# block 1

File: config.mk
export PLATFORM = sky130hd
export DESIGN_NAME = inst_fetch
export DESIGN_NICKNAME = d
export VERILOG_FILES = /design/src/rtl/inst_fetch.sv
export SDC_FILE = /design/constraint.sdc
export NUM_CORES = 1
export LEC_CHECK = 0
export CORE_MARGIN = 1
export CORE_UTILIZATION = 63
export DETAILED_ROUTE_END_ITERATION = 10
export DONT_BUFFER_PORTS = 1
export PLACE_DENSITY = 0.83
export SYNTH_ARGS = -nofsm -noshare
export SYNTH_HDL_FRONTEND = slang
export SYNTH_SLANG_ARGS = --single-unit
File: constraint.sdc
create_clock -name clk -period 2.61 [get_ports clk]
set_input_delay 0.261 -clock clk [delete_from_list [all_inputs] [get_ports clk]]
set_output_delay 0.261 -clock clk [all_outputs]
set_load 0.005 [all_outputs]
File: src/rtl/inst_fetch.sv
// Instruction fetch stage: PC register, IF/ID pipeline register and FETCH/HALT control.
// Define INST_FETCH_PERF_EN to add the fetch_count/bubble_count performance counters.
module inst_fetch #(
    parameter logic [31:0] RESET_PC = 32'h0000_0000,
    parameter int unsigned NUM_INST = 128
) (
    input  logic        clk,
    input  logic        reset,
    output logic [31:0] pc,
    input  logic [31:0] instruction,
    input  logic        stall,
    input  logic        redirect,
    input  logic [31:0] redirect_pc,
    output logic [31:0] if_id_pc,
    output logic [31:0] if_id_instr,
    output logic        if_id_valid,
    output logic        misaligned,
`ifdef INST_FETCH_PERF_EN
    output logic [31:0] fetch_count,
    output logic [31:0] bubble_count,
`endif
    output logic        halted
);

    localparam int unsigned XLEN     = 32;
    localparam logic [XLEN-1:0] PC_LIMIT = XLEN'(NUM_INST * 4);
    localparam logic [XLEN-1:0] PC_STEP  = XLEN'(4);

    typedef enum logic {
        ST_FETCH = 1'b0,
        ST_HALT  = 1'b1
    } state_e;

    localparam state_e RESET_STATE = (RESET_PC >= PC_LIMIT) ? ST_HALT : ST_FETCH;

    state_e          state_q, state_d;
    logic [XLEN-1:0] pc_q, pc_d;
    logic [XLEN-1:0] if_id_pc_q, if_id_pc_d;
    logic [XLEN-1:0] if_id_instr_q, if_id_instr_d;
    logic            if_id_valid_q, if_id_valid_d;
    logic            misaligned_q, misaligned_d;
    logic [XLEN-1:0] redirect_tgt_c;
    logic [XLEN-1:0] pc_inc_c;

    assign redirect_tgt_c = {redirect_pc[XLEN-1:2], 2'b00};
    assign pc_inc_c       = pc_q + PC_STEP;

    // State and pipeline registers
    always_ff @(posedge clk) begin
        if (reset) begin
            state_q       <= RESET_STATE;
            pc_q          <= RESET_PC;
            if_id_pc_q    <= '0;
            if_id_instr_q <= '0;
            if_id_valid_q <= 1'b0;
            misaligned_q  <= 1'b0;
        end else begin
            state_q       <= state_d;
            pc_q          <= pc_d;
            if_id_pc_q    <= if_id_pc_d;
            if_id_instr_q <= if_id_instr_d;
            if_id_valid_q <= if_id_valid_d;
            misaligned_q  <= misaligned_d;
        end
    end

    // Next-state: redirect beats stall, stall beats advance
    always_comb begin
        state_d       = state_q;
        pc_d          = pc_q;
        if_id_pc_d    = if_id_pc_q;
        if_id_instr_d = if_id_instr_q;
        if_id_valid_d = if_id_valid_q;
        misaligned_d  = 1'b0;
        if (redirect) begin
            pc_d          = redirect_tgt_c;
            if_id_instr_d = '0;
            if_id_valid_d = 1'b0;
            misaligned_d  = |redirect_pc[1:0];
            state_d       = (redirect_tgt_c >= PC_LIMIT) ? ST_HALT : ST_FETCH;
        end else if (!stall) begin
            unique case (state_q)
                ST_FETCH: begin
                    if_id_pc_d    = pc_q;
                    if_id_instr_d = instruction;
                    if_id_valid_d = 1'b1;
                    pc_d          = pc_inc_c;
                    if (pc_inc_c >= PC_LIMIT) begin
                        state_d = ST_HALT;
                    end
                end
                ST_HALT: begin
                    if_id_instr_d = '0;
                    if_id_valid_d = 1'b0;
                end
                default: state_d = ST_FETCH;
            endcase
        end
    end

`ifdef INST_FETCH_PERF_EN
    logic [XLEN-1:0] fetch_count_q, bubble_count_q;
    logic            fetch_inc_c, bubble_inc_c;

    assign fetch_inc_c  = !redirect && !stall && (state_q == ST_FETCH);
    assign bubble_inc_c = !stall && (redirect || (state_q == ST_HALT));

    // Saturating performance counters
    always_ff @(posedge clk) begin
        if (reset) begin
            fetch_count_q  <= '0;
            bubble_count_q <= '0;
        end else begin
            if (fetch_inc_c && (fetch_count_q != '1)) begin
                fetch_count_q <= fetch_count_q + XLEN'(1);
            end
            if (bubble_inc_c && (bubble_count_q != '1)) begin
                bubble_count_q <= bubble_count_q + XLEN'(1);
            end
        end
    end

    assign fetch_count  = fetch_count_q;
    assign bubble_count = bubble_count_q;
`endif

    assign pc          = pc_q;
    assign if_id_pc    = if_id_pc_q;
    assign if_id_instr = if_id_instr_q;
    assign if_id_valid = if_id_valid_q;
    assign misaligned  = misaligned_q;
    assign halted      = (state_q == ST_HALT);

endmodule

Block 1, clock wires, drivers and flops:
The bar under the picture is 20 microns long.
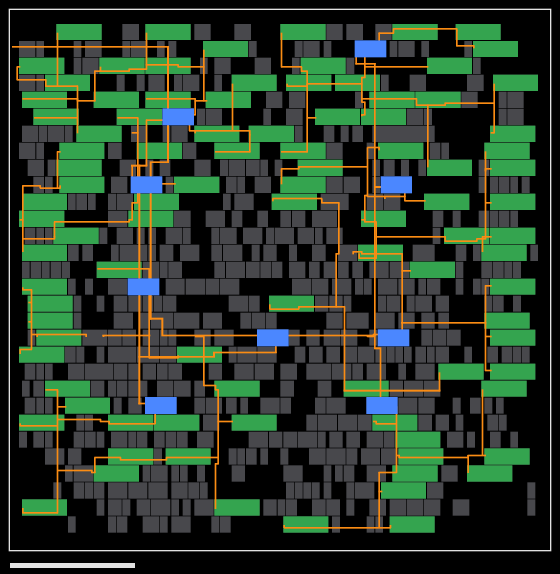
[cells driving clock nets] blue | count: 9
[clock wires] orange | length: 1060 microns
[flip-flops] green | count: 95
flops lie: all over the die
routed clock nets: 10
Worst Skew: 14.84 ps
Power Clock: 908 uW

Block 1, where the registers sit:
The bar under the picture is 20 microns long. Other sequential cells in the stronger grey, the rest of the logic in the fainter grey.
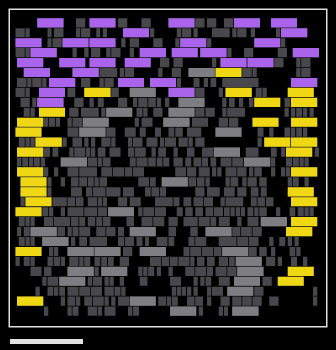
[`if_id_pc`] yellow | flops: 30
[`if_id_instr`] purple | flops: 32 | where: a band across the top
flop share of the area: 0.3971
area of all sequential standard cells: 1902 sq um
Seq group: 1560 uW

==> writeup.txt <==
Setup repair after global routing left no endpoint under its margin. According to the I/O placement log, the pin count is 167. Critical setup path kind: flop to flop.

By area the synthesized netlist is led by sky130_fd_sc_hd__dfxtp_1 (42%), sky130_fd_sc_hd__nand2_1 (7.8%), sky130_fd_sc_hd__nor2_1 (6.2%). The area fraction in and, or, nand and nor cells was 0.2694. The run gives 2 for the count of non-CTS inverters in the layout. Entering global routing, the biggest net connects 62 pins. Looking at the gate-level netlist, the highest instance count belongs to sky130_fd_sc_hd__dfxtp_1. The via count is 4121. Primary flip-flop cell chosen by synthesis mapping: sky130_fd_sc_hd__dfxtp_1.

The layout cell share with drive strength beyond 1 works out to 0.09804. The routed design uses 5850 microns of met2 wire. The run finished with clean final reports. In this run the core area contains 30 standard-cell rows. For reference, the post-synthesis area per instance comes to 7.805 sq um. The total power draw came out at 2776 uW. The chip height is 86.48 microns.

With the number of warnings in the stage logs at 27, the detailed-route DRC error count is 0. The count of state elements after synthesis came out at 95. The number of sinks driven by the clock tree came out at 95. Cell count after placement: 640.

TritonCTS built the clock tree. The logs give 0.6581 for the initial core utilization and 4 for the number of detailed-route iterations in the first pass. The number of instances in the synthesized netlist is 576.

Hold-critical path endpoint: pc[28].
[repair_timing]
item	in CTS	in global routing
buffers inserted	0	0
endpoints found under the hold margin	61	0
hold buffers	1	0
[report_power, final]
| part | internal (uW) | leakage, uW | switching [uW] | total [uW] |
|---|---|---|---|---|
| combinational | 120 | 0.000751 | 187 | 308 |
| sequential | 1500 | 0.000775 | 58.4 | 1560 |
| clock | 360 | 0.0000814 | 548 | 908 |
[registers in the layout (all words and copies together), names as in the netlist]
signal and flops:
pc 30, misaligned 1, halted 1, if_id_instr 32, if_id_valid 1, if_id_pc 30

# block 2

[src/rtl/writeback_regfile.sv]
// Writeback stage and architectural register file of the pipelined RV32I core.
// Selects the writeback result from the MEM/WB outputs and commits it to
// x1..x31. Serves two combinational decode read ports with write-to-read
// bypass, exposes a0 (x10) for observation and counts retired register writes.
module writeback_regfile #(
   parameter int ADDRESS_WIDTH = 5,
   parameter int DATA_WIDTH    = 32
) (
   input  logic                     clk,
   input  logic                     rst_n,
   // W-stage controls from the MEM/WB pipeline register
   input  logic                     RegWriteW,
   input  logic                     ResultSrcW,
   input  logic                     MUXJUMPW,
   input  logic                     JUMPRTW,
   // W-stage data from the MEM/WB pipeline register
   input  logic [DATA_WIDTH-1:0]    ALUResultW,
   input  logic [DATA_WIDTH-1:0]    ReadDataW,
   input  logic [ADDRESS_WIDTH-1:0] RdW,
   input  logic [DATA_WIDTH-1:0]    PCTargetW,
   input  logic [DATA_WIDTH-1:0]    PCPlus4W,
   // Decode-stage read ports
   input  logic [ADDRESS_WIDTH-1:0] A1,
   input  logic [ADDRESS_WIDTH-1:0] A2,
   output logic [DATA_WIDTH-1:0]    RD1,
   output logic [DATA_WIDTH-1:0]    RD2,
   // Observation outputs
   output logic [DATA_WIDTH-1:0]    ResultW,
   output logic [DATA_WIDTH-1:0]    a0,
   output logic [31:0]              WbCount
);

   localparam int NUM_REGS = 2 ** ADDRESS_WIDTH;
   localparam logic [ADDRESS_WIDTH-1:0] A0_INDEX = ADDRESS_WIDTH'(10);

   // Register storage; entry 0 exists for uniform indexing but is never written.
   logic [DATA_WIDTH-1:0] regs_q [NUM_REGS];
   logic [31:0]           wb_count_q;
   logic [31:0]           wb_count_d;
   logic [DATA_WIDTH-1:0] result_d;
   logic                  wr_en;

   // Writeback result select, fixed priority: link > PC target > load > ALU.
   always_comb begin
      // NOTE: every always_comb output gets a default first so no path leaves it unassigned and a latch is inferred.
      result_d = ALUResultW;
      if (MUXJUMPW) begin
         result_d = PCPlus4W;
      end else if (JUMPRTW) begin
         result_d = PCTargetW;
      end else if (ResultSrcW) begin
         result_d = ReadDataW;
      end
   end

   assign ResultW = result_d;

   // A write retires only when enabled and aimed at a real register; the
   // RegWriteW term is first so unknown RdW while idle resolves to no write.
   assign wr_en = RegWriteW && (RdW != '0);

   // Retired-write counter next state; wraps silently at 2**32.
   always_comb begin
      wb_count_d = wb_count_q;
      if (wr_en) begin
         wb_count_d = wb_count_q + 32'd1;
      end
   end

   // Register file commit; reset clears every entry and beats a same-edge write.
   always_ff @(posedge clk or negedge rst_n) begin
      if (!rst_n) begin
         // NOTE: the whole array is reset because architectural state must read 0 after reset; this forces flops rather than RAM.
         for (int i = 0; i < NUM_REGS; i++) begin
            regs_q[i] <= '0;
         end
      end else if (wr_en) begin
         // NOTE: sequential state uses non-blocking assignment so same-edge readers see the pre-edge value.
         regs_q[RdW] <= result_d;
      end
   end

   // Retired-write counter register.
   always_ff @(posedge clk or negedge rst_n) begin
      if (!rst_n) begin
         wb_count_q <= '0;
      end else begin
         wb_count_q <= wb_count_d;
      end
   end

   // Read port 1: x0 is hard zero, a same-cycle write to A1 is bypassed.
   always_comb begin
      RD1 = regs_q[A1];
      if (A1 == '0) begin
         RD1 = '0;
      end else if (RegWriteW && (RdW == A1)) begin
         RD1 = result_d;
      end
   end

   // Read port 2: same policy as port 1, evaluated independently.
   always_comb begin
      RD2 = regs_q[A2];
      if (A2 == '0) begin
         RD2 = '0;
      end else if (RegWriteW && (RdW == A2)) begin
         RD2 = result_d;
      end
   end

   // a0 shows committed state only; it is deliberately not bypassed.
   assign a0      = regs_q[A0_INDEX];
   assign WbCount = wb_count_q;

endmodule
[config.mk]
export PLATFORM = sky130hd
export DESIGN_NAME = writeback_regfile
export DESIGN_NICKNAME = d
export VERILOG_FILES = /design/src/rtl/writeback_regfile.sv
export SDC_FILE = /design/constraint.sdc
export NUM_CORES = 2
export LEC_CHECK = 0
export ABC_AREA = 1
export CORE_ASPECT_RATIO = 1.4
export CORE_UTILIZATION = 40
export DETAILED_ROUTE_END_ITERATION = 8
export DONT_BUFFER_PORTS = 1
export PLACE_DENSITY = 0.58
export SYNTH_ARGS = -nofsm -noshare
export SYNTH_HDL_FRONTEND = slang
export SYNTH_SLANG_ARGS = --single-unit
[constraint.sdc]
create_clock -name clk -period 2.4 [get_ports clk]
set_input_delay 0.48 -clock clk [delete_from_list [all_inputs] [get_ports clk]]
set_output_delay 0.48 -clock clk [all_outputs]
set_load 0.03 [all_outputs]
Block 2, cells coloured by class:
The bar under the picture is 100 microns long.
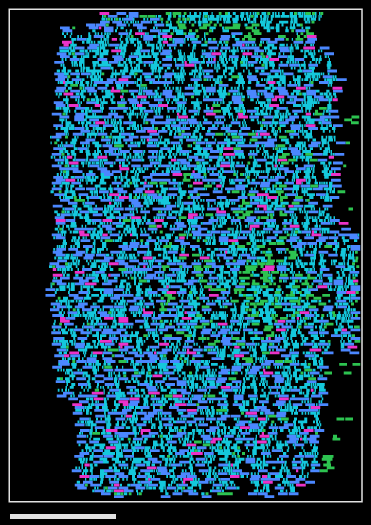
[flip-flops] blue | cells: 1056 | share of their area: 37%
[other buffers and delay cells] green | cells: 488 | share of their area: 8.6%
[all other logic] cyan | cells: 6663 | share of their area: 49%
[clock drivers and dummy loads] magenta | cells: 201 | share of their area: 5.4%

Block 2, routing congestion:
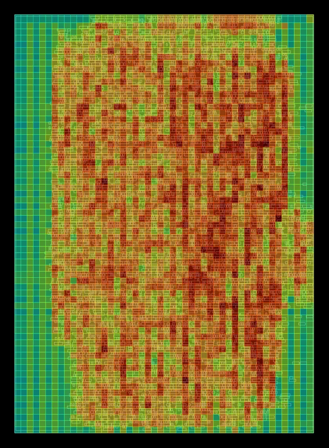
GR met3 Demand/Resource: 0.05064
GR met2 Demand/Resource: 0.4800

Block 2, gate families picked out:
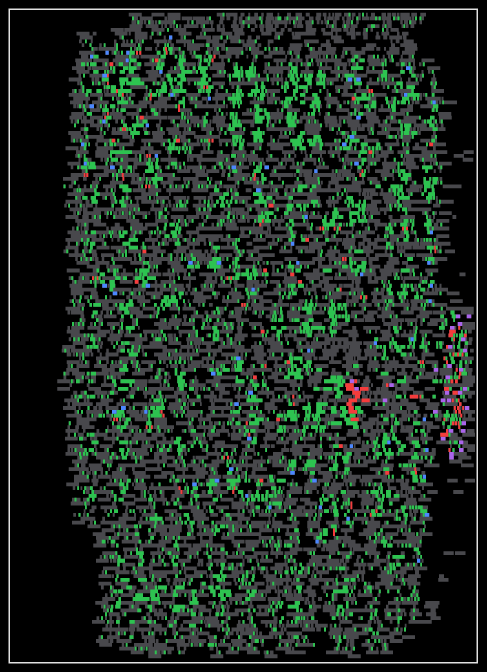
[XOR/XNOR gates] purple | cells: 30 | where: right middle
[AND and OR gates] blue | cells: 71 | where: all over the die
[NOR gates] red | cells: 180
[NAND gates] green | cells: 3473 | where: all over the die
most frequent logic cell in the layout: sky130_fd_sc_hd__nand2_1
Finished Layout Cells: 10380
combinational fraction of the cell area: 0.4309

==> writeup.txt <==
The run finished, with violations left. The checks that failed: max-slew violations, negative setup slack. Relative slew slack: -0.5175. Dividing the detail-routed via count by the number of cells gives 5.840. The path class of the lowest-slack min-delay path was input port to async pin. Yosys cell count: 8546. In the final report, the number of pins over their slew limit comes to 825. The tools report the minimum setup slack in the final design as -1247 ps. The path length in cells of the critical path is 10. According to the floorplan report, the placeable core area is 151600 sq um. The worst hold-check slack was 32.39 ps; the number of I/O pins was 309.

The violation tally recorded at the end of detailed-routing iteration 0 is 7404. The count of final setup violators is 64. The run gives 154200 sq um as the area of the chip. OpenROAD emitted warnings numbering 66.
[where the power goes]
part           internal, uW  switching [uW]
Clock                 10700            7850
Combinational          5760            8340
Sequential            21400            2390
[worst max-delay path by stage]
stage                startpoint           to
floorplan                 A1[1]       RD1[7]
CTS                 regs_q[579]       RD1[3]
global placement          rst_n       a0[13]
detailed placement        rst_n  regs_q[209]
finish                    A2[0]      RD2[13]
global route              A2[0]      RD2[13]
[worst min-delay path: cells and delay by family]
kind,cells,cell delay [ps]
buf+inv,6,660
[registers in the layout, summed over array words and instances (netlist names)]
name and flops:
a0 32, WbCount 32, regs_q 992

# block 3

## config.mk

```make
export PLATFORM = sky130hd
export DESIGN_NAME = trap_sequencer_flat
export DESIGN_NICKNAME = d
export VERILOG_FILES = /design/src/rtl/trap_sequencer_if.sv /design/src/rtl/trap_sequencer.sv /design/src/flat_wrapper.sv
export SDC_FILE = /design/constraint.sdc
export NUM_CORES = 1
export LEC_CHECK = 0
export ABC_AREA = 1
export CAP_MARGIN = 0
export CORE_ASPECT_RATIO = 1.4
export CORE_MARGIN = 2
export CORE_UTILIZATION = 44
export DETAILED_ROUTE_END_ITERATION = 10
export GPL_TIMING_DRIVEN = 0
export PLACE_DENSITY = 0.88
export RECOVER_POWER = 100
export SKIP_CTS_REPAIR_TIMING = 1
export SLEW_MARGIN = 20
export SYNTH_ARGS = -nofsm -noshare
export SYNTH_HDL_FRONTEND = slang
export SYNTH_SLANG_ARGS = --single-unit
export TNS_END_PERCENT = 10
```

## constraint.sdc

```tcl
create_clock -name clk -period 2.9 [get_ports clk]
set_input_delay 0.29 -clock clk [delete_from_list [all_inputs] [get_ports clk]]
set_output_delay 0.29 -clock clk [all_outputs]
set_load 0.01 [all_outputs]
```

## src/rtl/trap_sequencer_if.sv

```systemverilog
// Trap sequencer bundle: pipeline trap/MRET requests, the CSR port and the redirect/stall outputs.
// The sequencer takes the slave modport; the pipeline/CSR side takes the master modport.
interface trap_sequencer_if #(
  parameter int XLEN    = 32,
  parameter int NUM_IRQ = 4
);
  logic               exc_valid;
  logic [4:0]         exc_cause;
  logic [XLEN-1:0]    exc_pc;
  logic [XLEN-1:0]    exc_tval;
  logic               mret_req;
  logic [NUM_IRQ-1:0] irq_pending;
  logic [XLEN-1:0]    irq_pc;
  logic               mstatus_mie;
  logic [XLEN-1:0]    csr_read_data;
  logic               csr_we;
  logic [11:0]        csr_addr;
  logic [XLEN-1:0]    csr_wdata;
  logic               redirect_valid;
  logic [XLEN-1:0]    redirect_pc;
  logic               flush;
  logic               busy;

  modport master (
    output exc_valid, exc_cause, exc_pc, exc_tval, mret_req, irq_pending, irq_pc,
           mstatus_mie, csr_read_data,
    input  csr_we, csr_addr, csr_wdata, redirect_valid, redirect_pc, flush, busy
  );

  modport slave (
    input  exc_valid, exc_cause, exc_pc, exc_tval, mret_req, irq_pending, irq_pc,
           mstatus_mie, csr_read_data,
    output csr_we, csr_addr, csr_wdata, redirect_valid, redirect_pc, flush, busy
  );
endinterface

```

## src/rtl/trap_sequencer.sv

```systemverilog
// Trap/MRET sequencer: walks mepc/mcause/(mtval)/mstatus writes through one CSR port, then redirects.
// Optional macro TRAP_SEQ_MTVAL_EN adds the WR_MTVAL state so mtval is written on every trap.
module trap_sequencer #(
  parameter int XLEN           = 32,
  parameter int NUM_IRQ        = 4,
  parameter int IRQ_CAUSE_BASE = 16
) (
  input logic             clk,
  input logic             reset,
  input logic             clk_enable,
  trap_sequencer_if.slave bus
);

  typedef enum logic [2:0] {
    IDLE      = 3'd0,
    WR_MEPC   = 3'd1,
    WR_MCAUSE = 3'd2,
    WR_MTVAL  = 3'd3,
    WR_MSTAT  = 3'd4,
    RD_MTVEC  = 3'd5,
    RET_MSTAT = 3'd6,
    RET_MEPC  = 3'd7
  } state_t;

  localparam logic [11:0] CSR_MSTATUS = 12'h300;
  localparam logic [11:0] CSR_MTVEC   = 12'h305;
  localparam logic [11:0] CSR_MEPC    = 12'h341;
  localparam logic [11:0] CSR_MCAUSE  = 12'h342;
  localparam logic [11:0] CSR_MTVAL   = 12'h343;

  state_t          state_r;
  logic [XLEN-1:0] pc_r;
  logic [4:0]      code_r;
  logic            is_irq_r;
  logic            csr_we_r;
  logic [11:0]     csr_addr_r;
  logic [XLEN-1:0] wdata_r;
  logic            redirect_r;
  logic            busy_r;
`ifdef TRAP_SEQ_MTVAL_EN
  logic [XLEN-1:0] tval_r;
`endif

  logic            irq_take_s;
  logic [4:0]      irq_idx_s;
  logic [XLEN-1:0] trap_pc_s;
  logic [4:0]      trap_code_s;
  logic            trap_irq_s;
  logic            accept_s;
  logic [XLEN-1:0] wdata_s;
  logic [XLEN-1:0] rd_base_s;
  logic [XLEN-1:0] redirect_pc_s;

  // Trap entry: MPIE <= MIE, MIE <= 0, MPP <= machine.
  function automatic logic [XLEN-1:0] mstat_trap(input logic [XLEN-1:0] v);
    logic [XLEN-1:0] r;
    r        = v;
    r[7]     = v[3];
    r[3]     = 1'b0;
    r[12:11] = 2'b11;
    return r;
  endfunction

  // MRET: MIE <= MPIE, MPIE <= 1.
  function automatic logic [XLEN-1:0] mstat_ret(input logic [XLEN-1:0] v);
    logic [XLEN-1:0] r;
    r    = v;
    r[3] = v[7];
    r[7] = 1'b1;
    return r;
  endfunction

  function automatic logic [XLEN-1:0] mcause_of(input logic irq, input logic [4:0] code);
    return {irq, {(XLEN-6){1'b0}}, code};
  endfunction

  // Lowest pending interrupt index wins.
  always_comb begin
    irq_idx_s = 5'd0;
    for (int i = NUM_IRQ - 1; i >= 0; i--) begin
      if (bus.irq_pending[i]) begin
        irq_idx_s = 5'(i);
      end else begin
        irq_idx_s = irq_idx_s;
      end
    end
  end

  // Request arbitration in IDLE: exception > MRET > enabled interrupt.
  always_comb begin
    irq_take_s = bus.mstatus_mie && (|bus.irq_pending);
    if (bus.exc_valid) begin
      trap_pc_s   = bus.exc_pc;
      trap_code_s = bus.exc_cause;
      trap_irq_s  = 1'b0;
    end else begin
      trap_pc_s   = bus.irq_pc;
      trap_code_s = 5'(IRQ_CAUSE_BASE) + irq_idx_s;
      trap_irq_s  = 1'b1;
    end
    accept_s = (state_r == IDLE) && clk_enable &&
               (bus.exc_valid || bus.mret_req || irq_take_s);
  end

  // Sequencer state, latched trap context and registered strobes.
  always_ff @(posedge clk) begin
    if (reset) begin
      state_r    <= IDLE;
      pc_r       <= {XLEN{1'b0}};
      code_r     <= 5'd0;
      is_irq_r   <= 1'b0;
      csr_we_r   <= 1'b0;
      csr_addr_r <= 12'h000;
      wdata_r    <= {XLEN{1'b0}};
      redirect_r <= 1'b0;
      busy_r     <= 1'b0;
`ifdef TRAP_SEQ_MTVAL_EN
      tval_r     <= {XLEN{1'b0}};
`endif
    end else if (clk_enable) begin
      case (state_r)
        IDLE: begin
          if (bus.exc_valid || (!bus.mret_req && irq_take_s)) begin
            state_r    <= WR_MEPC;
            pc_r       <= trap_pc_s;
            code_r     <= trap_code_s;
            is_irq_r   <= trap_irq_s;
            csr_we_r   <= 1'b1;
            csr_addr_r <= CSR_MEPC;
            wdata_r    <= {trap_pc_s[XLEN-1:2], 2'b00};
            redirect_r <= 1'b0;
            busy_r     <= 1'b1;
`ifdef TRAP_SEQ_MTVAL_EN
            tval_r     <= bus.exc_valid ? bus.exc_tval : {XLEN{1'b0}};
`endif
          end else if (bus.mret_req) begin
            state_r    <= RET_MSTAT;
            csr_we_r   <= 1'b1;
            csr_addr_r <= CSR_MSTATUS;
            wdata_r    <= {XLEN{1'b0}};
            redirect_r <= 1'b0;
            busy_r     <= 1'b1;
          end else begin
            state_r    <= IDLE;
            csr_we_r   <= 1'b0;
            csr_addr_r <= 12'h000;
            wdata_r    <= {XLEN{1'b0}};
            redirect_r <= 1'b0;
            busy_r     <= 1'b0;
          end
        end
        WR_MEPC: begin
          state_r    <= WR_MCAUSE;
          csr_addr_r <= CSR_MCAUSE;
          wdata_r    <= mcause_of(is_irq_r, code_r);
        end
`ifdef TRAP_SEQ_MTVAL_EN
        WR_MCAUSE: begin
          state_r    <= WR_MTVAL;
          csr_addr_r <= CSR_MTVAL;
          wdata_r    <= tval_r;
        end
        WR_MTVAL: begin
          state_r    <= WR_MSTAT;
          csr_addr_r <= CSR_MSTATUS;
          wdata_r    <= {XLEN{1'b0}};
        end
`else
        WR_MCAUSE: begin
          state_r    <= WR_MSTAT;
          csr_addr_r <= CSR_MSTATUS;
          wdata_r    <= {XLEN{1'b0}};
        end
`endif
        WR_MSTAT: begin
          state_r    <= RD_MTVEC;
          csr_we_r   <= 1'b0;
          csr_addr_r <= CSR_MTVEC;
          redirect_r <= 1'b1;
        end
        RET_MSTAT: begin
          state_r    <= RET_MEPC;
          csr_we_r   <= 1'b0;
          csr_addr_r <= CSR_MEPC;
          redirect_r <= 1'b1;
        end
        default: begin
          // RD_MTVEC, RET_MEPC and any unencoded state all fall back to IDLE.
          state_r    <= IDLE;
          csr_we_r   <= 1'b0;
          csr_addr_r <= 12'h000;
          wdata_r    <= {XLEN{1'b0}};
          redirect_r <= 1'b0;
          busy_r     <= 1'b0;
        end
      endcase
    end else begin
      state_r <= state_r;
    end
  end

  // mstatus read-modify-write data follows the combinational CSR read in the same cycle.
  always_comb begin
    case (state_r)
      WR_MSTAT:  wdata_s = mstat_trap(bus.csr_read_data);
      RET_MSTAT: wdata_s = mstat_ret(bus.csr_read_data);
      default:   wdata_s = wdata_r;
    endcase
  end

  // Redirect target: vectored mtvec only for interrupts; offset wraps mod 2^XLEN.
  always_comb begin
    rd_base_s = {bus.csr_read_data[XLEN-1:2], 2'b00};
    case (state_r)
      RD_MTVEC: begin
        if ((bus.csr_read_data[1:0] == 2'b01) && is_irq_r) begin
          redirect_pc_s = rd_base_s + (XLEN'(code_r) << 2);
        end else begin
          redirect_pc_s = rd_base_s;
        end
      end
      RET_MEPC: redirect_pc_s = rd_base_s;
      default:  redirect_pc_s = {XLEN{1'b0}};
    endcase
  end

  assign bus.csr_we         = csr_we_r;
  assign bus.csr_addr       = csr_addr_r;
  assign bus.csr_wdata      = wdata_s;
  assign bus.redirect_valid = redirect_r;
  assign bus.flush          = redirect_r;
  assign bus.redirect_pc    = redirect_pc_s;
  assign bus.busy           = busy_r | accept_s;

endmodule

```

## src/flat_wrapper.sv

```systemverilog
// flat-port wrapper written by rule: the top's interface ports become plain ports
module trap_sequencer_flat 
#(
  parameter int XLEN           = 32,
  parameter int NUM_IRQ        = 4,
  parameter int IRQ_CAUSE_BASE = 16
)
  (clk, reset, clk_enable, bus_exc_valid, bus_exc_cause, bus_exc_pc, bus_exc_tval, bus_mret_req, bus_irq_pending, bus_irq_pc, bus_mstatus_mie, bus_csr_read_data, bus_csr_we, bus_csr_addr, bus_csr_wdata, bus_redirect_valid, bus_redirect_pc, bus_flush, bus_busy);
  trap_sequencer_if #(.XLEN(XLEN), .NUM_IRQ(NUM_IRQ)) bus_i ();
  input logic clk;
  input logic reset;
  input logic clk_enable;
  input wire logic [$bits(bus_i.exc_valid)-1:0] bus_exc_valid;
  input wire logic [$bits(bus_i.exc_cause)-1:0] bus_exc_cause;
  input wire logic [$bits(bus_i.exc_pc)-1:0] bus_exc_pc;
  input wire logic [$bits(bus_i.exc_tval)-1:0] bus_exc_tval;
  input wire logic [$bits(bus_i.mret_req)-1:0] bus_mret_req;
  input wire logic [$bits(bus_i.irq_pending)-1:0] bus_irq_pending;
  input wire logic [$bits(bus_i.irq_pc)-1:0] bus_irq_pc;
  input wire logic [$bits(bus_i.mstatus_mie)-1:0] bus_mstatus_mie;
  input wire logic [$bits(bus_i.csr_read_data)-1:0] bus_csr_read_data;
  output wire logic [$bits(bus_i.csr_we)-1:0] bus_csr_we;
  output wire logic [$bits(bus_i.csr_addr)-1:0] bus_csr_addr;
  output wire logic [$bits(bus_i.csr_wdata)-1:0] bus_csr_wdata;
  output wire logic [$bits(bus_i.redirect_valid)-1:0] bus_redirect_valid;
  output wire logic [$bits(bus_i.redirect_pc)-1:0] bus_redirect_pc;
  output wire logic [$bits(bus_i.flush)-1:0] bus_flush;
  output wire logic [$bits(bus_i.busy)-1:0] bus_busy;
  assign bus_i.exc_valid = bus_exc_valid;
  assign bus_i.exc_cause = bus_exc_cause;
  assign bus_i.exc_pc = bus_exc_pc;
  assign bus_i.exc_tval = bus_exc_tval;
  assign bus_i.mret_req = bus_mret_req;
  assign bus_i.irq_pending = bus_irq_pending;
  assign bus_i.irq_pc = bus_irq_pc;
  assign bus_i.mstatus_mie = bus_mstatus_mie;
  assign bus_i.csr_read_data = bus_csr_read_data;
  assign bus_csr_we = bus_i.csr_we;
  assign bus_csr_addr = bus_i.csr_addr;
  assign bus_csr_wdata = bus_i.csr_wdata;
  assign bus_redirect_valid = bus_i.redirect_valid;
  assign bus_redirect_pc = bus_i.redirect_pc;
  assign bus_flush = bus_i.flush;
  assign bus_busy = bus_i.busy;
  trap_sequencer #(.XLEN(XLEN), .NUM_IRQ(NUM_IRQ), .IRQ_CAUSE_BASE(IRQ_CAUSE_BASE)) u_core (.clk(clk), .reset(reset), .clk_enable(clk_enable), .bus(bus_i));
endmodule
```

Block 3, clock wires, drivers and flops:
The bar under the picture is 20 microns long.
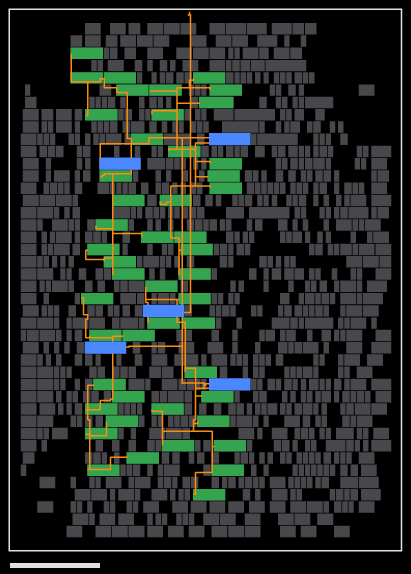
[clock wires] orange | length: 592 microns
[cells driving clock nets] blue | count: 5
[flip-flops] green | count: 48
routed clock nets: 6

Block 3, cells coloured by class:
The bar under the picture is 20 microns long.
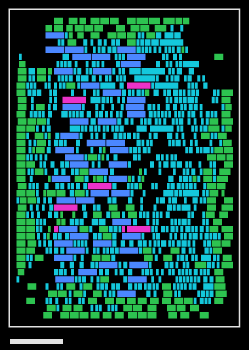
[all other logic] cyan | cells: 683 | share of their area: 50%
[flip-flops] blue | cells: 48 | share of their area: 16%
[other buffers and delay cells] green | cells: 212 | share of their area: 32%
[clock drivers and dummy loads] magenta | cells: 7 | share of their area: 2.2%

==> writeup.txt <==
The run finished, with violations left. The final reports fail on negative setup slack. The run gives 0.4479 for the initial core utilization.

The synthesized chip area reported by yosys came out at 4213 sq um. Layout cell share with drive strength beyond 1: 0.06737. The tally of unique sky130hd cells used after synthesis came out at 37. The tools report the maximum buffer depth of the clock tree as 2.

The maximum operating frequency is 343.9 MHz. The final antenna diode tally reported by the flow is 0. With the share of flip-flops with an asynchronous set or reset after synthesis at 0, the count of final setup violators is 1. The first TritonRoute pass finished after 6 iterations.

With the maximum vdd drop at 0.2612 mV, the share of final layout cell area taken by non-clock buffers is 0.3154. The minimum setup slack in the final design came out at -7.909 ps. The number of instances in the synthesized netlist came out at 760.
[layer usage]
| metal | vias to the layer above | share of wire | global-route usage |
|---|---|---|---|
| met5 | - | 0 | 0 |
| met4 | 0 | 0.051 | 0.1465 |
| met1 | 2393 | 0.38 | 0.3353 |
| met2 | 293 | 0.49 | 0.4923 |
| met3 | 58 | 0.081 | 0.03576 |
| li1 | 2756 | - | - |
[sequential cells by signal, summed over array words and instances, names as in the netlist]
register	count
u_core.busy_r	1
u_core.state_r	3
u_core.bus.csr_we	1
u_core.bus.csr_addr	4
u_core.bus.flush	1
u_core.wdata_r	32
u_core.code_r	5
u_core.is_irq_r	1

# block 4

**config.mk**
```make
export PLATFORM = sky130hd
export DESIGN_NAME = song_sequencer
export DESIGN_NICKNAME = d
export VERILOG_FILES = /design/src/rtl/song_sequencer.sv
export SDC_FILE = /design/constraint.sdc
export NUM_CORES = 1
export LEC_CHECK = 0
export CORE_MARGIN = 2
export CORE_UTILIZATION = 53
export CTS_BUF_LIST = sky130_fd_sc_hd__clkbuf_16
export CTS_CLUSTER_SIZE = 12
export DETAILED_ROUTE_END_ITERATION = 12
export PLACE_DENSITY = 0.84
export SLEW_MARGIN = 25
export SYNTH_ARGS = -nofsm -noshare
export SYNTH_HDL_FRONTEND = slang
export SYNTH_SLANG_ARGS = --single-unit
```
**constraint.sdc**
```tcl
create_clock -name clk -period 2.6 [get_ports clk]
set_clock_uncertainty 0.15 [all_clocks]
set_input_delay 0.52 -clock clk [delete_from_list [all_inputs] [get_ports clk]]
set_output_delay 0.52 -clock clk [all_outputs]
set_load 0.01 [all_outputs]
```
**src/rtl/song_sequencer.sv**
```systemverilog
`default_nettype none
// ============================================================================
// Module   : song_sequencer
// Purpose  : Fetches note entries from song memory and times play/gap periods
//            for a buzzer driver.
// Revision : 1.0 - initial release
// ============================================================================
module song_sequencer #(
  parameter int ADDR_W    = 8,
  parameter int BEAT_DIV  = 1562500,
  parameter int GAP_TICKS = 1
) (
  input  logic              clk,
  input  logic              rst_n,
  input  logic              start,
  input  logic              stop,
  input  logic              pause,
  output logic              mem_rd,
  output logic [ADDR_W-1:0] mem_addr,
  input  logic              mem_valid,
  input  logic [8:0]        mem_data,
  output logic              play_en,
  output logic [1:0]        octave,
  output logic [2:0]        note,
  output logic              busy,
  output logic              done
);

  localparam int c_DIV_W  = (BEAT_DIV > 1) ? $clog2(BEAT_DIV) : 1;
  localparam int c_TMAX   = (GAP_TICKS > 8) ? GAP_TICKS : 8;
  localparam int c_TICK_W = $clog2(c_TMAX);

  localparam logic [c_DIV_W-1:0]  c_DIV_LAST  = c_DIV_W'(BEAT_DIV - 1);
  localparam logic [c_TICK_W-1:0] c_GAP_LAST  = c_TICK_W'((GAP_TICKS > 0) ? GAP_TICKS - 1 : 0);
  localparam logic [ADDR_W-1:0]   c_ADDR_LAST = '1;

  typedef enum logic [2:0] {
    S_IDLE  = 3'd0,
    S_FETCH = 3'd1,
    S_WAIT  = 3'd2,
    S_PLAY  = 3'd3,
    S_GAP   = 3'd4,
    S_DONE  = 3'd5
  } state_t;

  state_t              r_state;
  state_t              w_state_next;
  logic [ADDR_W-1:0]   r_addr;
  logic [c_DIV_W-1:0]  r_div;
  logic [c_TICK_W-1:0] r_ticks;
  logic [1:0]          r_octave;
  logic [2:0]          r_note;
  logic [2:0]          r_len;
  logic                w_cnt_run;
  logic                w_seg_end;
  logic                w_addr_clr;
  logic                w_addr_inc;
  logic                w_latch;
  logic [c_TICK_W-1:0] w_tick_last;

  // Segment ends on the last prescaler cycle of its last tick, so PLAY/GAP
  // durations are exact multiples of BEAT_DIV from their own entry.
  assign w_tick_last = (r_state == S_PLAY) ? c_TICK_W'(r_len) : c_GAP_LAST;
  assign w_cnt_run   = ((r_state == S_PLAY) || (r_state == S_GAP)) && !pause;
  assign w_seg_end   = w_cnt_run && (r_div == c_DIV_LAST) && (r_ticks == w_tick_last);

  assign mem_addr = r_addr;
  assign octave   = r_octave;
  assign note     = r_note;

  always_ff @(posedge clk or negedge rst_n) begin
    if (!rst_n) begin
      r_state <= S_IDLE;
    end else begin
      r_state <= w_state_next;
    end
  end

  always_comb begin
    w_state_next = r_state;
    w_addr_clr   = 1'b0;
    w_addr_inc   = 1'b0;
    w_latch      = 1'b0;
    mem_rd       = 1'b0;
    play_en      = 1'b0;
    busy         = 1'b1;
    done         = 1'b0;
    unique case (r_state)
      S_IDLE: begin
        busy = 1'b0;
        if (start) begin
          w_state_next = S_FETCH;
          w_addr_clr   = 1'b1;
        end
      end
      S_FETCH: begin
        mem_rd       = 1'b1;
        w_state_next = S_WAIT;
      end
      S_WAIT: begin
        if (mem_valid) begin
          w_latch      = 1'b1;
          w_state_next = mem_data[8] ? S_DONE : S_PLAY;
        end
      end
      S_PLAY: begin
        play_en = !pause && (r_note != 3'd7);
        if (w_seg_end) begin
          if (GAP_TICKS > 0) begin
            w_state_next = S_GAP;
          end else if (r_addr == c_ADDR_LAST) begin
            w_state_next = S_DONE;
          end else begin
            w_addr_inc   = 1'b1;
            w_state_next = S_FETCH;
          end
        end
      end
      S_GAP: begin
        if (w_seg_end) begin
          if (r_addr == c_ADDR_LAST) begin
            w_state_next = S_DONE;
          end else begin
            w_addr_inc   = 1'b1;
            w_state_next = S_FETCH;
          end
        end
      end
      S_DONE: begin
        done         = 1'b1;
        w_state_next = S_IDLE;
      end
      default: w_state_next = S_IDLE;
    endcase
    // Stop overrides everything, including a same-cycle start.
    if (stop) begin
      w_state_next = S_IDLE;
      w_addr_clr   = 1'b1;
      w_addr_inc   = 1'b0;
      w_latch      = 1'b0;
    end
  end

  always_ff @(posedge clk or negedge rst_n) begin
    if (!rst_n) begin
      r_addr   <= '0;
      r_div    <= '0;
      r_ticks  <= '0;
      r_octave <= '0;
      r_note   <= '0;
      r_len    <= '0;
    end else begin
      if (w_addr_clr) begin
        r_addr <= '0;
      end else if (w_addr_inc) begin
        r_addr <= r_addr + ADDR_W'(1);
      end
      if (w_latch) begin
        {r_octave, r_note, r_len} <= mem_data[7:0];
      end
      // Any state change restarts the timers; pause simply withholds the count.
      if (w_state_next != r_state) begin
        r_div   <= '0;
        r_ticks <= '0;
      end else if (w_cnt_run) begin
        if (r_div == c_DIV_LAST) begin
          r_div   <= '0;
          r_ticks <= r_ticks + c_TICK_W'(1);
        end else begin
          r_div <= r_div + c_DIV_W'(1);
        end
      end
    end
  end

endmodule
`default_nettype wire

```
Block 4, cells coloured by class:
The bar under the picture is 20 microns long.
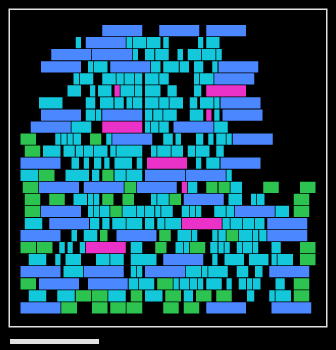
[flip-flops] blue | cells: 43 | share of their area: 37%
[all other logic] cyan | cells: 198 | share of their area: 44%
[clock drivers and dummy loads] magenta | cells: 8 | share of their area: 4.7%
[other buffers and delay cells] green | cells: 45 | share of their area: 14%

Block 4, gate families picked out:
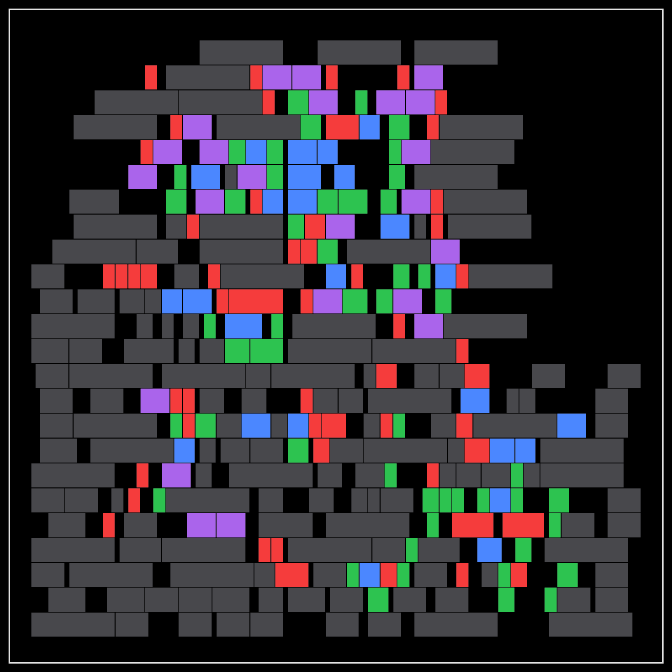
[NAND gates] green | cells: 50
[XOR/XNOR gates] purple | cells: 23
[NOR gates] red | cells: 53
[AND and OR gates] blue | cells: 25

==> writeup.txt <==
The run finished with clean final reports. The synth_stat.txt file lists the number of cells as 251. 0 antenna diodes ended up in the layout.

The minimum setup slack in the final design came out at 58.09 ps. The power per standard cell area was 549.7 nW/um^2; the count of final setup violators was 0. The switching share of power came out at 0.2561.

The run gives 194 for the number of multi-input combinational cells. At the worst endpoint, the required time is 1930 ps. Looking at the reg2reg group, the worst path starts from r_state[1].

The fraction of power consumed by sequential logic was 0.464. Per the layout report, the design carries 45 non-clock buffers. The count of state elements after synthesis is 43.

The cell depth of the worst min-delay path works out to 1. The number of flops mapped to enable cells by yosys is 0. For the register area share after synthesis, the log shows 0.4484. For this design the static power due to leakage is 0.001277 uW. Per the OpenROAD timing report, the critical path contains 3 cells.
-- kinds of logic after synthesis --
| family | share of synthesized area |
|---|---|
| buffers and inverters | 0.02763 |
| and+or+nand+nor | 0.2883 |
| adders and majority gates | 0.01564 |
| DFF | 0.4484 |
| xor gates and xnor gates | 0.08394 |
| muxes | 0.06257 |
| AOI/OAI and AO/OA | 0.07352 |
-- registers in the layout (all words and copies together) (netlist names) --
signal	flops
mem_addr	8
note	3
octave	2
r_div	21
r_len	3
r_state	3
r_ticks	3

# block 5

**config.mk**
```make
export PLATFORM = sky130hd
export DESIGN_NAME = mem_arbiter
export DESIGN_NICKNAME = d
export VERILOG_FILES = /design/src/rtl/mem_arbiter.sv
export SDC_FILE = /design/constraint.sdc
export NUM_CORES = 1
export LEC_CHECK = 0
export CAP_MARGIN = 30
export CORE_MARGIN = 10
export CORE_UTILIZATION = 21
export DETAILED_ROUTE_END_ITERATION = 10
export PLACE_DENSITY_LB_ADDON = 0.1
export SYNTH_ARGS = -nofsm -noshare
export SYNTH_HDL_FRONTEND = slang
export SYNTH_SLANG_ARGS = --single-unit
export TNS_END_PERCENT = 30
```
**constraint.sdc**
```tcl
create_clock -name Clk -period 1.9 [get_ports Clk]
set_clock_uncertainty 0.1 [all_clocks]
set_input_delay 0.38 -clock Clk [delete_from_list [all_inputs] [get_ports Clk]]
set_output_delay 0.38 -clock Clk [all_outputs]
set_load 0.05 [all_outputs]
```
**src/rtl/mem_arbiter.sv**
```systemverilog
// Two-port (instruction fetch / data memory) arbiter in front of a single-port synchronous RAM.
// Optional macro MEM_ARB_RR_EN: round-robin tie-break in IDLE; otherwise DM has fixed priority.
module mem_arbiter #(
  parameter int ADDR_W = 10
) (
  input  logic              Clk,
  input  logic              Reset_n,
  input  logic              IF_Req,
  input  logic [31:0]       IF_Addr,
  output logic              IF_Ack,
  output logic [31:0]       IF_DataOut,
  input  logic              DM_Req,
  input  logic              DM_WrEn,
  input  logic [31:0]       DM_Addr,
  input  logic [31:0]       DM_DataIn,
  output logic              DM_Ack,
  output logic [31:0]       DM_DataOut,
  output logic              Mem_WrEn,
  output logic [ADDR_W-1:0] Mem_Addr,
  output logic [31:0]       Mem_DataIn,
  input  logic [31:0]       Mem_DataOut
);

  typedef enum logic [1:0] {
    IDLE   = 2'd0,
    ACCESS = 2'd1,
    DONE   = 2'd2
  } state_t;

  state_t              state_q, state_d;
  logic                gnt_q, gnt_d;
  logic [ADDR_W-1:0]   addr_q;
  logic [ADDR_W-1:0]   sel_addr;

  // Winner for a fresh arbitration out of IDLE (1 = DM, 0 = IF).
  function automatic logic pick_winner(input logic if_req, input logic dm_req, input logic gnt);
`ifdef MEM_ARB_RR_EN
    if (if_req && dm_req) return ~gnt;
    return dm_req;
`else
    if (if_req && dm_req) return 1'b1;
    return dm_req;
`endif
  endfunction

  always_ff @(posedge Clk or negedge Reset_n) begin
    if (!Reset_n) begin
      state_q <= IDLE;
      gnt_q   <= 1'b1;
    end else begin
      state_q <= state_d;
      gnt_q   <= gnt_d;
    end
  end

  always_comb begin
    state_d = state_q;
    gnt_d   = gnt_q;
    case (state_q)
      IDLE: begin
        if (IF_Req || DM_Req) begin
          gnt_d   = pick_winner(IF_Req, DM_Req, gnt_q);
          state_d = ACCESS;
        end
      end
      ACCESS: state_d = DONE;
      DONE: begin
        // The requester just served is ignored; only the other side may chain straight in.
        if (gnt_q ? IF_Req : DM_Req) begin
          gnt_d   = ~gnt_q;
          state_d = ACCESS;
        end else begin
          state_d = IDLE;
        end
      end
      default: state_d = IDLE;
    endcase
  end

  // Address bus is live only in ACCESS and otherwise parks on the last value driven.
  assign sel_addr = gnt_q ? DM_Addr[ADDR_W+1:2] : IF_Addr[ADDR_W+1:2];
  assign Mem_Addr = (state_q == ACCESS) ? sel_addr : addr_q;

  always_ff @(posedge Clk) begin
    addr_q <= Mem_Addr;
  end

  assign Mem_WrEn   = (state_q == ACCESS) && gnt_q && DM_WrEn;
  assign Mem_DataIn = DM_DataIn;

  assign IF_Ack     = (state_q == DONE) && !gnt_q;
  assign DM_Ack     = (state_q == DONE) &&  gnt_q;
  assign IF_DataOut = IF_Ack ? Mem_DataOut : 32'h0;
  assign DM_DataOut = DM_Ack ? Mem_DataOut : 32'h0;

  wire unused_addr_bits = &{1'b0, IF_Addr[31:ADDR_W+2], IF_Addr[1:0],
                            DM_Addr[31:ADDR_W+2], DM_Addr[1:0]};

endmodule

```
Block 5, gate families picked out:
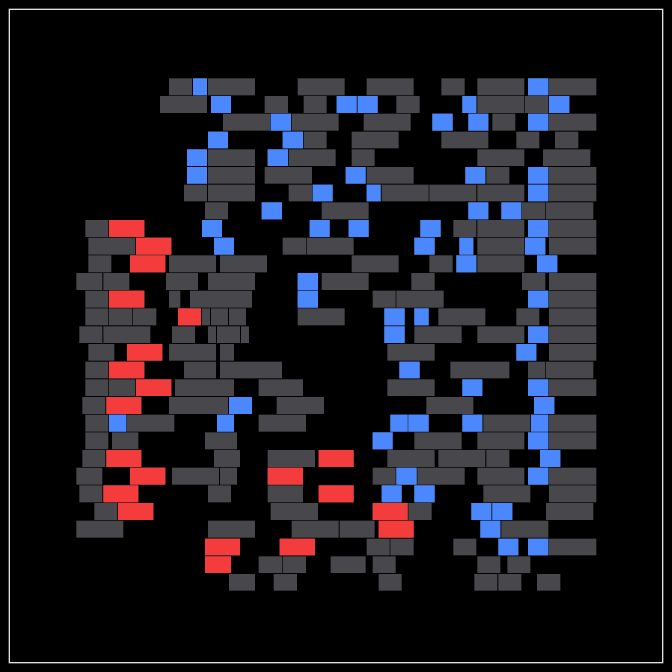
[AND and OR gates] blue | cells: 67
[multiplexers] red | cells: 21
most frequent logic cell in the layout: sky130_fd_sc_hd__buf_12
combinational fraction of the cell area: 0.2618
Finished Layout Cells: 332

==> writeup.txt <==
The register with the most flip-flops in the layout has 10 of them. The number of max-cap violations was 0. For this run, the final setup violation count is recorded as 76. The number of cells on the worst reg-to-reg path is 3. The share of flip-flops with an asynchronous set or reset after synthesis was 0.2308. The layout-stage area growth over the synthesis result came out at 162.0%.

The final reports fail on negative setup slack. Minimum setup slack in the final design: -293.1 ps. The tools report the worst setup path startpoint as gnt_q. The tightest hold path in the finished design has a slack of 228.7 ps.

For the detailed-placement wirelength estimate, the log shows 4950 microns. The run gives 0.6184 for the share of final layout cell area taken by non-clock buffers. In the final layout, excluding clock buffers the buffer count is 143. Counting I/O delays and the setup requirement, the final critical path takes 2193 ps. The run finished, with violations left. For this run, the post-layout net count is 389. Primary flip-flop cell chosen by synthesis mapping: sky130_fd_sc_hd__dfxtp_1.

In the setup report, the worst path falls into the class flop to primary output.
-- report_power, final --
group          total, uW  internal [uW]  leakage (uW)  switching [uW]
clock network        246            145     0.0000255             101
registers            514            434      0.000119            80.3
logic               4290           2140       0.00139            2150
-- per-layer routing --
layer,wire [microns],global-route usage
met1,2255,0.1121
met2,2949,0.1746
met3,690,0.05426
met4,98,0.02826
met5,0,0
-- worst reg2reg max path, delay by kind of cell (launching register included) --
| family | cells | cell delay (ps) |
|---|---|---|
| muxes | 2 | 600 |
| buffers and inverters | 1 | 140 |
| DFF | 1 | 580 |

# block 6

<file path="src/rtl/barrel_shifter_pipe.sv">
// barrel_shifter_pipe: log-stage pipelined barrel shifter (stage k shifts by 2^k) with valid/ready flow control.
// Define BSHIFT_FLAGS_EN to add the pipelined out_zero / out_carry result flags.
module barrel_shifter_pipe #(
  parameter  int WIDTH   = 32,
  localparam int SHAMT_W = $clog2(WIDTH)
) (
  input  logic               clk,
  input  logic               rst,
  input  logic               in_valid,
  output logic               in_ready,
  input  logic [WIDTH-1:0]   in_data,
  input  logic [SHAMT_W-1:0] in_shamt,
  input  logic               in_dir,
  input  logic [1:0]         in_mode,
  output logic               out_valid,
  input  logic               out_ready,
  output logic [WIDTH-1:0]   out_data
`ifdef BSHIFT_FLAGS_EN
  ,
  output logic               out_zero,
  output logic               out_carry
`endif
);
  localparam logic [1:0] MODE_ARI  = 2'b01;
  localparam logic [1:0] MODE_ROT  = 2'b10;
  localparam logic [1:0] MODE_PASS = 2'b11;

  logic advance;

  for (genvar k = 0; k < SHAMT_W; k++) begin : g_stg
    localparam int SH = 1 << k;

    logic               src_vld, src_dir, src_sign;
    logic [WIDTH-1:0]   src_data;
    logic [SHAMT_W-1:0] src_shamt;
    logic [1:0]         src_mode;

    logic               vld_q, dir_q, sign_q;
    logic [WIDTH-1:0]   data_q, data_d;
    logic [SHAMT_W-1:0] shamt_q;
    logic [1:0]         mode_q;
`ifdef BSHIFT_FLAGS_EN
    logic               src_carry, carry_d, carry_q;
`endif

    if (k == 0) begin : g_src
      assign src_vld   = in_valid;
      assign src_data  = in_data;
      assign src_shamt = in_shamt;
      assign src_dir   = in_dir;
      assign src_mode  = in_mode;
      assign src_sign  = in_data[WIDTH-1];
`ifdef BSHIFT_FLAGS_EN
      assign src_carry = 1'b0;
`endif
    end else begin : g_src
      assign src_vld   = g_stg[k-1].vld_q;
      assign src_data  = g_stg[k-1].data_q;
      assign src_shamt = g_stg[k-1].shamt_q;
      assign src_dir   = g_stg[k-1].dir_q;
      assign src_mode  = g_stg[k-1].mode_q;
      assign src_sign  = g_stg[k-1].sign_q;
`ifdef BSHIFT_FLAGS_EN
      assign src_carry = g_stg[k-1].carry_q;
`endif
    end

    always_comb begin
      data_d = src_data;
      if (src_shamt[k] && src_mode != MODE_PASS) begin
        case (src_mode)
          MODE_ROT: data_d = src_dir ? ((src_data >> SH) | (src_data << (WIDTH - SH)))
                                     : ((src_data << SH) | (src_data >> (WIDTH - SH)));
          // sign is the operand's original MSB, carried alongside the data
          MODE_ARI: data_d = src_dir ? (({WIDTH{src_sign}} << (WIDTH - SH)) | (src_data >> SH))
                                     : (src_data << SH);
          default:  data_d = src_dir ? (src_data >> SH) : (src_data << SH);
        endcase
      end
    end

`ifdef BSHIFT_FLAGS_EN
    always_comb begin
      carry_d = src_carry;
      if (src_shamt[k] && src_mode != MODE_PASS)
        carry_d = src_dir ? src_data[SH-1] : src_data[WIDTH-SH];
    end
`endif

    // payload only loads on a real beat so bubbles never disturb out_data
    always_ff @(posedge clk or posedge rst) begin
      if (rst) begin
        vld_q   <= 1'b0;
        data_q  <= '0;
        shamt_q <= '0;
        dir_q   <= 1'b0;
        mode_q  <= '0;
        sign_q  <= 1'b0;
`ifdef BSHIFT_FLAGS_EN
        carry_q <= 1'b0;
`endif
      end else if (advance) begin
        vld_q <= src_vld;
        if (src_vld) begin
          data_q  <= data_d;
          shamt_q <= src_shamt;
          dir_q   <= src_dir;
          mode_q  <= src_mode;
          sign_q  <= src_sign;
`ifdef BSHIFT_FLAGS_EN
          carry_q <= carry_d;
`endif
        end
      end
    end
  end

  assign out_valid = g_stg[SHAMT_W-1].vld_q;
  assign out_data  = g_stg[SHAMT_W-1].data_q;
  assign advance   = !out_valid || out_ready;
  assign in_ready  = advance;

  logic unused_tail;
  assign unused_tail = ^{g_stg[SHAMT_W-1].shamt_q, g_stg[SHAMT_W-1].dir_q,
                         g_stg[SHAMT_W-1].mode_q, g_stg[SHAMT_W-1].sign_q};

`ifdef BSHIFT_FLAGS_EN
  logic zero_q;

  always_ff @(posedge clk or posedge rst) begin
    if (rst)
      zero_q <= 1'b0;
    else if (advance && g_stg[SHAMT_W-1].src_vld)
      zero_q <= (g_stg[SHAMT_W-1].data_d == '0);
  end

  assign out_zero  = zero_q;
  assign out_carry = g_stg[SHAMT_W-1].carry_q;
`endif
endmodule

</file>
<file path="config.mk">
export PLATFORM = sky130hd
export DESIGN_NAME = barrel_shifter_pipe
export DESIGN_NICKNAME = d
export VERILOG_FILES = /design/src/rtl/barrel_shifter_pipe.sv
export SDC_FILE = /design/constraint.sdc
export NUM_CORES = 1
export LEC_CHECK = 0
export CORE_ASPECT_RATIO = 0.6
export CORE_MARGIN = 2
export CORE_UTILIZATION = 35
export DETAILED_ROUTE_END_ITERATION = 12
export HOLD_SLACK_MARGIN = 0.08
export PLACE_DENSITY_LB_ADDON = 0.05
export RECOVER_POWER = 100
export SKIP_LAST_GASP = 1
export SYNTH_ARGS = -nofsm -noshare
export SYNTH_HDL_FRONTEND = slang
export SYNTH_SLANG_ARGS = --single-unit
</file>
<file path="constraint.sdc">
create_clock -name clk -period 8.03 [get_ports clk]
set_input_delay 1.606 -clock clk [delete_from_list [all_inputs] [get_ports clk]]
set_output_delay 1.606 -clock clk [all_outputs]
set_load 0.02 [all_outputs]
</file>
==> writeup.txt <==
The run finished, with violations left. The checks that failed: max-capacitance violations, max-slew violations. The post-synthesis area per instance is 8.767 sq um.

Setup slack closes at 2793 ps. 78 I/O pins were placed. The leakage component of the power was reported as 0.005178 uW. The most frequent cell after synthesis is sky130_fd_sc_hd__nand2_1. The worst VDD IR drop from the latest analysis is 0.2424 mV.

The synthesized-area fraction occupied by xor and xnor cells works out to 0. The synthesized chip area reported by yosys is 10450 sq um, and the maximum buffer depth of the clock tree is 2. STA classifies the critical path endpoint as a primary output. The run gives 4 for the number of H-tree levels. The number of max-cap violations came out at 6. In this run, placement finished with an instance count of 1592.

The number of placement rows is 48, and the number of pins with negative max-slew slack in the final report is 397. The final layout contains 1270 nets. The initial core utilization came out at 0.3595. Number of flops mapped to enable cells by yosys: 0. For this run, the detailed router's first-pass iteration total came to 5. With the core outline area at 29070 sq um, the number of inserted diodes is 0. The layout report lists the multi-input gate area as 5066 sq um. The run gives 0 as the detailed-route DRC error count.

According to the hold report, the worst path is of the flop to flop type. The endpoint required time on the critical path came out at 6420 ps. The combinational share of cell area is 0.4243. The number of flip-flops under the largest register name came out at 128.
-- final timing paths --
kind,endpoint,slack [ps],from,depth (start not counted)
max,in_ready,2790,out_ready,4
min,g_stg[3].shamt_q[4],470,g_stg[2].shamt_q[4],2
max reg2reg,g_stg[0].dir_q,4240,out_valid,5
min reg2reg,g_stg[3].shamt_q[4],470,g_stg[2].shamt_q[4],2
max in group asynchronous,g_stg[3].data_q[30],3150,rst,3
min in group asynchronous,g_stg[0].data_q[17],2860,rst,2
-- power breakdown --
group	switching (uW)	leakage (uW)	internal, uW
logic	1310	0.00250	787
registers	469	0.00234	1390
clock network	387	0.000333	595
Block 6, cells coloured by class:
The bar under the picture is 50 microns long.
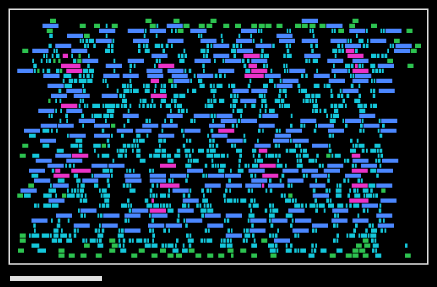
[all other logic] cyan | cells: 910 | share of their area: 45%
[other buffers and delay cells] green | cells: 91 | share of their area: 7.4%
[clock drivers and dummy loads] magenta | cells: 32 | share of their area: 5.9%
[flip-flops] blue | cells: 191 | share of their area: 42%
flop share of the area: 0.4003
final cell area excluding filler cells: 11940 sq um

Block 6, where the registers sit:
The bar under the picture is 50 microns long. Other sequential cells in the stronger grey, the rest of the logic in the fainter grey.
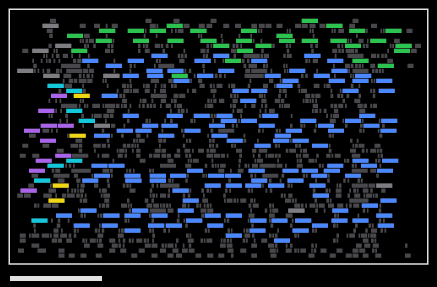
[`g_stg.mode_q`] cyan | flops: 8 | where: left middle
[`g_stg.sign_q`] yellow | flops: 4
[`g_stg.data_q`] blue | flops: 128
[`g_stg.shamt_q`] purple | flops: 10 | where: left middle
[`out_data`] green | flops: 32 | where: a band across the top
not coloured: 9


# block 7

$ cat src/rtl/rice_run_serializer_if.sv
`default_nettype none
// ------------------------------------------------------------------
// rice_run_serializer_if: mask-in / run-out valid-ready stream bundle
// Rev 1.0
// ------------------------------------------------------------------
interface rice_run_serializer_if #(
  parameter int W  = 8,
  parameter int QW = 16
);
  logic          in_valid;
  logic          in_ready;
  logic [W-1:0]  in_mask;
  logic          out_valid;
  logic          out_ready;
  logic [QW-1:0] out_run;
  logic          out_last;
  logic          out_sat;

  modport slave (
    input  in_valid, in_mask, out_ready,
    output in_ready, out_valid, out_run, out_last, out_sat
  );

  modport master (
    output in_valid, in_mask, out_ready,
    input  in_ready, out_valid, out_run, out_last, out_sat
  );
endinterface
`default_nettype wire

$ cat src/rtl/rice_run_serializer.sv
`default_nettype none
// ------------------------------------------------------------------
// rice_run_serializer: terminator mask -> one Rice quotient per set bit
// Rev 1.0
// ------------------------------------------------------------------
module rice_run_serializer #(
  parameter int W  = 8,
  parameter int N  = 2,
  parameter int QW = 16
) (
  input  wire logic             clk,
  input  wire logic             rst_n,
  input  wire logic             flush,
  rice_run_serializer_if.slave  s,
  output logic                  err
);

  localparam int PW = (W > 1) ? $clog2(W) : 1;
  localparam int IW = (N > 0) ? $clog2(N + 1) : 1;
  localparam logic [QW-1:0] RUN_MAX = '1;
  localparam logic [QW:0]   W_EXT   = (QW+1)'(W);
  localparam logic [QW:0]   W_M1    = (QW+1)'(W - 1);

  typedef enum logic [0:0] {
    IDLE = 1'b0,
    EMIT = 1'b1
  } state_t;

  state_t        state, state_n;
  logic [W-1:0]  mask, mask_n;
  logic [PW-1:0] prev_p, prev_p_n;
  logic          first, first_n;
  logic [QW-1:0] carry, carry_n;
  logic          err_n;
  logic [IW-1:0] run_idx, run_idx_n;

  logic [PW-1:0] p;
  logic [W-1:0]  p_onehot;
  logic          is_last;
  logic [QW:0]   p_ext, prev_ext, first_sum, later_sum, run_wide;
  logic          run_sat;
  logic          emitting, hs, accept;
  logic [QW-1:0] carry_base;
  logic [QW:0]   zsum;

  // Highest remaining terminator is the next one in bitstream order
  always_comb begin
    p = '0;
    for (int i = 0; i < W; i++) begin
      if (mask[i]) p = PW'(i);
    end
    p_onehot = W'(1) << p;
    is_last  = (mask & ~p_onehot) == '0;
  end

  assign p_ext     = (QW+1)'(p);
  assign prev_ext  = (QW+1)'(prev_p);
  assign first_sum = {1'b0, carry} + W_M1 - p_ext;
  assign later_sum = prev_ext - p_ext - (QW+1)'(1);
  assign run_wide  = first ? first_sum : later_sum;
  assign run_sat   = run_wide >= {1'b0, RUN_MAX};

  assign emitting    = (state == EMIT);
  assign s.out_valid = emitting;
  assign s.out_run   = emitting ? (run_sat ? RUN_MAX : run_wide[QW-1:0]) : '0;
  assign s.out_last  = emitting & is_last;
  assign s.out_sat   = emitting & run_sat;
  assign s.in_ready  = !flush && (!emitting || (is_last && s.out_ready));

  assign hs     = emitting && s.out_ready;
  assign accept = s.in_valid && s.in_ready;

  always_comb begin
    state_n    = state;
    mask_n     = mask;
    prev_p_n   = prev_p;
    first_n    = first;
    carry_n    = carry;
    err_n      = err;
    run_idx_n  = run_idx;
    carry_base = carry;
    zsum       = '0;
    if (flush) begin
      state_n   = IDLE;
      mask_n    = '0;
      prev_p_n  = '0;
      first_n   = 1'b0;
      carry_n   = '0;
      err_n     = 1'b0;
      run_idx_n = '0;
    end else begin
      if (s.out_valid && run_sat) err_n = 1'b1;
      if (hs) begin
        mask_n    = mask & ~p_onehot;
        prev_p_n  = p;
        first_n   = 1'b0;
        run_idx_n = run_idx + IW'(1);
        if (first) carry_n = '0;
        if (is_last) begin
          // Zeros below the last terminator open the next word's first run
          carry_n    = QW'(p);
          carry_base = QW'(p);
          state_n    = IDLE;
          run_idx_n  = '0;
        end
      end
      if (accept) begin
        if (s.in_mask == '0) begin
          zsum    = {1'b0, carry_base} + W_EXT;
          carry_n = zsum[QW] ? RUN_MAX : zsum[QW-1:0];
        end else begin
          mask_n    = s.in_mask;
          prev_p_n  = '0;
          first_n   = 1'b1;
          run_idx_n = '0;
          state_n   = EMIT;
        end
      end
    end
  end

  always_ff @(posedge clk or negedge rst_n) begin
    if (!rst_n) begin
      state   <= IDLE;
      mask    <= '0;
      prev_p  <= '0;
      first   <= 1'b0;
      carry   <= '0;
      err     <= 1'b0;
      run_idx <= '0;
    end else begin
      state   <= state_n;
      mask    <= mask_n;
      prev_p  <= prev_p_n;
      first   <= first_n;
      carry   <= carry_n;
      err     <= err_n;
      run_idx <= run_idx_n;
    end
  end

  a_mask_ones: assert property (@(posedge clk) disable iff (!rst_n)
    (s.in_valid && s.in_ready) |-> ($countones(s.in_mask) <= N));

  a_run_index: assert property (@(posedge clk) disable iff (!rst_n)
    (hs && !flush) |-> (int'(run_idx) < N));

endmodule
`default_nettype wire

$ cat src/flat_wrapper.sv
// flat-port wrapper written by rule: the top's interface ports become plain ports
module rice_run_serializer_flat 
#(
  parameter int W  = 8,
  parameter int N  = 2,
  parameter int QW = 16
)
  (clk, rst_n, flush, err, s_in_valid, s_in_mask, s_out_ready, s_in_ready, s_out_valid, s_out_run, s_out_last, s_out_sat);
  rice_run_serializer_if #(.W(W), .QW(QW)) s_i ();
  input  wire logic clk;
  input  wire logic rst_n;
  input  wire logic flush;
  output logic err;
  input wire logic [$bits(s_i.in_valid)-1:0] s_in_valid;
  input wire logic [$bits(s_i.in_mask)-1:0] s_in_mask;
  input wire logic [$bits(s_i.out_ready)-1:0] s_out_ready;
  output wire logic [$bits(s_i.in_ready)-1:0] s_in_ready;
  output wire logic [$bits(s_i.out_valid)-1:0] s_out_valid;
  output wire logic [$bits(s_i.out_run)-1:0] s_out_run;
  output wire logic [$bits(s_i.out_last)-1:0] s_out_last;
  output wire logic [$bits(s_i.out_sat)-1:0] s_out_sat;
  assign s_i.in_valid = s_in_valid;
  assign s_i.in_mask = s_in_mask;
  assign s_i.out_ready = s_out_ready;
  assign s_in_ready = s_i.in_ready;
  assign s_out_valid = s_i.out_valid;
  assign s_out_run = s_i.out_run;
  assign s_out_last = s_i.out_last;
  assign s_out_sat = s_i.out_sat;
  rice_run_serializer #(.W(W), .N(N), .QW(QW)) u_core (.clk(clk), .rst_n(rst_n), .flush(flush), .s(s_i), .err(err));
endmodule
$ cat config.mk
export PLATFORM = sky130hd
export DESIGN_NAME = rice_run_serializer_flat
export DESIGN_NICKNAME = d
export VERILOG_FILES = /design/src/rtl/rice_run_serializer_if.sv /design/src/rtl/rice_run_serializer.sv /design/src/flat_wrapper.sv
export SDC_FILE = /design/constraint.sdc
export NUM_CORES = 1
export LEC_CHECK = 0
export ABC_AREA = 1
export CAP_MARGIN = 20
export CORE_ASPECT_RATIO = 0.9
export CORE_MARGIN = 4
export CORE_UTILIZATION = 39
export CTS_BUF_LIST = sky130_fd_sc_hd__clkbuf_8
export DETAILED_ROUTE_END_ITERATION = 10
export GPL_TIMING_DRIVEN = 0
export PLACE_DENSITY = 0.67
export SKIP_CTS_REPAIR_TIMING = 1
export SLEW_MARGIN = 20
export SYNTH_ARGS = -nofsm -noshare
export SYNTH_HDL_FRONTEND = slang
export SYNTH_SLANG_ARGS = --single-unit
$ cat constraint.sdc
create_clock -name clk -period 4.67 [get_ports clk]
set_input_delay 0.7005 -clock clk [delete_from_list [all_inputs] [get_ports clk]]
set_output_delay 0.7005 -clock clk [all_outputs]
set_load 0.005 [all_outputs]
Block 7, routing congestion:
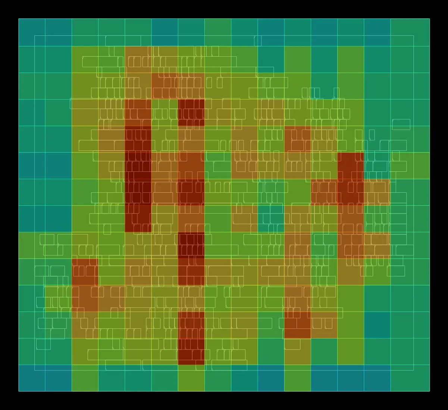
core utilization of the finished layout: 0.4817
most utilized layer in the global route result: met2
GR met3 Demand/Resource: 0.01668
routed wire length per instance: 13.55 microns

==> power breakdown <==
part / internal, uW / switching [uW] / total [uW]
Clock: 118 / 104 / 223
Combinational: 168 / 231 / 399
Sequential: 269 / 9.65 / 278
==> layout make-up <==
class	instances	area [sq um]
flip-flops and latches	30	750.7
repair buffers	40	380.4
plain buffers	12	86.33
fillers	892	4441
clock buffers	6	82.58
well taps	119	148.9
multi-input cells	404	2367
inverters	78	299.0
clock inverters	2	12.51
==> writeup.txt <==
The logs give 0.5364 for the relative slew slack and 261 for the violation count after the first detailed-routing iteration. Yosys mapped a number of flops with a built-in enable equal to 0. The final wirelength was 9361 microns; the detailed-placement wirelength estimate was 7253 microns. The clock period could shrink to 4499 ps. 0 antenna diodes ended up in the layout. Layout cell share with drive strength beyond 1: 0.1434. The run finished with clean final reports. With the synthesized-area fraction occupied by xor and xnor cells at 0.02047, the number of standard cells in the final layout excluding fillers is 691.

With the share of flip-flops with an asynchronous set or reset after synthesis at 1.000, the pin count of the biggest net entering global routing is 31. TritonCTS built the clock tree. The clock tree synthesis step divided the H-tree into 2 levels.

Final hold analysis gives a worst-case slack of 456.9 ps. The placer's final routability congestion estimate is 0.9628, and the multiplexer share of the synthesized area is 0. The share of the synthesized area in the top cell type was 0.2193.

Top logic cell by instance count in the layout: sky130_fd_sc_hd__nand2_1.

# block 8

Block 8, cells coloured by class:
The bar under the picture is 20 microns long.
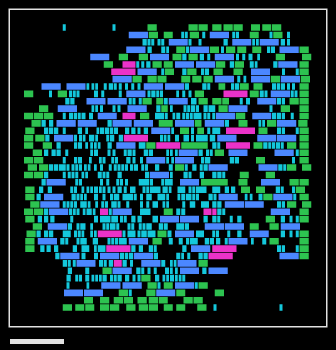
Block 8, clock wires, drivers and flops:
The bar under the picture is 20 microns long.
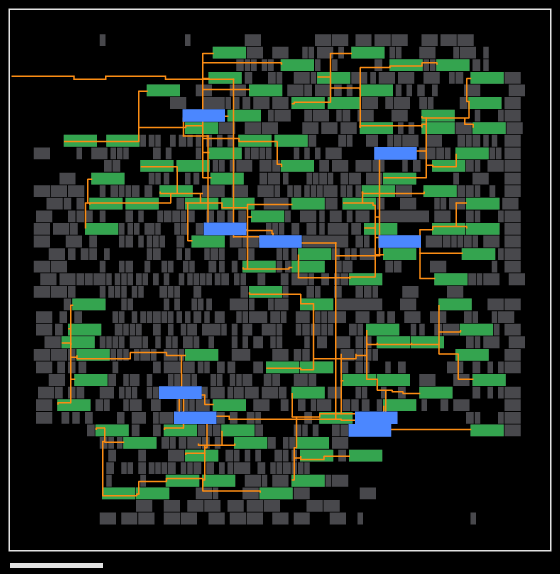
--- config.mk ---
export PLATFORM = sky130hd
export DESIGN_NAME = if_fetch_stage
export DESIGN_NICKNAME = d
export VERILOG_FILES = /design/src/rtl/if_pkg.sv /design/src/rtl/if_id_reg.sv /design/src/rtl/if_fetch_stage.sv
export SDC_FILE = /design/constraint.sdc
export NUM_CORES = 1
export LEC_CHECK = 0
export ABC_AREA = 1
export CAP_MARGIN = 40
export CORE_MARGIN = 5
export CORE_UTILIZATION = 40
export DETAILED_ROUTE_END_ITERATION = 16
export HOLD_SLACK_MARGIN = 0.1
export PLACE_DENSITY = 0.77
export SLEW_MARGIN = 20
export SYNTH_ARGS = -nofsm -noshare
export SYNTH_HDL_FRONTEND = slang
export SYNTH_SLANG_ARGS = --single-unit
--- constraint.sdc ---
create_clock -name clk -period 4.75 [get_ports clk]
set_clock_uncertainty 0.15 [all_clocks]
set_input_delay 0.7125 -clock clk [delete_from_list [all_inputs] [get_ports clk]]
set_output_delay 0.7125 -clock clk [all_outputs]
set_load 0.02 [all_outputs]
--- src/rtl/if_pkg.sv ---
// Shared constants and types for the instruction-fetch stage.
package if_pkg;

  localparam logic [31:0] NOP_INST = 32'h0000_0000;
  localparam logic [31:0] PC_INC   = 32'd4;

  typedef enum logic [1:0] {
    StBoot   = 2'd0,
    StRun    = 2'd1,
    StHalted = 2'd2
  } if_state_t;

  typedef struct packed {
    logic [31:0] inst;
    logic [31:0] pc4;
    logic        valid;
  } if_id_t;

  localparam if_id_t IF_ID_BUBBLE = '{inst: NOP_INST, pc4: 32'h0, valid: 1'b0};

endpackage

--- src/rtl/if_id_reg.sv ---
// IF/ID pipeline register: flush beats load, otherwise hold.
module if_id_reg
  import if_pkg::*;
(
  input  logic        i_clk,
  input  logic        i_rst_n,
  input  logic        i_load,
  input  logic        i_flush,
  input  logic [31:0] i_inst,
  input  logic [31:0] i_pc4,
  output logic [31:0] o_inst,
  output logic [31:0] o_pc4,
  output logic        o_valid
);

  if_id_t r_if_id;

  // Synchronous reset, then flush / load / hold.
  always_ff @(posedge i_clk) begin
    if (!i_rst_n) begin
      r_if_id <= IF_ID_BUBBLE;
    end else if (i_flush) begin
      r_if_id <= IF_ID_BUBBLE;
    end else if (i_load) begin
      r_if_id <= '{inst: i_inst, pc4: i_pc4, valid: 1'b1};
    end
  end

  assign o_inst  = r_if_id.inst;
  assign o_pc4   = r_if_id.pc4;
  assign o_valid = r_if_id.valid;

endmodule

--- src/rtl/if_fetch_stage.sv ---
// Instruction-fetch stage: PC, BOOT/RUN/HALTED control and next-PC mux.
// Optional performance counters are built when IF_PERF_CNT_EN is defined.
module if_fetch_stage
  import if_pkg::*;
#(
  parameter logic [31:0] RESET_PC = 32'h0000_0000,
  parameter int unsigned IMEM_AW  = 8
) (
  input  logic        clk,
  input  logic        rst_n,
  output logic [31:0] IM_addr,
  input  logic [31:0] inst,
  input  logic        stall,
  input  logic        redirect_valid,
  input  logic [31:0] redirect_target,
  input  logic        halt_req,
  input  logic        resume,
  output logic [31:0] if_id_inst,
  output logic [31:0] if_id_pc4,
  output logic        if_id_valid,
  output logic        misalign_err,
  output logic        oob_err
`ifdef IF_PERF_CNT_EN
  ,
  output logic [31:0] perf_fetch_cnt,
  output logic [31:0] perf_stall_cnt
`endif
);

  if_state_t   r_state;
  if_state_t   w_state_d;
  logic [31:0] r_pc;
  logic [31:0] w_pc_d;
  logic [31:0] w_pc_plus4;
  logic [31:0] w_redir_pc;
  logic        w_fetch;
  logic        w_flush;
  logic        w_oob;
  logic        r_misalign;
  logic        r_oob;

  assign w_pc_plus4 = r_pc + PC_INC;
  assign w_redir_pc = {redirect_target[31:2], 2'b00};
  assign w_oob      = |r_pc[31:IMEM_AW];

  // Next-state / next-PC decode; redirect beats halt beats stall beats sequential.
  always_comb begin
    w_state_d = r_state;
    w_pc_d    = r_pc;
    w_fetch   = 1'b0;
    w_flush   = 1'b0;
    unique case (r_state)
      StBoot: begin
        w_flush   = 1'b1;
        w_state_d = StRun;
      end
      StRun: begin
        if (redirect_valid) begin
          w_pc_d  = w_redir_pc;
          w_flush = 1'b1;
          if (halt_req) w_state_d = StHalted;
        end else if (halt_req) begin
          w_flush   = 1'b1;
          w_state_d = StHalted;
        end else if (!stall) begin
          w_fetch = 1'b1;
          w_pc_d  = w_pc_plus4;
        end
      end
      StHalted: begin
        w_flush = 1'b1;
        if (redirect_valid) w_pc_d = w_redir_pc;
        if (resume) w_state_d = StRun;
      end
      default: begin
        w_flush   = 1'b1;
        w_state_d = StBoot;
      end
    endcase
  end

  // PC, FSM and registered error flags.
  always_ff @(posedge clk) begin
    if (!rst_n) begin
      r_state    <= StBoot;
      r_pc       <= RESET_PC;
      r_misalign <= 1'b0;
      r_oob      <= 1'b0;
    end else begin
      r_state    <= w_state_d;
      r_pc       <= w_pc_d;
      r_misalign <= redirect_valid && (redirect_target[1:0] != 2'b00) && (r_state != StBoot);
      if (w_fetch) r_oob <= w_oob;
    end
  end

  if_id_reg u_if_id_reg (
    .i_clk   (clk),
    .i_rst_n (rst_n),
    .i_load  (w_fetch),
    .i_flush (w_flush),
    .i_inst  (inst),
    .i_pc4   (w_pc_plus4),
    .o_inst  (if_id_inst),
    .o_pc4   (if_id_pc4),
    .o_valid (if_id_valid)
  );

  assign IM_addr      = r_pc;
  assign misalign_err = r_misalign;
  assign oob_err      = r_oob;

`ifdef IF_PERF_CNT_EN
  logic [31:0] r_fetch_cnt;
  logic [31:0] r_stall_cnt;

  // Counters only advance in RUN; they wrap naturally.
  always_ff @(posedge clk) begin
    if (!rst_n) begin
      r_fetch_cnt <= '0;
      r_stall_cnt <= '0;
    end else begin
      if (w_fetch) r_fetch_cnt <= r_fetch_cnt + 32'd1;
      if ((r_state == StRun) && stall && !redirect_valid) r_stall_cnt <= r_stall_cnt + 32'd1;
    end
  end

  assign perf_fetch_cnt = r_fetch_cnt;
  assign perf_stall_cnt = r_stall_cnt;
`endif

endmodule

==> writeup.txt <==
The combinational share of cell area works out to 0.3408. The flow ran to the end, and the final reports show no timing, DRC or antenna violations. The compound-gate portion of the synthesized area was 0.1777. Area taken by multi-input logic gates: 2266 sq um. The capture point of the critical path was reported as oob_err. STA classifies the critical path endpoint as a flop. The timing report attributes the biggest portion of critical-path delay to buffers and inverters.

The run gives 0.2244 mV as the maximum vdd drop. The final layout reports a setup TNS of 0 ps. Traced cell by cell, the critical path runs through clkdlybuf4s50_1 > inv_2 > buf_4 > nand3_2 > buf_4 > inv_1 > o21ai_0 > nor2_1.

The per-cell via count in the routed design is 4.864. For the worst reg-to-reg path, the endpoint reported by OpenROAD is u_if_id_reg.o_inst[27]. After detailed routing, the number of remaining DRC violations is 0. The tools report the kind of launch point of the worst setup path as an input port.

The path class of the lowest-slack min-delay path was flop to flop.
Notes on 'cells coloured by class' of block 8 above:
[flip-flops] blue | cells: 97 | share of their area: 30%
[all other logic] cyan | cells: 540 | share of their area: 38%
[clock drivers and dummy loads] magenta | cells: 16 | share of their area: 4.9%
[other buffers and delay cells] green | cells: 173 | share of their area: 27%

Notes on 'clock wires, drivers and flops' of block 8 above:
[clock wires] orange | length: 1170 microns
[cells driving clock nets] blue | count: 9
[flip-flops] green | count: 97
flops lie: all over the die

[state kept, by name (all words and copies together) (netlist names)]
| name | count |
|---|---|
| u_if_id_reg.o_inst | 32 |
| IM_addr | 30 |
| u_if_id_reg.o_pc4 | 30 |
| r_state | 2 |
| misalign_err | 1 |
| oob_err | 1 |
| u_if_id_reg.o_valid | 1 |
[metal layers]
metal | track usage | vias to the layer above
met4 | 0.06346 | 0
met5 | 0 | -
met2 | 0.3295 | 155
met1 | 0.2785 | 2093
li1 | - | 2446
met3 | 0.04819 | 19

# block 9

--- src/rtl/kbd_mouse_pkg.sv ---
// Shared definitions for the keyboard/mouse FIFO register window.
package kbd_mouse_pkg;

  localparam logic [1:0] REG_STATUS = 2'd0;
  localparam logic [1:0] REG_TYPE   = 2'd1;
  localparam logic [1:0] REG_DATA   = 2'd2;

  localparam logic [1:0] KM_MOUSE_X = 2'd0;
  localparam logic [1:0] KM_MOUSE_Y = 2'd1;
  localparam logic [1:0] KM_KBD     = 2'd2;
  localparam logic [1:0] KM_MBTN    = 2'd3;

  localparam int ST_NOT_EMPTY = 7;
  localparam int ST_OVERFLOW  = 6;

  typedef enum logic [1:0] {
    BUS_IDLE   = 2'd0,
    BUS_ACTIVE = 2'd1,
    BUS_DONE   = 2'd2
  } bus_state_e;

endpackage

--- src/rtl/kbd_mouse_fifo_sync_fifo.sv ---
// Single-clock FIFO; a pop in the same clock as a push-while-full frees the slot for that push.
module sync_fifo #(
  parameter int WIDTH      = 10,
  parameter int DEPTH_LOG2 = 4
) (
  input  logic                  clk,
  input  logic                  rst_n,
  input  logic                  push,
  input  logic [WIDTH-1:0]      push_data,
  input  logic                  pop,
  output logic                  full,
  output logic                  empty,
  output logic [DEPTH_LOG2:0]   count,
  output logic [WIDTH-1:0]      head,
  output logic                  drop
);

  localparam int DEPTH = 1 << DEPTH_LOG2;

  logic [WIDTH-1:0]      mem_q [DEPTH];
  logic [DEPTH_LOG2-1:0] wr_ptr_q, wr_ptr_d;
  logic [DEPTH_LOG2-1:0] rd_ptr_q, rd_ptr_d;
  logic [DEPTH_LOG2:0]   count_q, count_d;
  logic                  do_push, do_pop;

  assign empty   = (count_q == '0);
  assign full    = (count_q == (DEPTH_LOG2+1)'(DEPTH));
  assign do_pop  = pop & ~empty;
  assign do_push = push & (~full | do_pop);
  assign drop    = push & ~do_push;
  assign count   = count_q;
  assign head    = mem_q[rd_ptr_q];

  always_comb begin
    wr_ptr_d = wr_ptr_q;
    rd_ptr_d = rd_ptr_q;
    count_d  = count_q;
    if (do_push) wr_ptr_d = wr_ptr_q + 1'b1;
    if (do_pop)  rd_ptr_d = rd_ptr_q + 1'b1;
    case ({do_push, do_pop})
      2'b10:   count_d = count_q + 1'b1;
      2'b01:   count_d = count_q - 1'b1;
      default: count_d = count_q;
    endcase
  end

  always_ff @(posedge clk) begin
    if (!rst_n) begin
      wr_ptr_q <= '0;
      rd_ptr_q <= '0;
      count_q  <= '0;
    end else begin
      wr_ptr_q <= wr_ptr_d;
      rd_ptr_q <= rd_ptr_d;
      count_q  <= count_d;
    end
  end

  // Storage is not reset; occupancy is tracked by count_q alone.
  always_ff @(posedge clk) begin
    if (rst_n && do_push) mem_q[wr_ptr_q] <= push_data;
  end

endmodule

--- src/rtl/kbd_mouse_fifo.sv ---
// Keyboard/mouse byte queue behind a byte-wide 68020 register window on D[31:24].
//   state      | meaning
//   BUS_IDLE   | waiting for a window hit with DS20 low
//   BUS_ACTIVE | read data captured and held, waiting for AS20 release
//   BUS_DONE   | one-clock recovery before the next cycle may start
module kbd_mouse_fifo
  import kbd_mouse_pkg::*;
#(
  parameter logic [7:0] BASE       = 8'hE9,
  parameter int         DEPTH_LOG2 = 4
) (
  input  logic        CLKCPU_A,
  input  logic        RESET_n,
  input  logic [7:0]  KBD_MOUSE_DATA,
  input  logic [1:0]  KBD_MOUSE_TYPE,
  input  logic        KBD_MOUSE_STROBE,
  input  logic        AS20,
  input  logic        DS20,
  input  logic        RW,
  input  logic [23:0] A,
  input  logic [7:0]  D_IN,
  output logic [7:0]  D_OUT,
  output logic        D_OE,
  output logic        ACCESS
);

  bus_state_e state_q, state_d;
  logic       sync1_q, sync1_d, sync2_q, sync2_d, edge_q, edge_d, push_q, push_d;
  logic       access_q, access_d, d_oe_q, d_oe_d, pop_pend_q, pop_pend_d;
  logic       overflow_q, overflow_d;
  logic [7:0] d_out_q, d_out_d;

  logic                fifo_full, fifo_empty, fifo_drop, fifo_pop, ovf_clr, hit;
  logic [DEPTH_LOG2:0] fifo_count;
  logic [9:0]          fifo_head;
  logic [1:0]          reg_sel;
  logic [7:0]          rd_byte;
  logic                unused_ok;

  assign unused_ok = ^{A[15:2], D_IN[7], D_IN[5:0], fifo_full};
  assign hit     = ~AS20 && (A[23:16] == BASE);
  assign reg_sel = A[1:0];

  sync_fifo #(.WIDTH(10), .DEPTH_LOG2(DEPTH_LOG2)) u_fifo (
    .clk       (CLKCPU_A),
    .rst_n     (RESET_n),
    .push      (push_q),
    .push_data ({KBD_MOUSE_TYPE, KBD_MOUSE_DATA}),
    .pop       (fifo_pop),
    .full      (fifo_full),
    .empty     (fifo_empty),
    .count     (fifo_count),
    .head      (fifo_head),
    .drop      (fifo_drop)
  );

  always_comb begin
    rd_byte = 8'h00;
    case (reg_sel)
      REG_STATUS: begin
        rd_byte[ST_NOT_EMPTY] = ~fifo_empty;
        rd_byte[ST_OVERFLOW]  = overflow_q;
        rd_byte[4:0]          = 5'(fifo_count);
      end
      REG_TYPE: if (!fifo_empty) rd_byte[1:0] = fifo_head[9:8];
      REG_DATA: if (!fifo_empty) rd_byte = fifo_head[7:0];
      default:  rd_byte = 8'h00;
    endcase
  end

  always_comb begin
    sync1_d    = KBD_MOUSE_STROBE;
    sync2_d    = sync1_q;
    edge_d     = sync2_q;
    push_d     = sync2_q & ~edge_q;
    access_d   = hit;
    state_d    = state_q;
    d_out_d    = d_out_q;
    d_oe_d     = d_oe_q;
    pop_pend_d = pop_pend_q;
    ovf_clr    = 1'b0;
    fifo_pop   = 1'b0;
    case (state_q)
      BUS_IDLE: begin
        if (hit && !DS20) begin
          state_d    = BUS_ACTIVE;
          d_out_d    = rd_byte;
          d_oe_d     = RW;
          pop_pend_d = RW && (reg_sel == REG_DATA) && !fifo_empty;
          ovf_clr    = !RW && (reg_sel == REG_STATUS) && D_IN[ST_OVERFLOW];
        end
      end
      BUS_ACTIVE: begin
        if (AS20) begin
          state_d    = BUS_DONE;
          d_oe_d     = 1'b0;
          fifo_pop   = pop_pend_q;
          pop_pend_d = 1'b0;
        end
      end
      default: state_d = BUS_IDLE;
    endcase
    // A drop in the same clock as a clear wins so the event is not lost.
    overflow_d = (overflow_q & ~ovf_clr) | fifo_drop;
  end

  always_ff @(posedge CLKCPU_A) begin
    if (!RESET_n) begin
      state_q    <= BUS_IDLE;
      sync1_q    <= 1'b0;
      sync2_q    <= 1'b0;
      edge_q     <= 1'b0;
      push_q     <= 1'b0;
      access_q   <= 1'b0;
      d_oe_q     <= 1'b0;
      pop_pend_q <= 1'b0;
      overflow_q <= 1'b0;
      d_out_q    <= 8'h00;
    end else begin
      state_q    <= state_d;
      sync1_q    <= sync1_d;
      sync2_q    <= sync2_d;
      edge_q     <= edge_d;
      push_q     <= push_d;
      access_q   <= access_d;
      d_oe_q     <= d_oe_d;
      pop_pend_q <= pop_pend_d;
      overflow_q <= overflow_d;
      d_out_q    <= d_out_d;
    end
  end

  assign D_OUT  = d_out_q;
  assign D_OE   = d_oe_q;
  assign ACCESS = access_q;

endmodule

--- config.mk ---
export PLATFORM = sky130hd
export DESIGN_NAME = kbd_mouse_fifo
export DESIGN_NICKNAME = d
export VERILOG_FILES = /design/src/rtl/kbd_mouse_pkg.sv /design/src/rtl/kbd_mouse_fifo_sync_fifo.sv /design/src/rtl/kbd_mouse_fifo.sv
export SDC_FILE = /design/constraint.sdc
export NUM_CORES = 1
export LEC_CHECK = 0
export ABC_AREA = 1
export CORE_AREA = 5 5 110 163
export DETAILED_ROUTE_END_ITERATION = 6
export DIE_AREA = 0 0 115 168
export PLACE_DENSITY = 0.74
export SYNTH_ARGS = -nofsm -noshare
export SYNTH_HDL_FRONTEND = slang
export SYNTH_HIERARCHICAL = 1
export SYNTH_SLANG_ARGS = --single-unit
--- constraint.sdc ---
create_clock -name CLKCPU_A -period 1.79 [get_ports CLKCPU_A]
set_input_delay 0.179 -clock CLKCPU_A [delete_from_list [all_inputs] [get_ports CLKCPU_A]]
set_output_delay 0.179 -clock CLKCPU_A [all_outputs]
set_load 0.03 [all_outputs]
Block 9, routing congestion:
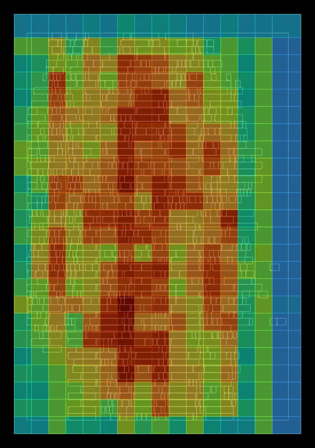
GR met3 Demand/Resource: 0.03878
global router's overall resource usage: 0.2025

Block 9, cells coloured by class:
The bar under the picture is 20 microns long.
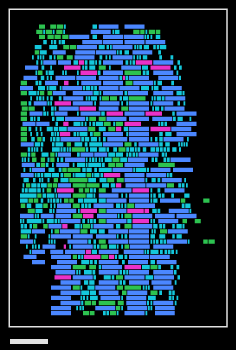
[clock drivers and dummy loads] magenta | cells: 32 | share of their area: 5.7%
[other buffers and delay cells] green | cells: 131 | share of their area: 13%
[all other logic] cyan | cells: 527 | share of their area: 29%
[flip-flops] blue | cells: 195 | share of their area: 52%
core utilization of the finished layout: 0.6677
Placeable Area: 16260 sq um
flop share of the area: 0.5078

Block 9, clock wires, drivers and flops:
The bar under the picture is 20 microns long.
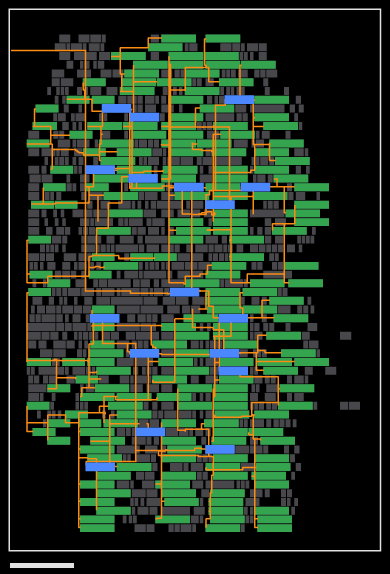
[clock wires] orange | length: 2090 microns
[flip-flops] green | count: 195
[cells driving clock nets] blue | count: 17
routed clock nets: 18
clock latency reported for the late side of the worst-skew pair: 430 ps
Power Clock: 3870 uW

==> writeup.txt <==
The detailed router placed 6182 vias in this run. Synthesized chip area reported by yosys: 8453 sq um. The buffers plus inverters on the worst setup path is 3. The minimum setup slack in the final design is -126.8 ps. The area taken by multi-input logic gates came out at 2594 sq um. The final reports fail on negative setup slack. The placed instances occupy a cell area of 9408 sq um.

For this design, the slowest cell found on the critical path is sky130_fd_sc_hd__dfxtp_4. The final hold violation count recorded for this run is 0. The largest driver fanout on the critical path came out at 17.

Cell depth of the worst min-delay path: 3. Subtracting the final worst setup slack from the clock period gives 1917 ps. The final report lists the setup-violating endpoint count as 52.

The dominant combinational cell family by area after synthesis was simple AND/OR/NAND/NOR gates. The layout cell share with drive strength beyond 1 was 0.2588. With the final-layout clock-cell area share at 0.05543, the register area share after synthesis is 0.6513. The run finished, with violations left. The primary flip-flop cell chosen by synthesis mapping is sky130_fd_sc_hd__edfxtp_1. The worst hold-check slack was 273.7 ps; the path length in cells of the critical path was 11. The final weighted congestion recorded by global placement is 0.8829. Counting the fill cells in the layout gives 1130.

The share of flip-flops with an asynchronous set or reset after synthesis was 0; the remaining global-route overflow was 0. Top routing layer in use: met4. Counting along the longest clock path gives a buffer depth of 2.
==> state kept, by name, summed over array words and instances, names as in the netlist, named ones only <==
register         flops
u_fifo/mem_q       160
D_OUT                8
u_fifo/count         5
u_fifo/rd_ptr_q      4
u_fifo/wr_ptr_q      4
state_q              2
ACCESS               1
D_OE                 1
edge_d               1
edge_q               1
overflow_q           1
pop_pend_q           1
push_q               1
sync1_q              1
==> power groups by stage <==
stage                     Clock, uW  Combinational, uW  Sequential, uW
after floorplan                   0               71.2            5020
after global placement            0                245            5010
after detailed placement          0                249            5010
after CTS                      3870                262            4910
after global routing           4080                301            4910
final                          3870                282            4910

# block 10

File: src/rtl/filterbank_sequencer.sv
// Windowing-pass sequencer: tracks the sample RAM write pointer and ready blocks,
// issues the 64x8 tap address sequence, and produces pipelined MAC/write strobes.
//
// state | meaning
// IDLE  | waiting for a pending block while enable is high
// RUN   | issuing 512 taps, j inner (0..7), i outer (0..63)
// DRAIN | PIPE_LAT+1 cycles for the last products and the final write
module filterbank_sequencer #(
    parameter int PIPE_LAT = 2
) (
    input  logic       clk,
    input  logic       rst,
    input  logic       sample_valid,
    input  logic       enable,
    input  logic       clr_overrun,
    output logic [8:0] sample_wr_addr,
    output logic [8:0] rd_sample_addr,
    output logic [8:0] rd_coef_addr,
    output logic       tap_valid,
    output logic       acc_clr,
    output logic       acc_en,
    output logic       out_we,
    output logic [5:0] out_idx,
    output logic       busy,
    output logic       block_done,
    output logic       overrun
);
    typedef enum logic [1:0] {IDLE, RUN, DRAIN} state_t;

    localparam logic [2:0] DRAIN_LAST = 3'(PIPE_LAT);

    state_t              state_q, state_d;
    logic [8:0]          wr_addr_q, wr_addr_d;
    logic [8:0]          newest_q, newest_d;
    logic [8:0]          base_q, base_d;
    logic                pending_q, pending_d;
    logic                overrun_q, overrun_d;
    logic [5:0]          i_q, i_d;
    logic [2:0]          j_q, j_d;
    logic [2:0]          drain_q, drain_d;
    logic [8:0]          coef_hold_q, coef_hold_d;
    logic [8:0]          samp_hold_q, samp_hold_d;
    logic [PIPE_LAT-1:0] en_dly_q, en_dly_d;
    logic [PIPE_LAT-1:0] clr_dly_q, clr_dly_d;
    logic [PIPE_LAT:0]   we_dly_q, we_dly_d;
    logic [PIPE_LAT:0][5:0] idx_dly_q, idx_dly_d;

    logic       block_complete;
    logic       start;
    logic       last_tap;
    logic [8:0] tap_addr;
    logic [8:0] tap_samp;

    always_comb begin
        tap_valid      = (state_q == RUN);
        tap_addr       = {j_q, i_q};
        tap_samp       = base_q - tap_addr;
        block_complete = sample_valid && (wr_addr_q[4:0] == 5'd31);
        start          = (state_q == IDLE) && pending_q && enable;
        last_tap       = (i_q == 6'd63) && (j_q == 3'd7);

        state_d   = state_q;
        i_d       = i_q;
        j_d       = j_q;
        drain_d   = drain_q;
        wr_addr_d = sample_valid ? wr_addr_q + 9'd1 : wr_addr_q;
        newest_d  = block_complete ? wr_addr_q : newest_q;
        base_d    = start ? newest_q : base_q;

        // A completion landing on the start cycle refills pending and is not an overrun.
        if (block_complete)
            pending_d = 1'b1;
        else if (start)
            pending_d = 1'b0;
        else
            pending_d = pending_q;

        if (block_complete && pending_q && !start)
            overrun_d = 1'b1;
        else if (clr_overrun)
            overrun_d = 1'b0;
        else
            overrun_d = overrun_q;

        case (state_q)
            IDLE: begin
                if (start)
                    state_d = RUN;
            end
            RUN: begin
                j_d = j_q + 3'd1;
                if (j_q == 3'd7)
                    i_d = i_q + 6'd1;
                if (last_tap) begin
                    state_d = DRAIN;
                    drain_d = '0;
                end
            end
            DRAIN: begin
                if (drain_q == DRAIN_LAST)
                    state_d = IDLE;
                else
                    drain_d = drain_q + 3'd1;
            end
            default: state_d = IDLE;
        endcase

        coef_hold_d = tap_valid ? tap_addr : coef_hold_q;
        samp_hold_d = tap_valid ? tap_samp : samp_hold_q;

        en_dly_d     = '0;
        clr_dly_d    = '0;
        we_dly_d     = '0;
        idx_dly_d    = '0;
        en_dly_d[0]  = tap_valid;
        clr_dly_d[0] = tap_valid && (j_q == 3'd0);
        we_dly_d[0]  = tap_valid && (j_q == 3'd7);
        idx_dly_d[0] = i_q;
        for (int k = 1; k < PIPE_LAT; k++) begin
            en_dly_d[k]  = en_dly_q[k-1];
            clr_dly_d[k] = clr_dly_q[k-1];
        end
        for (int k = 1; k <= PIPE_LAT; k++) begin
            we_dly_d[k]  = we_dly_q[k-1];
            idx_dly_d[k] = idx_dly_q[k-1];
        end
    end

    always_ff @(posedge clk or negedge rst) begin
        if (!rst) begin
            state_q     <= IDLE;
            wr_addr_q   <= '0;
            newest_q    <= '0;
            base_q      <= '0;
            pending_q   <= 1'b0;
            overrun_q   <= 1'b0;
            i_q         <= '0;
            j_q         <= '0;
            drain_q     <= '0;
            coef_hold_q <= '0;
            samp_hold_q <= '0;
            en_dly_q    <= '0;
            clr_dly_q   <= '0;
            we_dly_q    <= '0;
            idx_dly_q   <= '0;
        end else begin
            state_q     <= state_d;
            wr_addr_q   <= wr_addr_d;
            newest_q    <= newest_d;
            base_q      <= base_d;
            pending_q   <= pending_d;
            overrun_q   <= overrun_d;
            i_q         <= i_d;
            j_q         <= j_d;
            drain_q     <= drain_d;
            coef_hold_q <= coef_hold_d;
            samp_hold_q <= samp_hold_d;
            en_dly_q    <= en_dly_d;
            clr_dly_q   <= clr_dly_d;
            we_dly_q    <= we_dly_d;
            idx_dly_q   <= idx_dly_d;
        end
    end

    assign sample_wr_addr = wr_addr_q;
    assign rd_coef_addr   = tap_valid ? tap_addr : coef_hold_q;
    assign rd_sample_addr = tap_valid ? tap_samp : samp_hold_q;
    assign acc_en         = en_dly_q[PIPE_LAT-1];
    assign acc_clr        = clr_dly_q[PIPE_LAT-1];
    assign out_we         = we_dly_q[PIPE_LAT];
    assign out_idx        = idx_dly_q[PIPE_LAT];
    assign busy           = (state_q != IDLE);
    assign block_done     = (state_q == DRAIN) && (drain_q == DRAIN_LAST);
    assign overrun        = overrun_q;

endmodule
File: config.mk
export PLATFORM = sky130hd
export DESIGN_NAME = filterbank_sequencer
export DESIGN_NICKNAME = d
export VERILOG_FILES = /design/src/rtl/filterbank_sequencer.sv
export SDC_FILE = /design/constraint.sdc
export NUM_CORES = 1
export LEC_CHECK = 0
export CAP_MARGIN = 40
export CORE_ASPECT_RATIO = 1.25
export CORE_MARGIN = 2
export CORE_UTILIZATION = 25
export CTS_CLUSTER_DIAMETER = 30
export DETAILED_ROUTE_END_ITERATION = 10
export SETUP_SLACK_MARGIN = 0.15
export SYNTH_ARGS = -nofsm -noshare
export SYNTH_HDL_FRONTEND = slang
export SYNTH_SLANG_ARGS = --single-unit
export TNS_END_PERCENT = 5
File: constraint.sdc
create_clock -name clk -period 6.22 [get_ports clk]
set_input_delay 1.244 -clock clk [delete_from_list [all_inputs] [get_ports clk]]
set_output_delay 1.244 -clock clk [all_outputs]
set_load 0.005 [all_outputs]
==> writeup.txt <==
The logs give 86 for the number of sinks driven by the clock tree and 47 for the number of placement rows. The detailed router reports a met3 wire length of 252 microns. The share of final layout cell area taken by non-clock buffers is 0.1076, and the maximum vdd drop is 0.2409 mV. The final timing report lists a max-slew violation count of 0.

Pin placement for this block handled 45 I/O pins. Detailed routing inserted a total of 2095 vias. CTS built an H-tree with a depth of 3.

The critical path contains buffers and inverters numbering 2 combined. From synthesis to final layout, the design area changed by 28.02%. The CTS clock-pin slew for the worst setup and hold paths came out at 70 ps. The run gives 2810 microns for the met1 routed wirelength after detailed routing. Ranked by instance count, the synthesized netlist is headed by sky130_fd_sc_hd__dfrtp_1 (86), sky130_fd_sc_hd__nand2_1 (39), sky130_fd_sc_hd__o21ai_0 (20), sky130_fd_sc_hd__mux2_2 (19), sky130_fd_sc_hd__ha_1 (16). The flow ran to the end, and the final reports show no timing, DRC or antenna violations. The count of nets left with antenna violations once routing finished came out at 0.

The combinational power was 779 uW.
## state kept, by name, summed over array words and instances (netlist names)
| register | flops |
|---|---|
| coef_hold_q | 9 |
| newest_q | 9 |
| clr_dly_q | 2 |
| sample_wr_addr | 9 |
| overrun | 1 |
| i_q | 6 |
| drain_q | 3 |
| state_q | 2 |
| base_q | 9 |
| we_dly_q | 3 |
| en_dly_q | 2 |
| pending_q | 1 |
| idx_dly_d | 12 |
| samp_hold_q | 9 |
| out_idx | 6 |
| j_q | 3 |
Block 10, routing congestion:
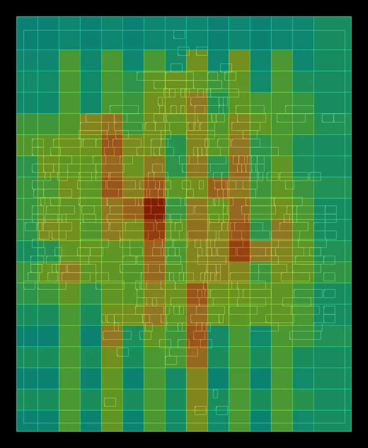
global router's overall resource usage: 0.09749
core utilization of the finished layout: 0.3293


# block 11

Block 11, cells coloured by class:
The bar under the picture is 20 microns long.
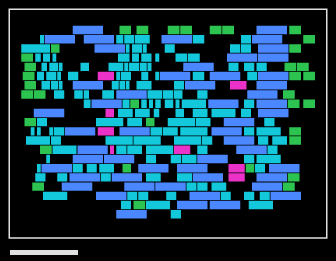
Block 11, where the registers sit:
The bar under the picture is 20 microns long. Other sequential cells in the stronger grey, the rest of the logic in the fainter grey.
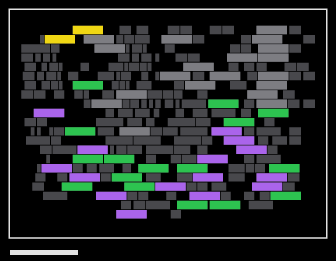
## src/rtl/csa_accum_seq.sv

```systemverilog
// Carry-save multi-operand accumulator with a chunked, multi-cycle final carry-propagate add.
// Optional per-frame beat counter (out_count) is enabled by defining CSA_ACCUM_CNT_EN.
module csa_accum_seq #(
  parameter int WIDTH     = 8,
  parameter int ACC_WIDTH = 16,
  parameter int CPA_CHUNK = 4,
  parameter int CNT_WIDTH = 16
) (
  input  logic                 clk,
  input  logic                 rst,
  input  logic                 in_valid,
  output logic                 in_ready,
  input  logic [WIDTH-1:0]     in_data,
  input  logic                 in_last,
  output logic                 out_valid,
  input  logic                 out_ready,
`ifdef CSA_ACCUM_CNT_EN
  output logic [CNT_WIDTH-1:0] out_count,
`endif
  output logic [ACC_WIDTH-1:0] out_data
);

  localparam int NCHUNK = ACC_WIDTH / CPA_CHUNK;
  localparam int IDX_W  = (NCHUNK > 1) ? $clog2(NCHUNK) : 1;

  typedef enum logic [1:0] {ST_ACCUM, ST_RESOLVE, ST_DONE} state_t;

  state_t               r_state;
  state_t               w_state_next;
  logic [ACC_WIDTH-1:0] r_s;
  logic [ACC_WIDTH-1:0] r_c;
  logic [ACC_WIDTH-1:0] r_out_data;
  logic [IDX_W-1:0]     r_idx;
  logic                 r_cy;

  logic [ACC_WIDTH-1:0] w_x;
  logic [ACC_WIDTH-1:0] w_b;
  logic [CPA_CHUNK-1:0] w_s_chunk;
  logic [CPA_CHUNK-1:0] w_b_chunk;
  logic [CPA_CHUNK:0]   w_chunk_sum;
  logic                 w_in_fire;
  logic                 w_out_fire;
  logic                 w_last_chunk;

  assign w_x          = ACC_WIDTH'(in_data);
  // Shifting drops the carry MSB, which gives the modulo-2^ACC_WIDTH wrap.
  assign w_b          = r_c << 1;
  assign w_in_fire    = in_valid && in_ready;
  assign w_out_fire   = out_valid && out_ready;
  assign w_last_chunk = (r_idx == IDX_W'(NCHUNK - 1));
  assign w_s_chunk    = r_s[r_idx*CPA_CHUNK +: CPA_CHUNK];
  assign w_b_chunk    = w_b[r_idx*CPA_CHUNK +: CPA_CHUNK];
  assign w_chunk_sum  = (CPA_CHUNK+1)'(w_s_chunk) + (CPA_CHUNK+1)'(w_b_chunk)
                      + (CPA_CHUNK+1)'(r_cy);
  assign out_data     = r_out_data;

  always_ff @(posedge clk or posedge rst) begin
    if (rst) begin
      r_state <= ST_ACCUM;
    end else begin
      r_state <= w_state_next;
    end
  end

  always_comb begin
    w_state_next = r_state;
    case (r_state)
      ST_ACCUM:   if (w_in_fire && in_last) w_state_next = ST_RESOLVE;
      ST_RESOLVE: if (w_last_chunk) w_state_next = ST_DONE;
      ST_DONE:    if (out_ready) w_state_next = ST_ACCUM;
      default:    w_state_next = ST_ACCUM;
    endcase
  end

  // in_ready is gated by rst so the port reads 0 for the whole reset pulse.
  always_comb begin
    in_ready  = 1'b0;
    out_valid = 1'b0;
    case (r_state)
      ST_ACCUM: in_ready  = !rst;
      ST_DONE:  out_valid = 1'b1;
      default:  ;
    endcase
  end

  always_ff @(posedge clk or posedge rst) begin
    if (rst) begin
      r_s        <= '0;
      r_c        <= '0;
      r_idx      <= '0;
      r_cy       <= 1'b0;
      r_out_data <= '0;
    end else begin
      case (r_state)
        ST_ACCUM: begin
          if (w_in_fire) begin
            r_s <= r_s ^ w_b ^ w_x;
            r_c <= (r_s & w_b) | (r_s & w_x) | (w_b & w_x);
            if (in_last) begin
              r_idx <= '0;
              r_cy  <= 1'b0;
            end
          end
        end
        ST_RESOLVE: begin
          r_out_data[r_idx*CPA_CHUNK +: CPA_CHUNK] <= w_chunk_sum[CPA_CHUNK-1:0];
          r_cy  <= w_chunk_sum[CPA_CHUNK];
          r_idx <= r_idx + 1'b1;
        end
        ST_DONE: begin
          if (w_out_fire) begin
            r_s   <= '0;
            r_c   <= '0;
            r_idx <= '0;
            r_cy  <= 1'b0;
          end
        end
        default: ;
      endcase
    end
  end

`ifdef CSA_ACCUM_CNT_EN
  logic [CNT_WIDTH-1:0] r_cnt;

  always_ff @(posedge clk or posedge rst) begin
    if (rst) begin
      r_cnt <= '0;
    end else if (w_out_fire) begin
      r_cnt <= '0;
    end else if (w_in_fire && (r_cnt != '1)) begin
      r_cnt <= r_cnt + 1'b1;
    end
  end

  assign out_count = r_cnt;
`endif

endmodule

```

## config.mk

```make
export PLATFORM = sky130hd
export DESIGN_NAME = csa_accum_seq
export DESIGN_NICKNAME = d
export VERILOG_FILES = /design/src/rtl/csa_accum_seq.sv
export SDC_FILE = /design/constraint.sdc
export NUM_CORES = 1
export LEC_CHECK = 0
export CAP_MARGIN = 20
export CORE_ASPECT_RATIO = 0.7
export CORE_MARGIN = 3
export CORE_UTILIZATION = 50
export DETAILED_ROUTE_END_ITERATION = 10
export PLACE_DENSITY_LB_ADDON = 0.08
export REMOVE_ABC_BUFFERS = 1
export SLEW_MARGIN = 30
export SYNTH_ARGS = -nofsm -noshare
export SYNTH_HDL_FRONTEND = slang
export SYNTH_SLANG_ARGS = --single-unit
export TNS_END_PERCENT = 50
```

## constraint.sdc

```tcl
create_clock -name clk -period 2.7 [get_ports clk]
set_input_delay 0.405 -clock clk [delete_from_list [all_inputs] [get_ports clk]]
set_output_delay 0.405 -clock clk [all_outputs]
set_load 0.02 [all_outputs]
```

==> writeup.txt <==
According to the timing report, the arrival time at the worst endpoint equals 2800 ps. The maximum vdd drop is 0.4109 mV, and the CTS clock-pin slew for the worst setup and hold paths is 90 ps. Critical path capture point type: a flop.

The count of state elements after synthesis was 52. The flow ran to the end, and the final reports show no timing, DRC or antenna violations. The worst hold-check slack came out at 508.9 ps. The initial core utilization was 0.5372. With the maximum operating frequency at 390.8 MHz, the slew at the pin closest to its max-slew limit is 768.9 ps. The buffer_ports step reported a buffer count of 30. The skew report gives the latency at the later pin of the worst-skew pair as 300 ps. The run gives 17.92 microns for the routed length per placed instance. The share of final layout cell area taken by non-clock buffers came out at 0.1080. The biggest area consumer among synthesized cells is sky130_fd_sc_hd__dfrtp_1. Number of standard cells in the final layout excluding fillers: 299. The total CTS buffers came out at 5.

The run gives 0.4878 for the share of the synthesized area in the top cell type. The synthesis run identifies the leading combinational cell family as AND-OR/OR-AND gates. The run gives 4 as the number of detailed-route iterations in the first pass. The run gives 0.1473 for the post-synthesis adder-cell area fraction. The multiplexer share of the synthesized area was 0.06660. The run gives 1 for the cell depth of the worst min-delay path.
## Picture notes: 'cells coloured by class' of block 11
[clock drivers and dummy loads] magenta | cells: 8 | share of their area: 3.1%
[flip-flops] blue | cells: 52 | share of their area: 43%
[all other logic] cyan | cells: 135 | share of their area: 43%
[other buffers and delay cells] green | cells: 35 | share of their area: 11%

## Picture notes: 'where the registers sit' of block 11
[`r_c`] purple | flops: 15
[`r_state`] yellow | flops: 2
[`r_s`] green | flops: 16
not coloured: 19

## routing by layer
metal  share of wire  track usage  vias up
li1                -            -      810
met1            0.52       0.2923      889
met2            0.41       0.2698       45
met3           0.060      0.06095        5
met4          0.0099      0.06581        0
met5               0            0        -
## where the power goes
part / switching [uW] / internal, uW / total, uW / leakage (uW)
clock: 246 / 209 / 455 / 0.0000445
sequential: 290 / 1040 / 1330 / 0.000699
combinational: 809 / 803 / 1610 / 0.000753
## flip-flops by register name (all words and copies together) (netlist names)
register	cells
out_data	16
r_s	16
r_c	15
r_idx	2
r_state	2
r_cy	1

# block 12

--- src/rtl/sobel_frame_ctrl.sv ---
// Frame sequencer for the Sobel path: streams one WIDTH x HEIGHT frame out of pixel RAM in
// raster order, clears the window generator at frame start, tags each pixel with the
// centre coordinate it completes, flushes the pipeline, then pulses done.
module sobel_frame_ctrl #(
  parameter int unsigned WIDTH    = 8,
  parameter int unsigned HEIGHT   = 8,
  parameter int unsigned PIPE_LAT = 3,
  parameter int unsigned ADDR_W   = $clog2(WIDTH * HEIGHT)
) (
  input  logic              clk,
  input  logic              rst,
  input  logic              start,
  input  logic              hold,
  output logic              mem_rd_en,
  output logic [ADDR_W-1:0] mem_addr,
  input  logic [7:0]        mem_rd_data,
  output logic              win_rst,
  output logic [7:0]        pix_data,
  output logic              pix_valid,
  output logic              res_valid,
  output logic [15:0]       res_x,
  output logic [15:0]       res_y,
  output logic              busy,
  output logic              done,
  output logic [15:0]       frame_cnt
);

  localparam logic [15:0] XMax   = 16'(WIDTH - 1);
  localparam logic [15:0] YMax   = 16'(HEIGHT - 1);
  localparam logic [15:0] DrainN = 16'(PIPE_LAT);

  typedef enum logic [2:0] {StIdle, StClear, StStream, StDrain, StDone} state_e;

  state_e              state_q, state_d;
  logic [15:0]         x_q, y_q;
  logic [ADDR_W-1:0]   addr_q;
  logic [15:0]         drain_q;
  logic [15:0]         frame_cnt_q;
  logic                rd;
  logic                drain_pulse;
  logic                last_rd;
  logic                pv_d;
  logic                pix_valid_q;
  logic                pix_src_q;

  // Tag of the pixel being read this cycle
  logic                tag_v;
  logic [15:0]         tag_x, tag_y;

  logic                sr_v [PIPE_LAT];
  logic [15:0]         sr_x [PIPE_LAT];
  logic [15:0]         sr_y [PIPE_LAT];
  logic                res_valid_q;
  logic [15:0]         res_x_q, res_y_q;

  // Next-state and strobe decode
  always_comb begin
    state_d     = state_q;
    rd          = 1'b0;
    drain_pulse = 1'b0;
    win_rst     = 1'b0;
    done        = 1'b0;
    unique case (state_q)
      StIdle: begin
        if (start) state_d = StClear;
      end
      StClear: begin
        win_rst = 1'b1;
        state_d = StStream;
      end
      StStream: begin
        if (!hold) begin
          rd = 1'b1;
          if (x_q == XMax && y_q == YMax) state_d = StDrain;
        end
      end
      StDrain: begin
        // Leave only once the final flush pulse is on pix_valid
        if (drain_q == DrainN) state_d = StDone;
        else if (!hold) drain_pulse = 1'b1;
      end
      StDone: begin
        done    = 1'b1;
        state_d = StIdle;
      end
      default: state_d = StIdle;
    endcase
  end

  assign last_rd = rd && (x_q == XMax) && (y_q == YMax);
  assign pv_d    = rd | drain_pulse;
  assign tag_v   = rd && (x_q >= 16'd2) && (y_q >= 16'd2);
  assign tag_x   = tag_v ? x_q - 16'd1 : 16'd0;
  assign tag_y   = tag_v ? y_q - 16'd1 : 16'd0;

  // State, raster position and drain/frame counters
  always_ff @(posedge clk) begin
    if (rst) begin
      state_q     <= StIdle;
      x_q         <= 16'd0;
      y_q         <= 16'd0;
      addr_q      <= '0;
      drain_q     <= 16'd0;
      frame_cnt_q <= 16'd0;
    end else begin
      state_q <= state_d;
      if (state_q == StClear) begin
        x_q     <= 16'd0;
        y_q     <= 16'd0;
        addr_q  <= '0;
        drain_q <= 16'd0;
      end else if (last_rd) begin
        // Park the address at 0 so idle outputs stay quiet
        x_q    <= 16'd0;
        y_q    <= 16'd0;
        addr_q <= '0;
      end else if (rd) begin
        addr_q <= addr_q + ADDR_W'(1);
        if (x_q == XMax) begin
          x_q <= 16'd0;
          y_q <= y_q + 16'd1;
        end else begin
          x_q <= x_q + 16'd1;
        end
      end
      if (drain_pulse) drain_q <= drain_q + 16'd1;
      if (state_q == StDone) frame_cnt_q <= frame_cnt_q + 16'd1;
    end
  end

  // Pixel strobe follows the read by the RAM's one-cycle latency
  always_ff @(posedge clk) begin
    if (rst) begin
      pix_valid_q <= 1'b0;
      pix_src_q   <= 1'b0;
    end else begin
      pix_valid_q <= pv_d;
      pix_src_q   <= rd;
    end
  end

  // Tag shift register; advances only on pipeline steps, tail registered into res_*
  always_ff @(posedge clk) begin
    if (rst) begin
      for (int i = 0; i < int'(PIPE_LAT); i++) begin
        sr_v[i] <= 1'b0;
        sr_x[i] <= 16'd0;
        sr_y[i] <= 16'd0;
      end
      res_valid_q <= 1'b0;
      res_x_q     <= 16'd0;
      res_y_q     <= 16'd0;
    end else begin
      res_valid_q <= 1'b0;
      if (pv_d) begin
        sr_v[0] <= tag_v;
        sr_x[0] <= tag_x;
        sr_y[0] <= tag_y;
        for (int i = 1; i < int'(PIPE_LAT); i++) begin
          sr_v[i] <= sr_v[i-1];
          sr_x[i] <= sr_x[i-1];
          sr_y[i] <= sr_y[i-1];
        end
        res_valid_q <= sr_v[PIPE_LAT-1];
        if (sr_v[PIPE_LAT-1]) begin
          res_x_q <= sr_x[PIPE_LAT-1];
          res_y_q <= sr_y[PIPE_LAT-1];
        end
      end
    end
  end

  assign mem_rd_en = rd;
  assign mem_addr  = addr_q;
  assign pix_valid = pix_valid_q;
  // Drain pulses carry zero data
  assign pix_data  = pix_src_q ? mem_rd_data : 8'h00;
  assign res_valid = res_valid_q;
  assign res_x     = res_x_q;
  assign res_y     = res_y_q;
  assign busy      = (state_q != StIdle);
  assign frame_cnt = frame_cnt_q;

endmodule

--- config.mk ---
export PLATFORM = sky130hd
export DESIGN_NAME = sobel_frame_ctrl
export DESIGN_NICKNAME = d
export VERILOG_FILES = /design/src/rtl/sobel_frame_ctrl.sv
export SDC_FILE = /design/constraint.sdc
export NUM_CORES = 1
export LEC_CHECK = 0
export CAP_MARGIN = 20
export CORE_MARGIN = 10
export CORE_UTILIZATION = 35
export CTS_BUF_LIST = sky130_fd_sc_hd__clkbuf_2 sky130_fd_sc_hd__clkbuf_4 sky130_fd_sc_hd__clkbuf_8
export DETAILED_ROUTE_END_ITERATION = 12
export SETUP_SLACK_MARGIN = 0.4
export SLEW_MARGIN = 20
export SYNTH_ARGS = -nofsm -noshare
export SYNTH_HDL_FRONTEND = slang
export SYNTH_SLANG_ARGS = --single-unit
--- constraint.sdc ---
create_clock -name clk -period 5.1 [get_ports clk]
set_input_delay 0.51 -clock clk [delete_from_list [all_inputs] [get_ports clk]]
set_output_delay 0.51 -clock clk [all_outputs]
set_load 0.01 [all_outputs]
Block 12, where the registers sit:
The bar under the picture is 50 microns long. Other sequential cells in the stronger grey, the rest of the logic in the fainter grey.
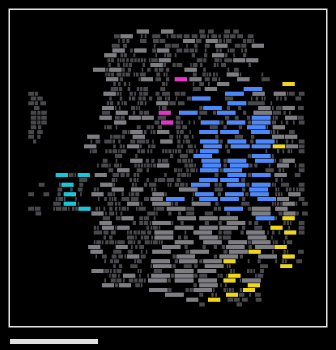
[`mem_addr`] cyan | flops: 6 | where: left middle
[`sr_y`] blue | flops: 48
[`res_x`] yellow | flops: 16 | where: bottom right
[`state_q`] magenta | flops: 3
not coloured: 134
area of all sequential standard cells: 5135 sq um
core utilization of the finished layout: 0.4228
flop share of the area: 0.4837

==> writeup.txt <==
With the post-detailed-route count of antenna-violating nets at 0, the remaining global-route overflow is 0. Detailed placement reports a standard cell area of 9933 sq um. The run finished with clean final reports. The most frequent cell after synthesis is sky130_fd_sc_hd__nand2_1. Minimum setup slack among reg-to-reg paths: 1650 ps. Largest cell class by area: sequential cells.

Summing internal, switching and leakage power gives 3286 uW. With the total length of routed met3 wires at 1073 microns, the maximum buffer depth of the clock tree is 3. The sequential power reported by the tool is 1800 uW. Per the detail_route report, routed wire per instance is 13.23 microns.

The minimum setup slack in the final design is 1654 ps. Critical setup path kind: flop to flop. The H-tree was split into 2 levels. Layout cell share with drive strength beyond 1: 0.08811. Critical path capture point type: a flop. For this run, the detailed router reports a per-instance via density of 4.733. IR analysis of the VDD net gives a maximum drop of 0.1419 mV. The routed wirelength on the met1 layer is recorded as 8099 microns. Counting the fill cells in the layout gives 2462. After layout, the buffer instance count without clock buffers stands at 85.

The proportion of power drawn by combinational gates is 0.033. The critical hold path startpoint was res_y[7]. The CTS clock-pin slew for the worst setup and hold paths was 60 ps; the largest driver fanout on the critical path was 64. For reference, the final report shows the max-slew violation count at 0. Based on the critical path, the design can be clocked at up to 290.2 MHz. TritonCTS created 34 clock buffers.

For the final design instance area without fill, the log shows 10620 sq um.
Block 12, gate families picked out:
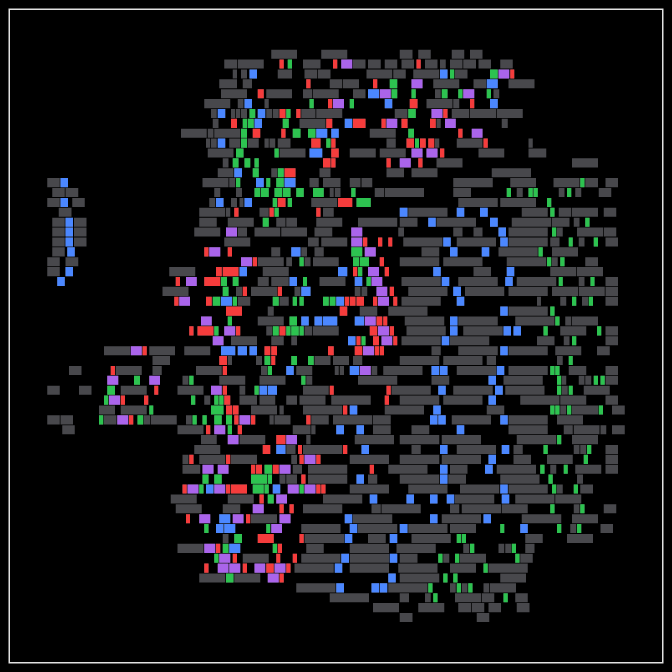
[AND and OR gates] blue | cells: 122
[NOR gates] red | cells: 139
[XOR/XNOR gates] purple | cells: 64
[NAND gates] green | cells: 174
Finished Layout Cells: 1306
most frequent logic cell in the layout: sky130_fd_sc_hd__nand2_1

worst max-delay path by stage:
stage	slack [ps]	endpoint	depth (start not counted)	start
after floorplan	1180	sr_v[0][0]	6	drain_q[0]
after global placement	1690	sr_x[0][9]	6	drain_q[0]
after detailed placement	1650	sr_y[0][4]	6	drain_q[0]
after CTS	1640	sr_v[0][0]	6	drain_q[0]
after global routing	1260	sr_x[1][7]	6	drain_q[0]
final	1650	sr_x[0][0]	6	drain_q[0]

# block 13

Block 13, where the registers sit:
The bar under the picture is 50 microns long. Other sequential cells in the stronger grey, the rest of the logic in the fainter grey.
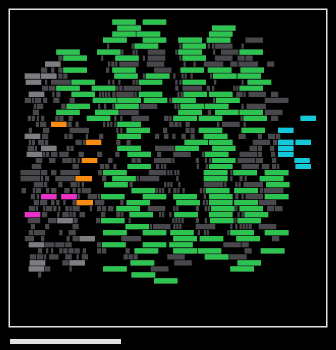
Block 13, clock wires, drivers and flops:
The bar under the picture is 50 microns long.
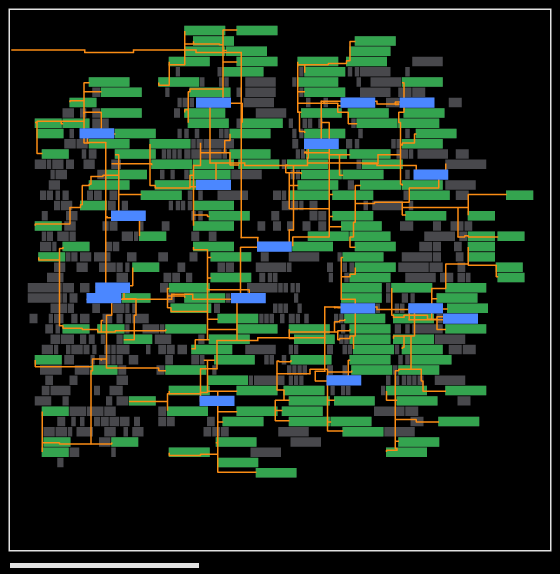
--- src/rtl/prog_loader.sv ---
// Program loader: receives a framed byte stream (header, N instruction bytes,
// XOR checksum), fills a 16x8 program memory and releases the CPU once the
// frame has been checked. Instruction fetch is a registered read port.
module prog_loader (
    input  logic       CLK,
    input  logic       CLB,
    input  logic       in_valid,
    input  logic [7:0] in_data,
    output logic       in_ready,
    input  logic [7:0] fetch_addr,
    output logic [7:0] fetch_data,
    output logic       cpu_clb,
    output logic       done,
    output logic       err,
    output logic [4:0] prog_len
);

    typedef enum logic [2:0] {
        StIdle,
        StLoad,
        StSum,
        StDone,
        StRun,
        StErr
    } state_e;

    state_e      state_q, state_d;
    logic [7:0]  mem_q [16];
    logic [4:0]  cnt_q;
    logic [4:0]  len_q;
    logic [7:0]  xor_q;
    logic [7:0]  fetch_q;
    logic        rst_q;     // high for the first cycle after reset releases

    logic        accept;
    logic        hdr_ok;
    logic        hdr_take;

    assign accept   = in_valid & in_ready;
    assign hdr_ok   = (in_data[7:4] == 4'hA);
    // Bytes are interpreted as headers only outside an active frame.
    assign hdr_take = accept & hdr_ok &
                      ((state_q == StIdle) | (state_q == StRun) | (state_q == StErr));

    // State register.
    always_ff @(posedge CLK) begin
        if (CLB) begin
            state_q <= StIdle;
        end else begin
            state_q <= state_d;
        end
    end

    // Next-state logic.
    always_comb begin
        state_d = state_q;
        case (state_q)
            StIdle: begin
                if (accept) begin
                    state_d = hdr_ok ? StLoad : StErr;
                end
            end
            StLoad: begin
                if (accept && (cnt_q == 5'd1)) begin
                    state_d = StSum;
                end
            end
            StSum: begin
                if (accept) begin
                    state_d = (in_data == xor_q) ? StDone : StErr;
                end
            end
            StDone: state_d = StRun;
            StRun, StErr: begin
                if (hdr_take) begin
                    state_d = StLoad;
                end
            end
            default: state_d = StIdle;
        endcase
    end

    // Outputs decoded from the current state.
    always_comb begin
        in_ready = ~rst_q & (state_q != StDone);
        done     = (state_q == StRun);
        err      = (state_q == StErr);
        cpu_clb  = (state_q == StRun);
    end

    // Loader datapath: memory, byte counter, running checksum, length.
    always_ff @(posedge CLK) begin
        if (CLB) begin
            rst_q <= 1'b1;
            cnt_q <= 5'd0;
            len_q <= 5'd0;
            xor_q <= 8'h00;
            for (int i = 0; i < 16; i++) begin
                mem_q[i] <= 8'h00;
            end
        end else begin
            rst_q <= 1'b0;
            if (hdr_take) begin
                cnt_q <= {1'b0, in_data[3:0]} + 5'd1;
                len_q <= 5'd0;
                xor_q <= 8'h00;
                for (int i = 0; i < 16; i++) begin
                    mem_q[i] <= 8'h00;
                end
            end else if (accept && (state_q == StLoad)) begin
                mem_q[len_q[3:0]] <= in_data;
                xor_q             <= xor_q ^ in_data;
                len_q             <= len_q + 5'd1;
                cnt_q             <= cnt_q - 5'd1;
            end
        end
    end

    // Registered fetch port; only the low 16 addresses map to memory.
    always_ff @(posedge CLK) begin
        if (CLB) begin
            fetch_q <= 8'h00;
        end else if ((state_q == StRun) && (fetch_addr[7:4] == 4'h0)) begin
            fetch_q <= mem_q[fetch_addr[3:0]];
        end else begin
            fetch_q <= 8'h00;
        end
    end

    assign fetch_data = fetch_q;
    assign prog_len   = len_q;

endmodule

--- config.mk ---
export PLATFORM = sky130hd
export DESIGN_NAME = prog_loader
export DESIGN_NICKNAME = d
export VERILOG_FILES = /design/src/rtl/prog_loader.sv
export SDC_FILE = /design/constraint.sdc
export NUM_CORES = 1
export LEC_CHECK = 0
export CORE_MARGIN = 4
export CORE_UTILIZATION = 40
export CTS_CLUSTER_SIZE = 30
export DETAILED_ROUTE_END_ITERATION = 10
export DONT_BUFFER_PORTS = 1
export SLEW_MARGIN = 30
export SYNTH_ARGS = -nofsm -noshare
export SYNTH_HDL_FRONTEND = slang
export SYNTH_SLANG_ARGS = --single-unit
--- constraint.sdc ---
create_clock -name CLK -period 6.6 [get_ports CLK]
set_input_delay 1.98 -clock CLK [delete_from_list [all_inputs] [get_ports CLK]]
set_output_delay 1.98 -clock CLK [all_outputs]
set_load 0.1 [all_outputs]
==> writeup.txt <==
The dominant combinational cell family by area after synthesis is simple AND/OR/NAND/NOR gates. The primary flip-flop cell chosen by synthesis mapping is sky130_fd_sc_hd__edfxtp_1. The end-of-flow timing check tallies setup violations at 0.

The final critical-path share of the clock period is 0.6769, and the hold violation count in the final report is 0. Across all stage logs, warnings added up to 30. Per the CTS log, the buffer count on the longest clock path is 2.

Looking at the VDD voltage map, the peak drop is 0.2171 mV. The detailed route wirelength on metal2 was 8048 microns; the post-route minimum period was 4467 ps. Register area share after synthesis: 0.6114. The worst stage delay on the critical path is 750 ps. On the worst setup and hold paths after CTS, the clock-pin slew comes to 60 ps. The share of the synthesized area in the top cell type is 0.5287, and the total CTS buffers is 17. The region available for standard cell placement spans 17900 sq um. The layout cell share with drive strength beyond 1 works out to 0.1474. The flow ran to the end, and the final reports show no timing, DRC or antenna violations. The fraction of power consumed by sequential logic was 0.528; the internal cell power was 1671 uW. Number of max-cap violations: 0. The share of flip-flops with an asynchronous set or reset after synthesis came out at 0. Biggest area consumer among synthesized cells: sky130_fd_sc_hd__edfxtp_1.

The proportion of power drawn by combinational gates was 0.052; the layout-stage area growth over the synthesis result was 10.00%. The group with the largest share of power was registers. The power report lists the clock group at 897 uW. The net count after synthesis is 601. The multiplexer share of the synthesized area was 0.1212.
## Picture notes: 'where the registers sit' of block 13
[`state_q`] magenta | flops: 3
[`fetch_data`] cyan | flops: 8 | where: right middle
[`prog_len`] orange | flops: 5 | where: left middle
[`mem_q`] green | flops: 128
not coloured: 14
core utilization of the finished layout: 0.4467
flop share of the area: 0.5561

## Picture notes: 'clock wires, drivers and flops' of block 13
[flip-flops] green | count: 158
[cells driving clock nets] blue | count: 17
[clock wires] orange | length: 1880 microns
routed clock nets: 18

## layout make-up
type                    instances  area share
clock buffers                  19     0.05414
clock inverters                13     0.01252
inverters                       6    0.002816
multi-input cells             368      0.3286
flip-flops and latches        158      0.5561
well taps                     229     0.03583
repair buffers                  6     0.01001
## worst paths after layout
check	startpoint	endpoint	slack, ps
max	state_q[1]	err	2130
min	xor_q[5]	xor_q[5]	540
max reg2reg	state_q[0]	mem_q[14][1]	3870
min reg2reg	xor_q[5]	xor_q[5]	540


==> gallery <==
Gate families picked out.
picture 1
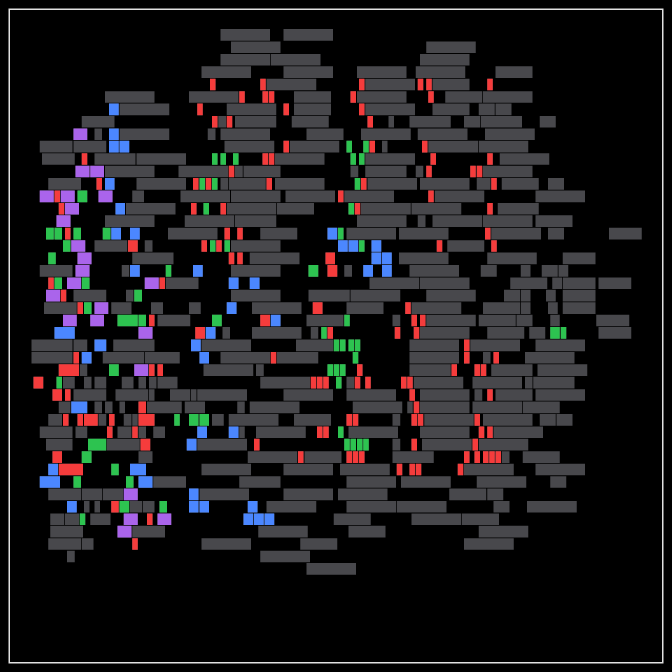
picture 2
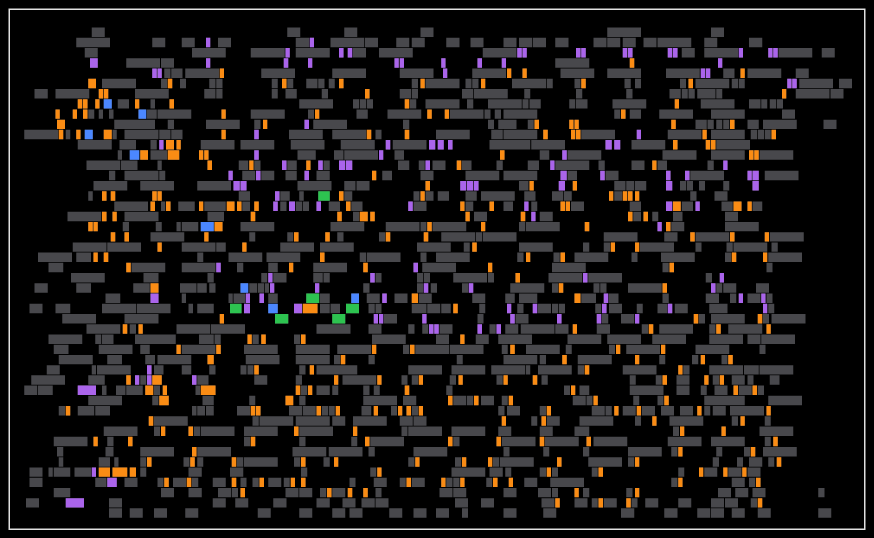
picture 3
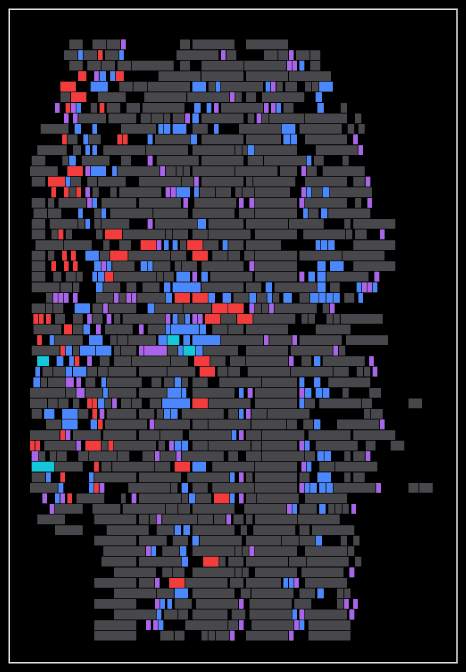
picture 4
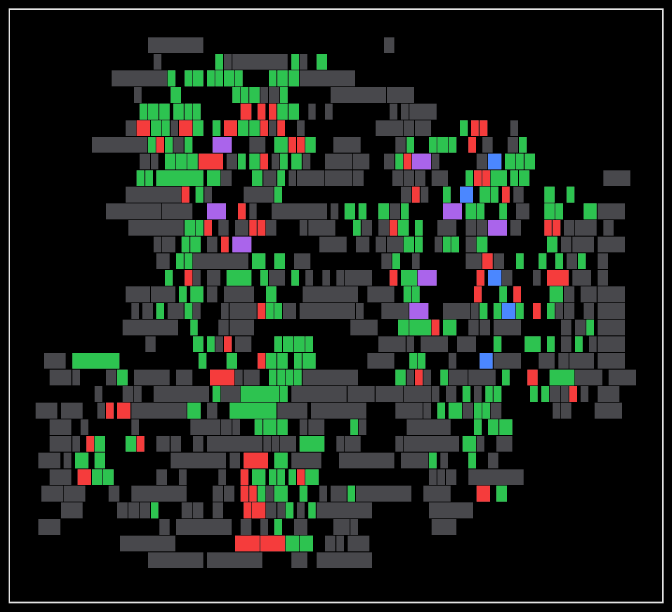
picture 5
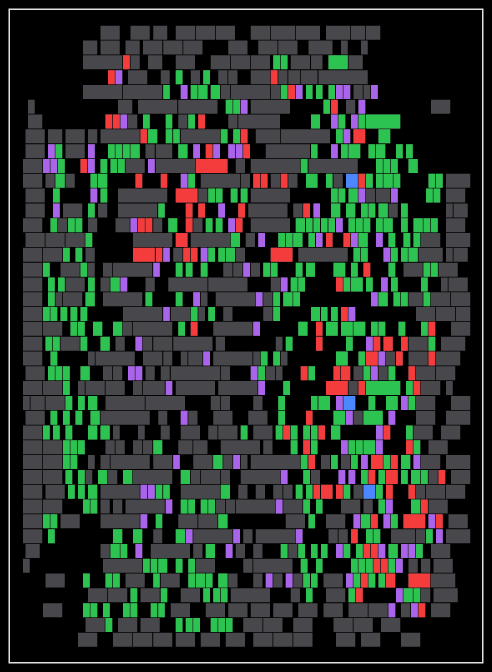
picture 6
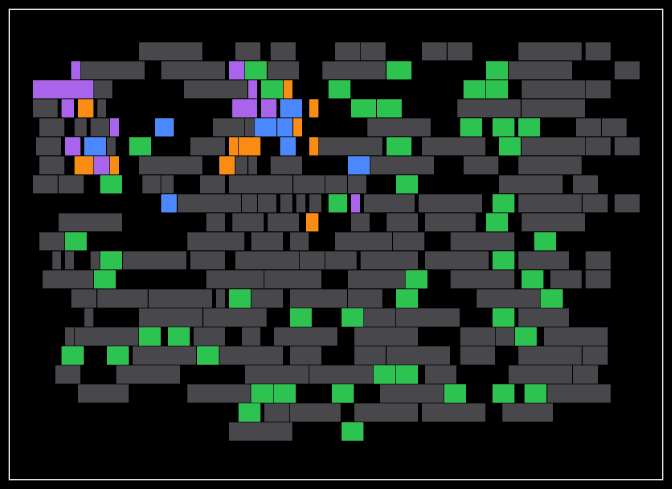
Picture 6 comes from block 11.
Picture 5 comes from block 3.
Picture 2 comes from block 6.
Picture 4 comes from block 7.
Picture 1 comes from block 13.
Picture 3 comes from block 9.
Of these, fewest cells: picture 6
Of these, most cells: picture 2


==> notes/layouts.md <==
Pictures saved along the way, in no particular order.

Where the registers sit.
The bar under the picture is 20 microns long. Other sequential cells in the stronger grey, the rest of the logic in the fainter grey.
shot_01.png
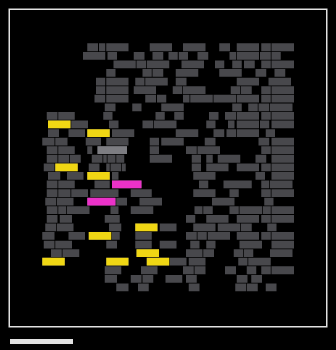
shot_02.png
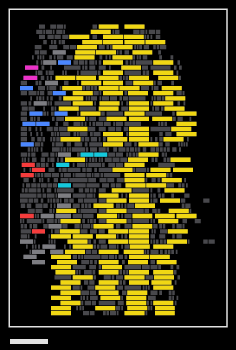
shot_03.png
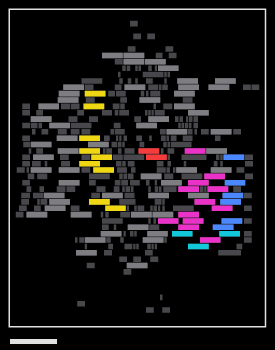
shot_04.png
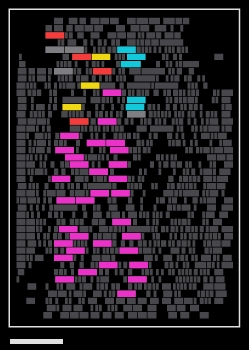
shot_05.png
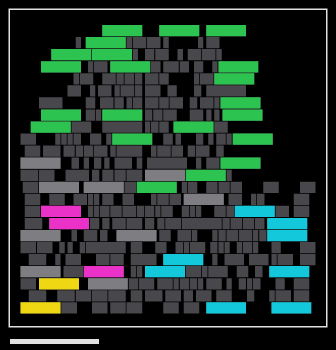
shot_06.png
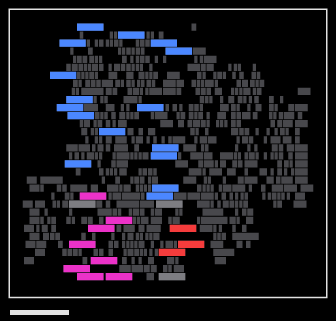
shot_05.png -> block 4
shot_02.png -> block 9
shot_01.png -> block 5
shot_04.png -> block 3
shot_03.png -> block 10
shot_06.png -> block 7
Of these, most sequential cells: shot_02.png
Of these, largest die: shot_02.png

Power is estimated from default activity; no workload was simulated.
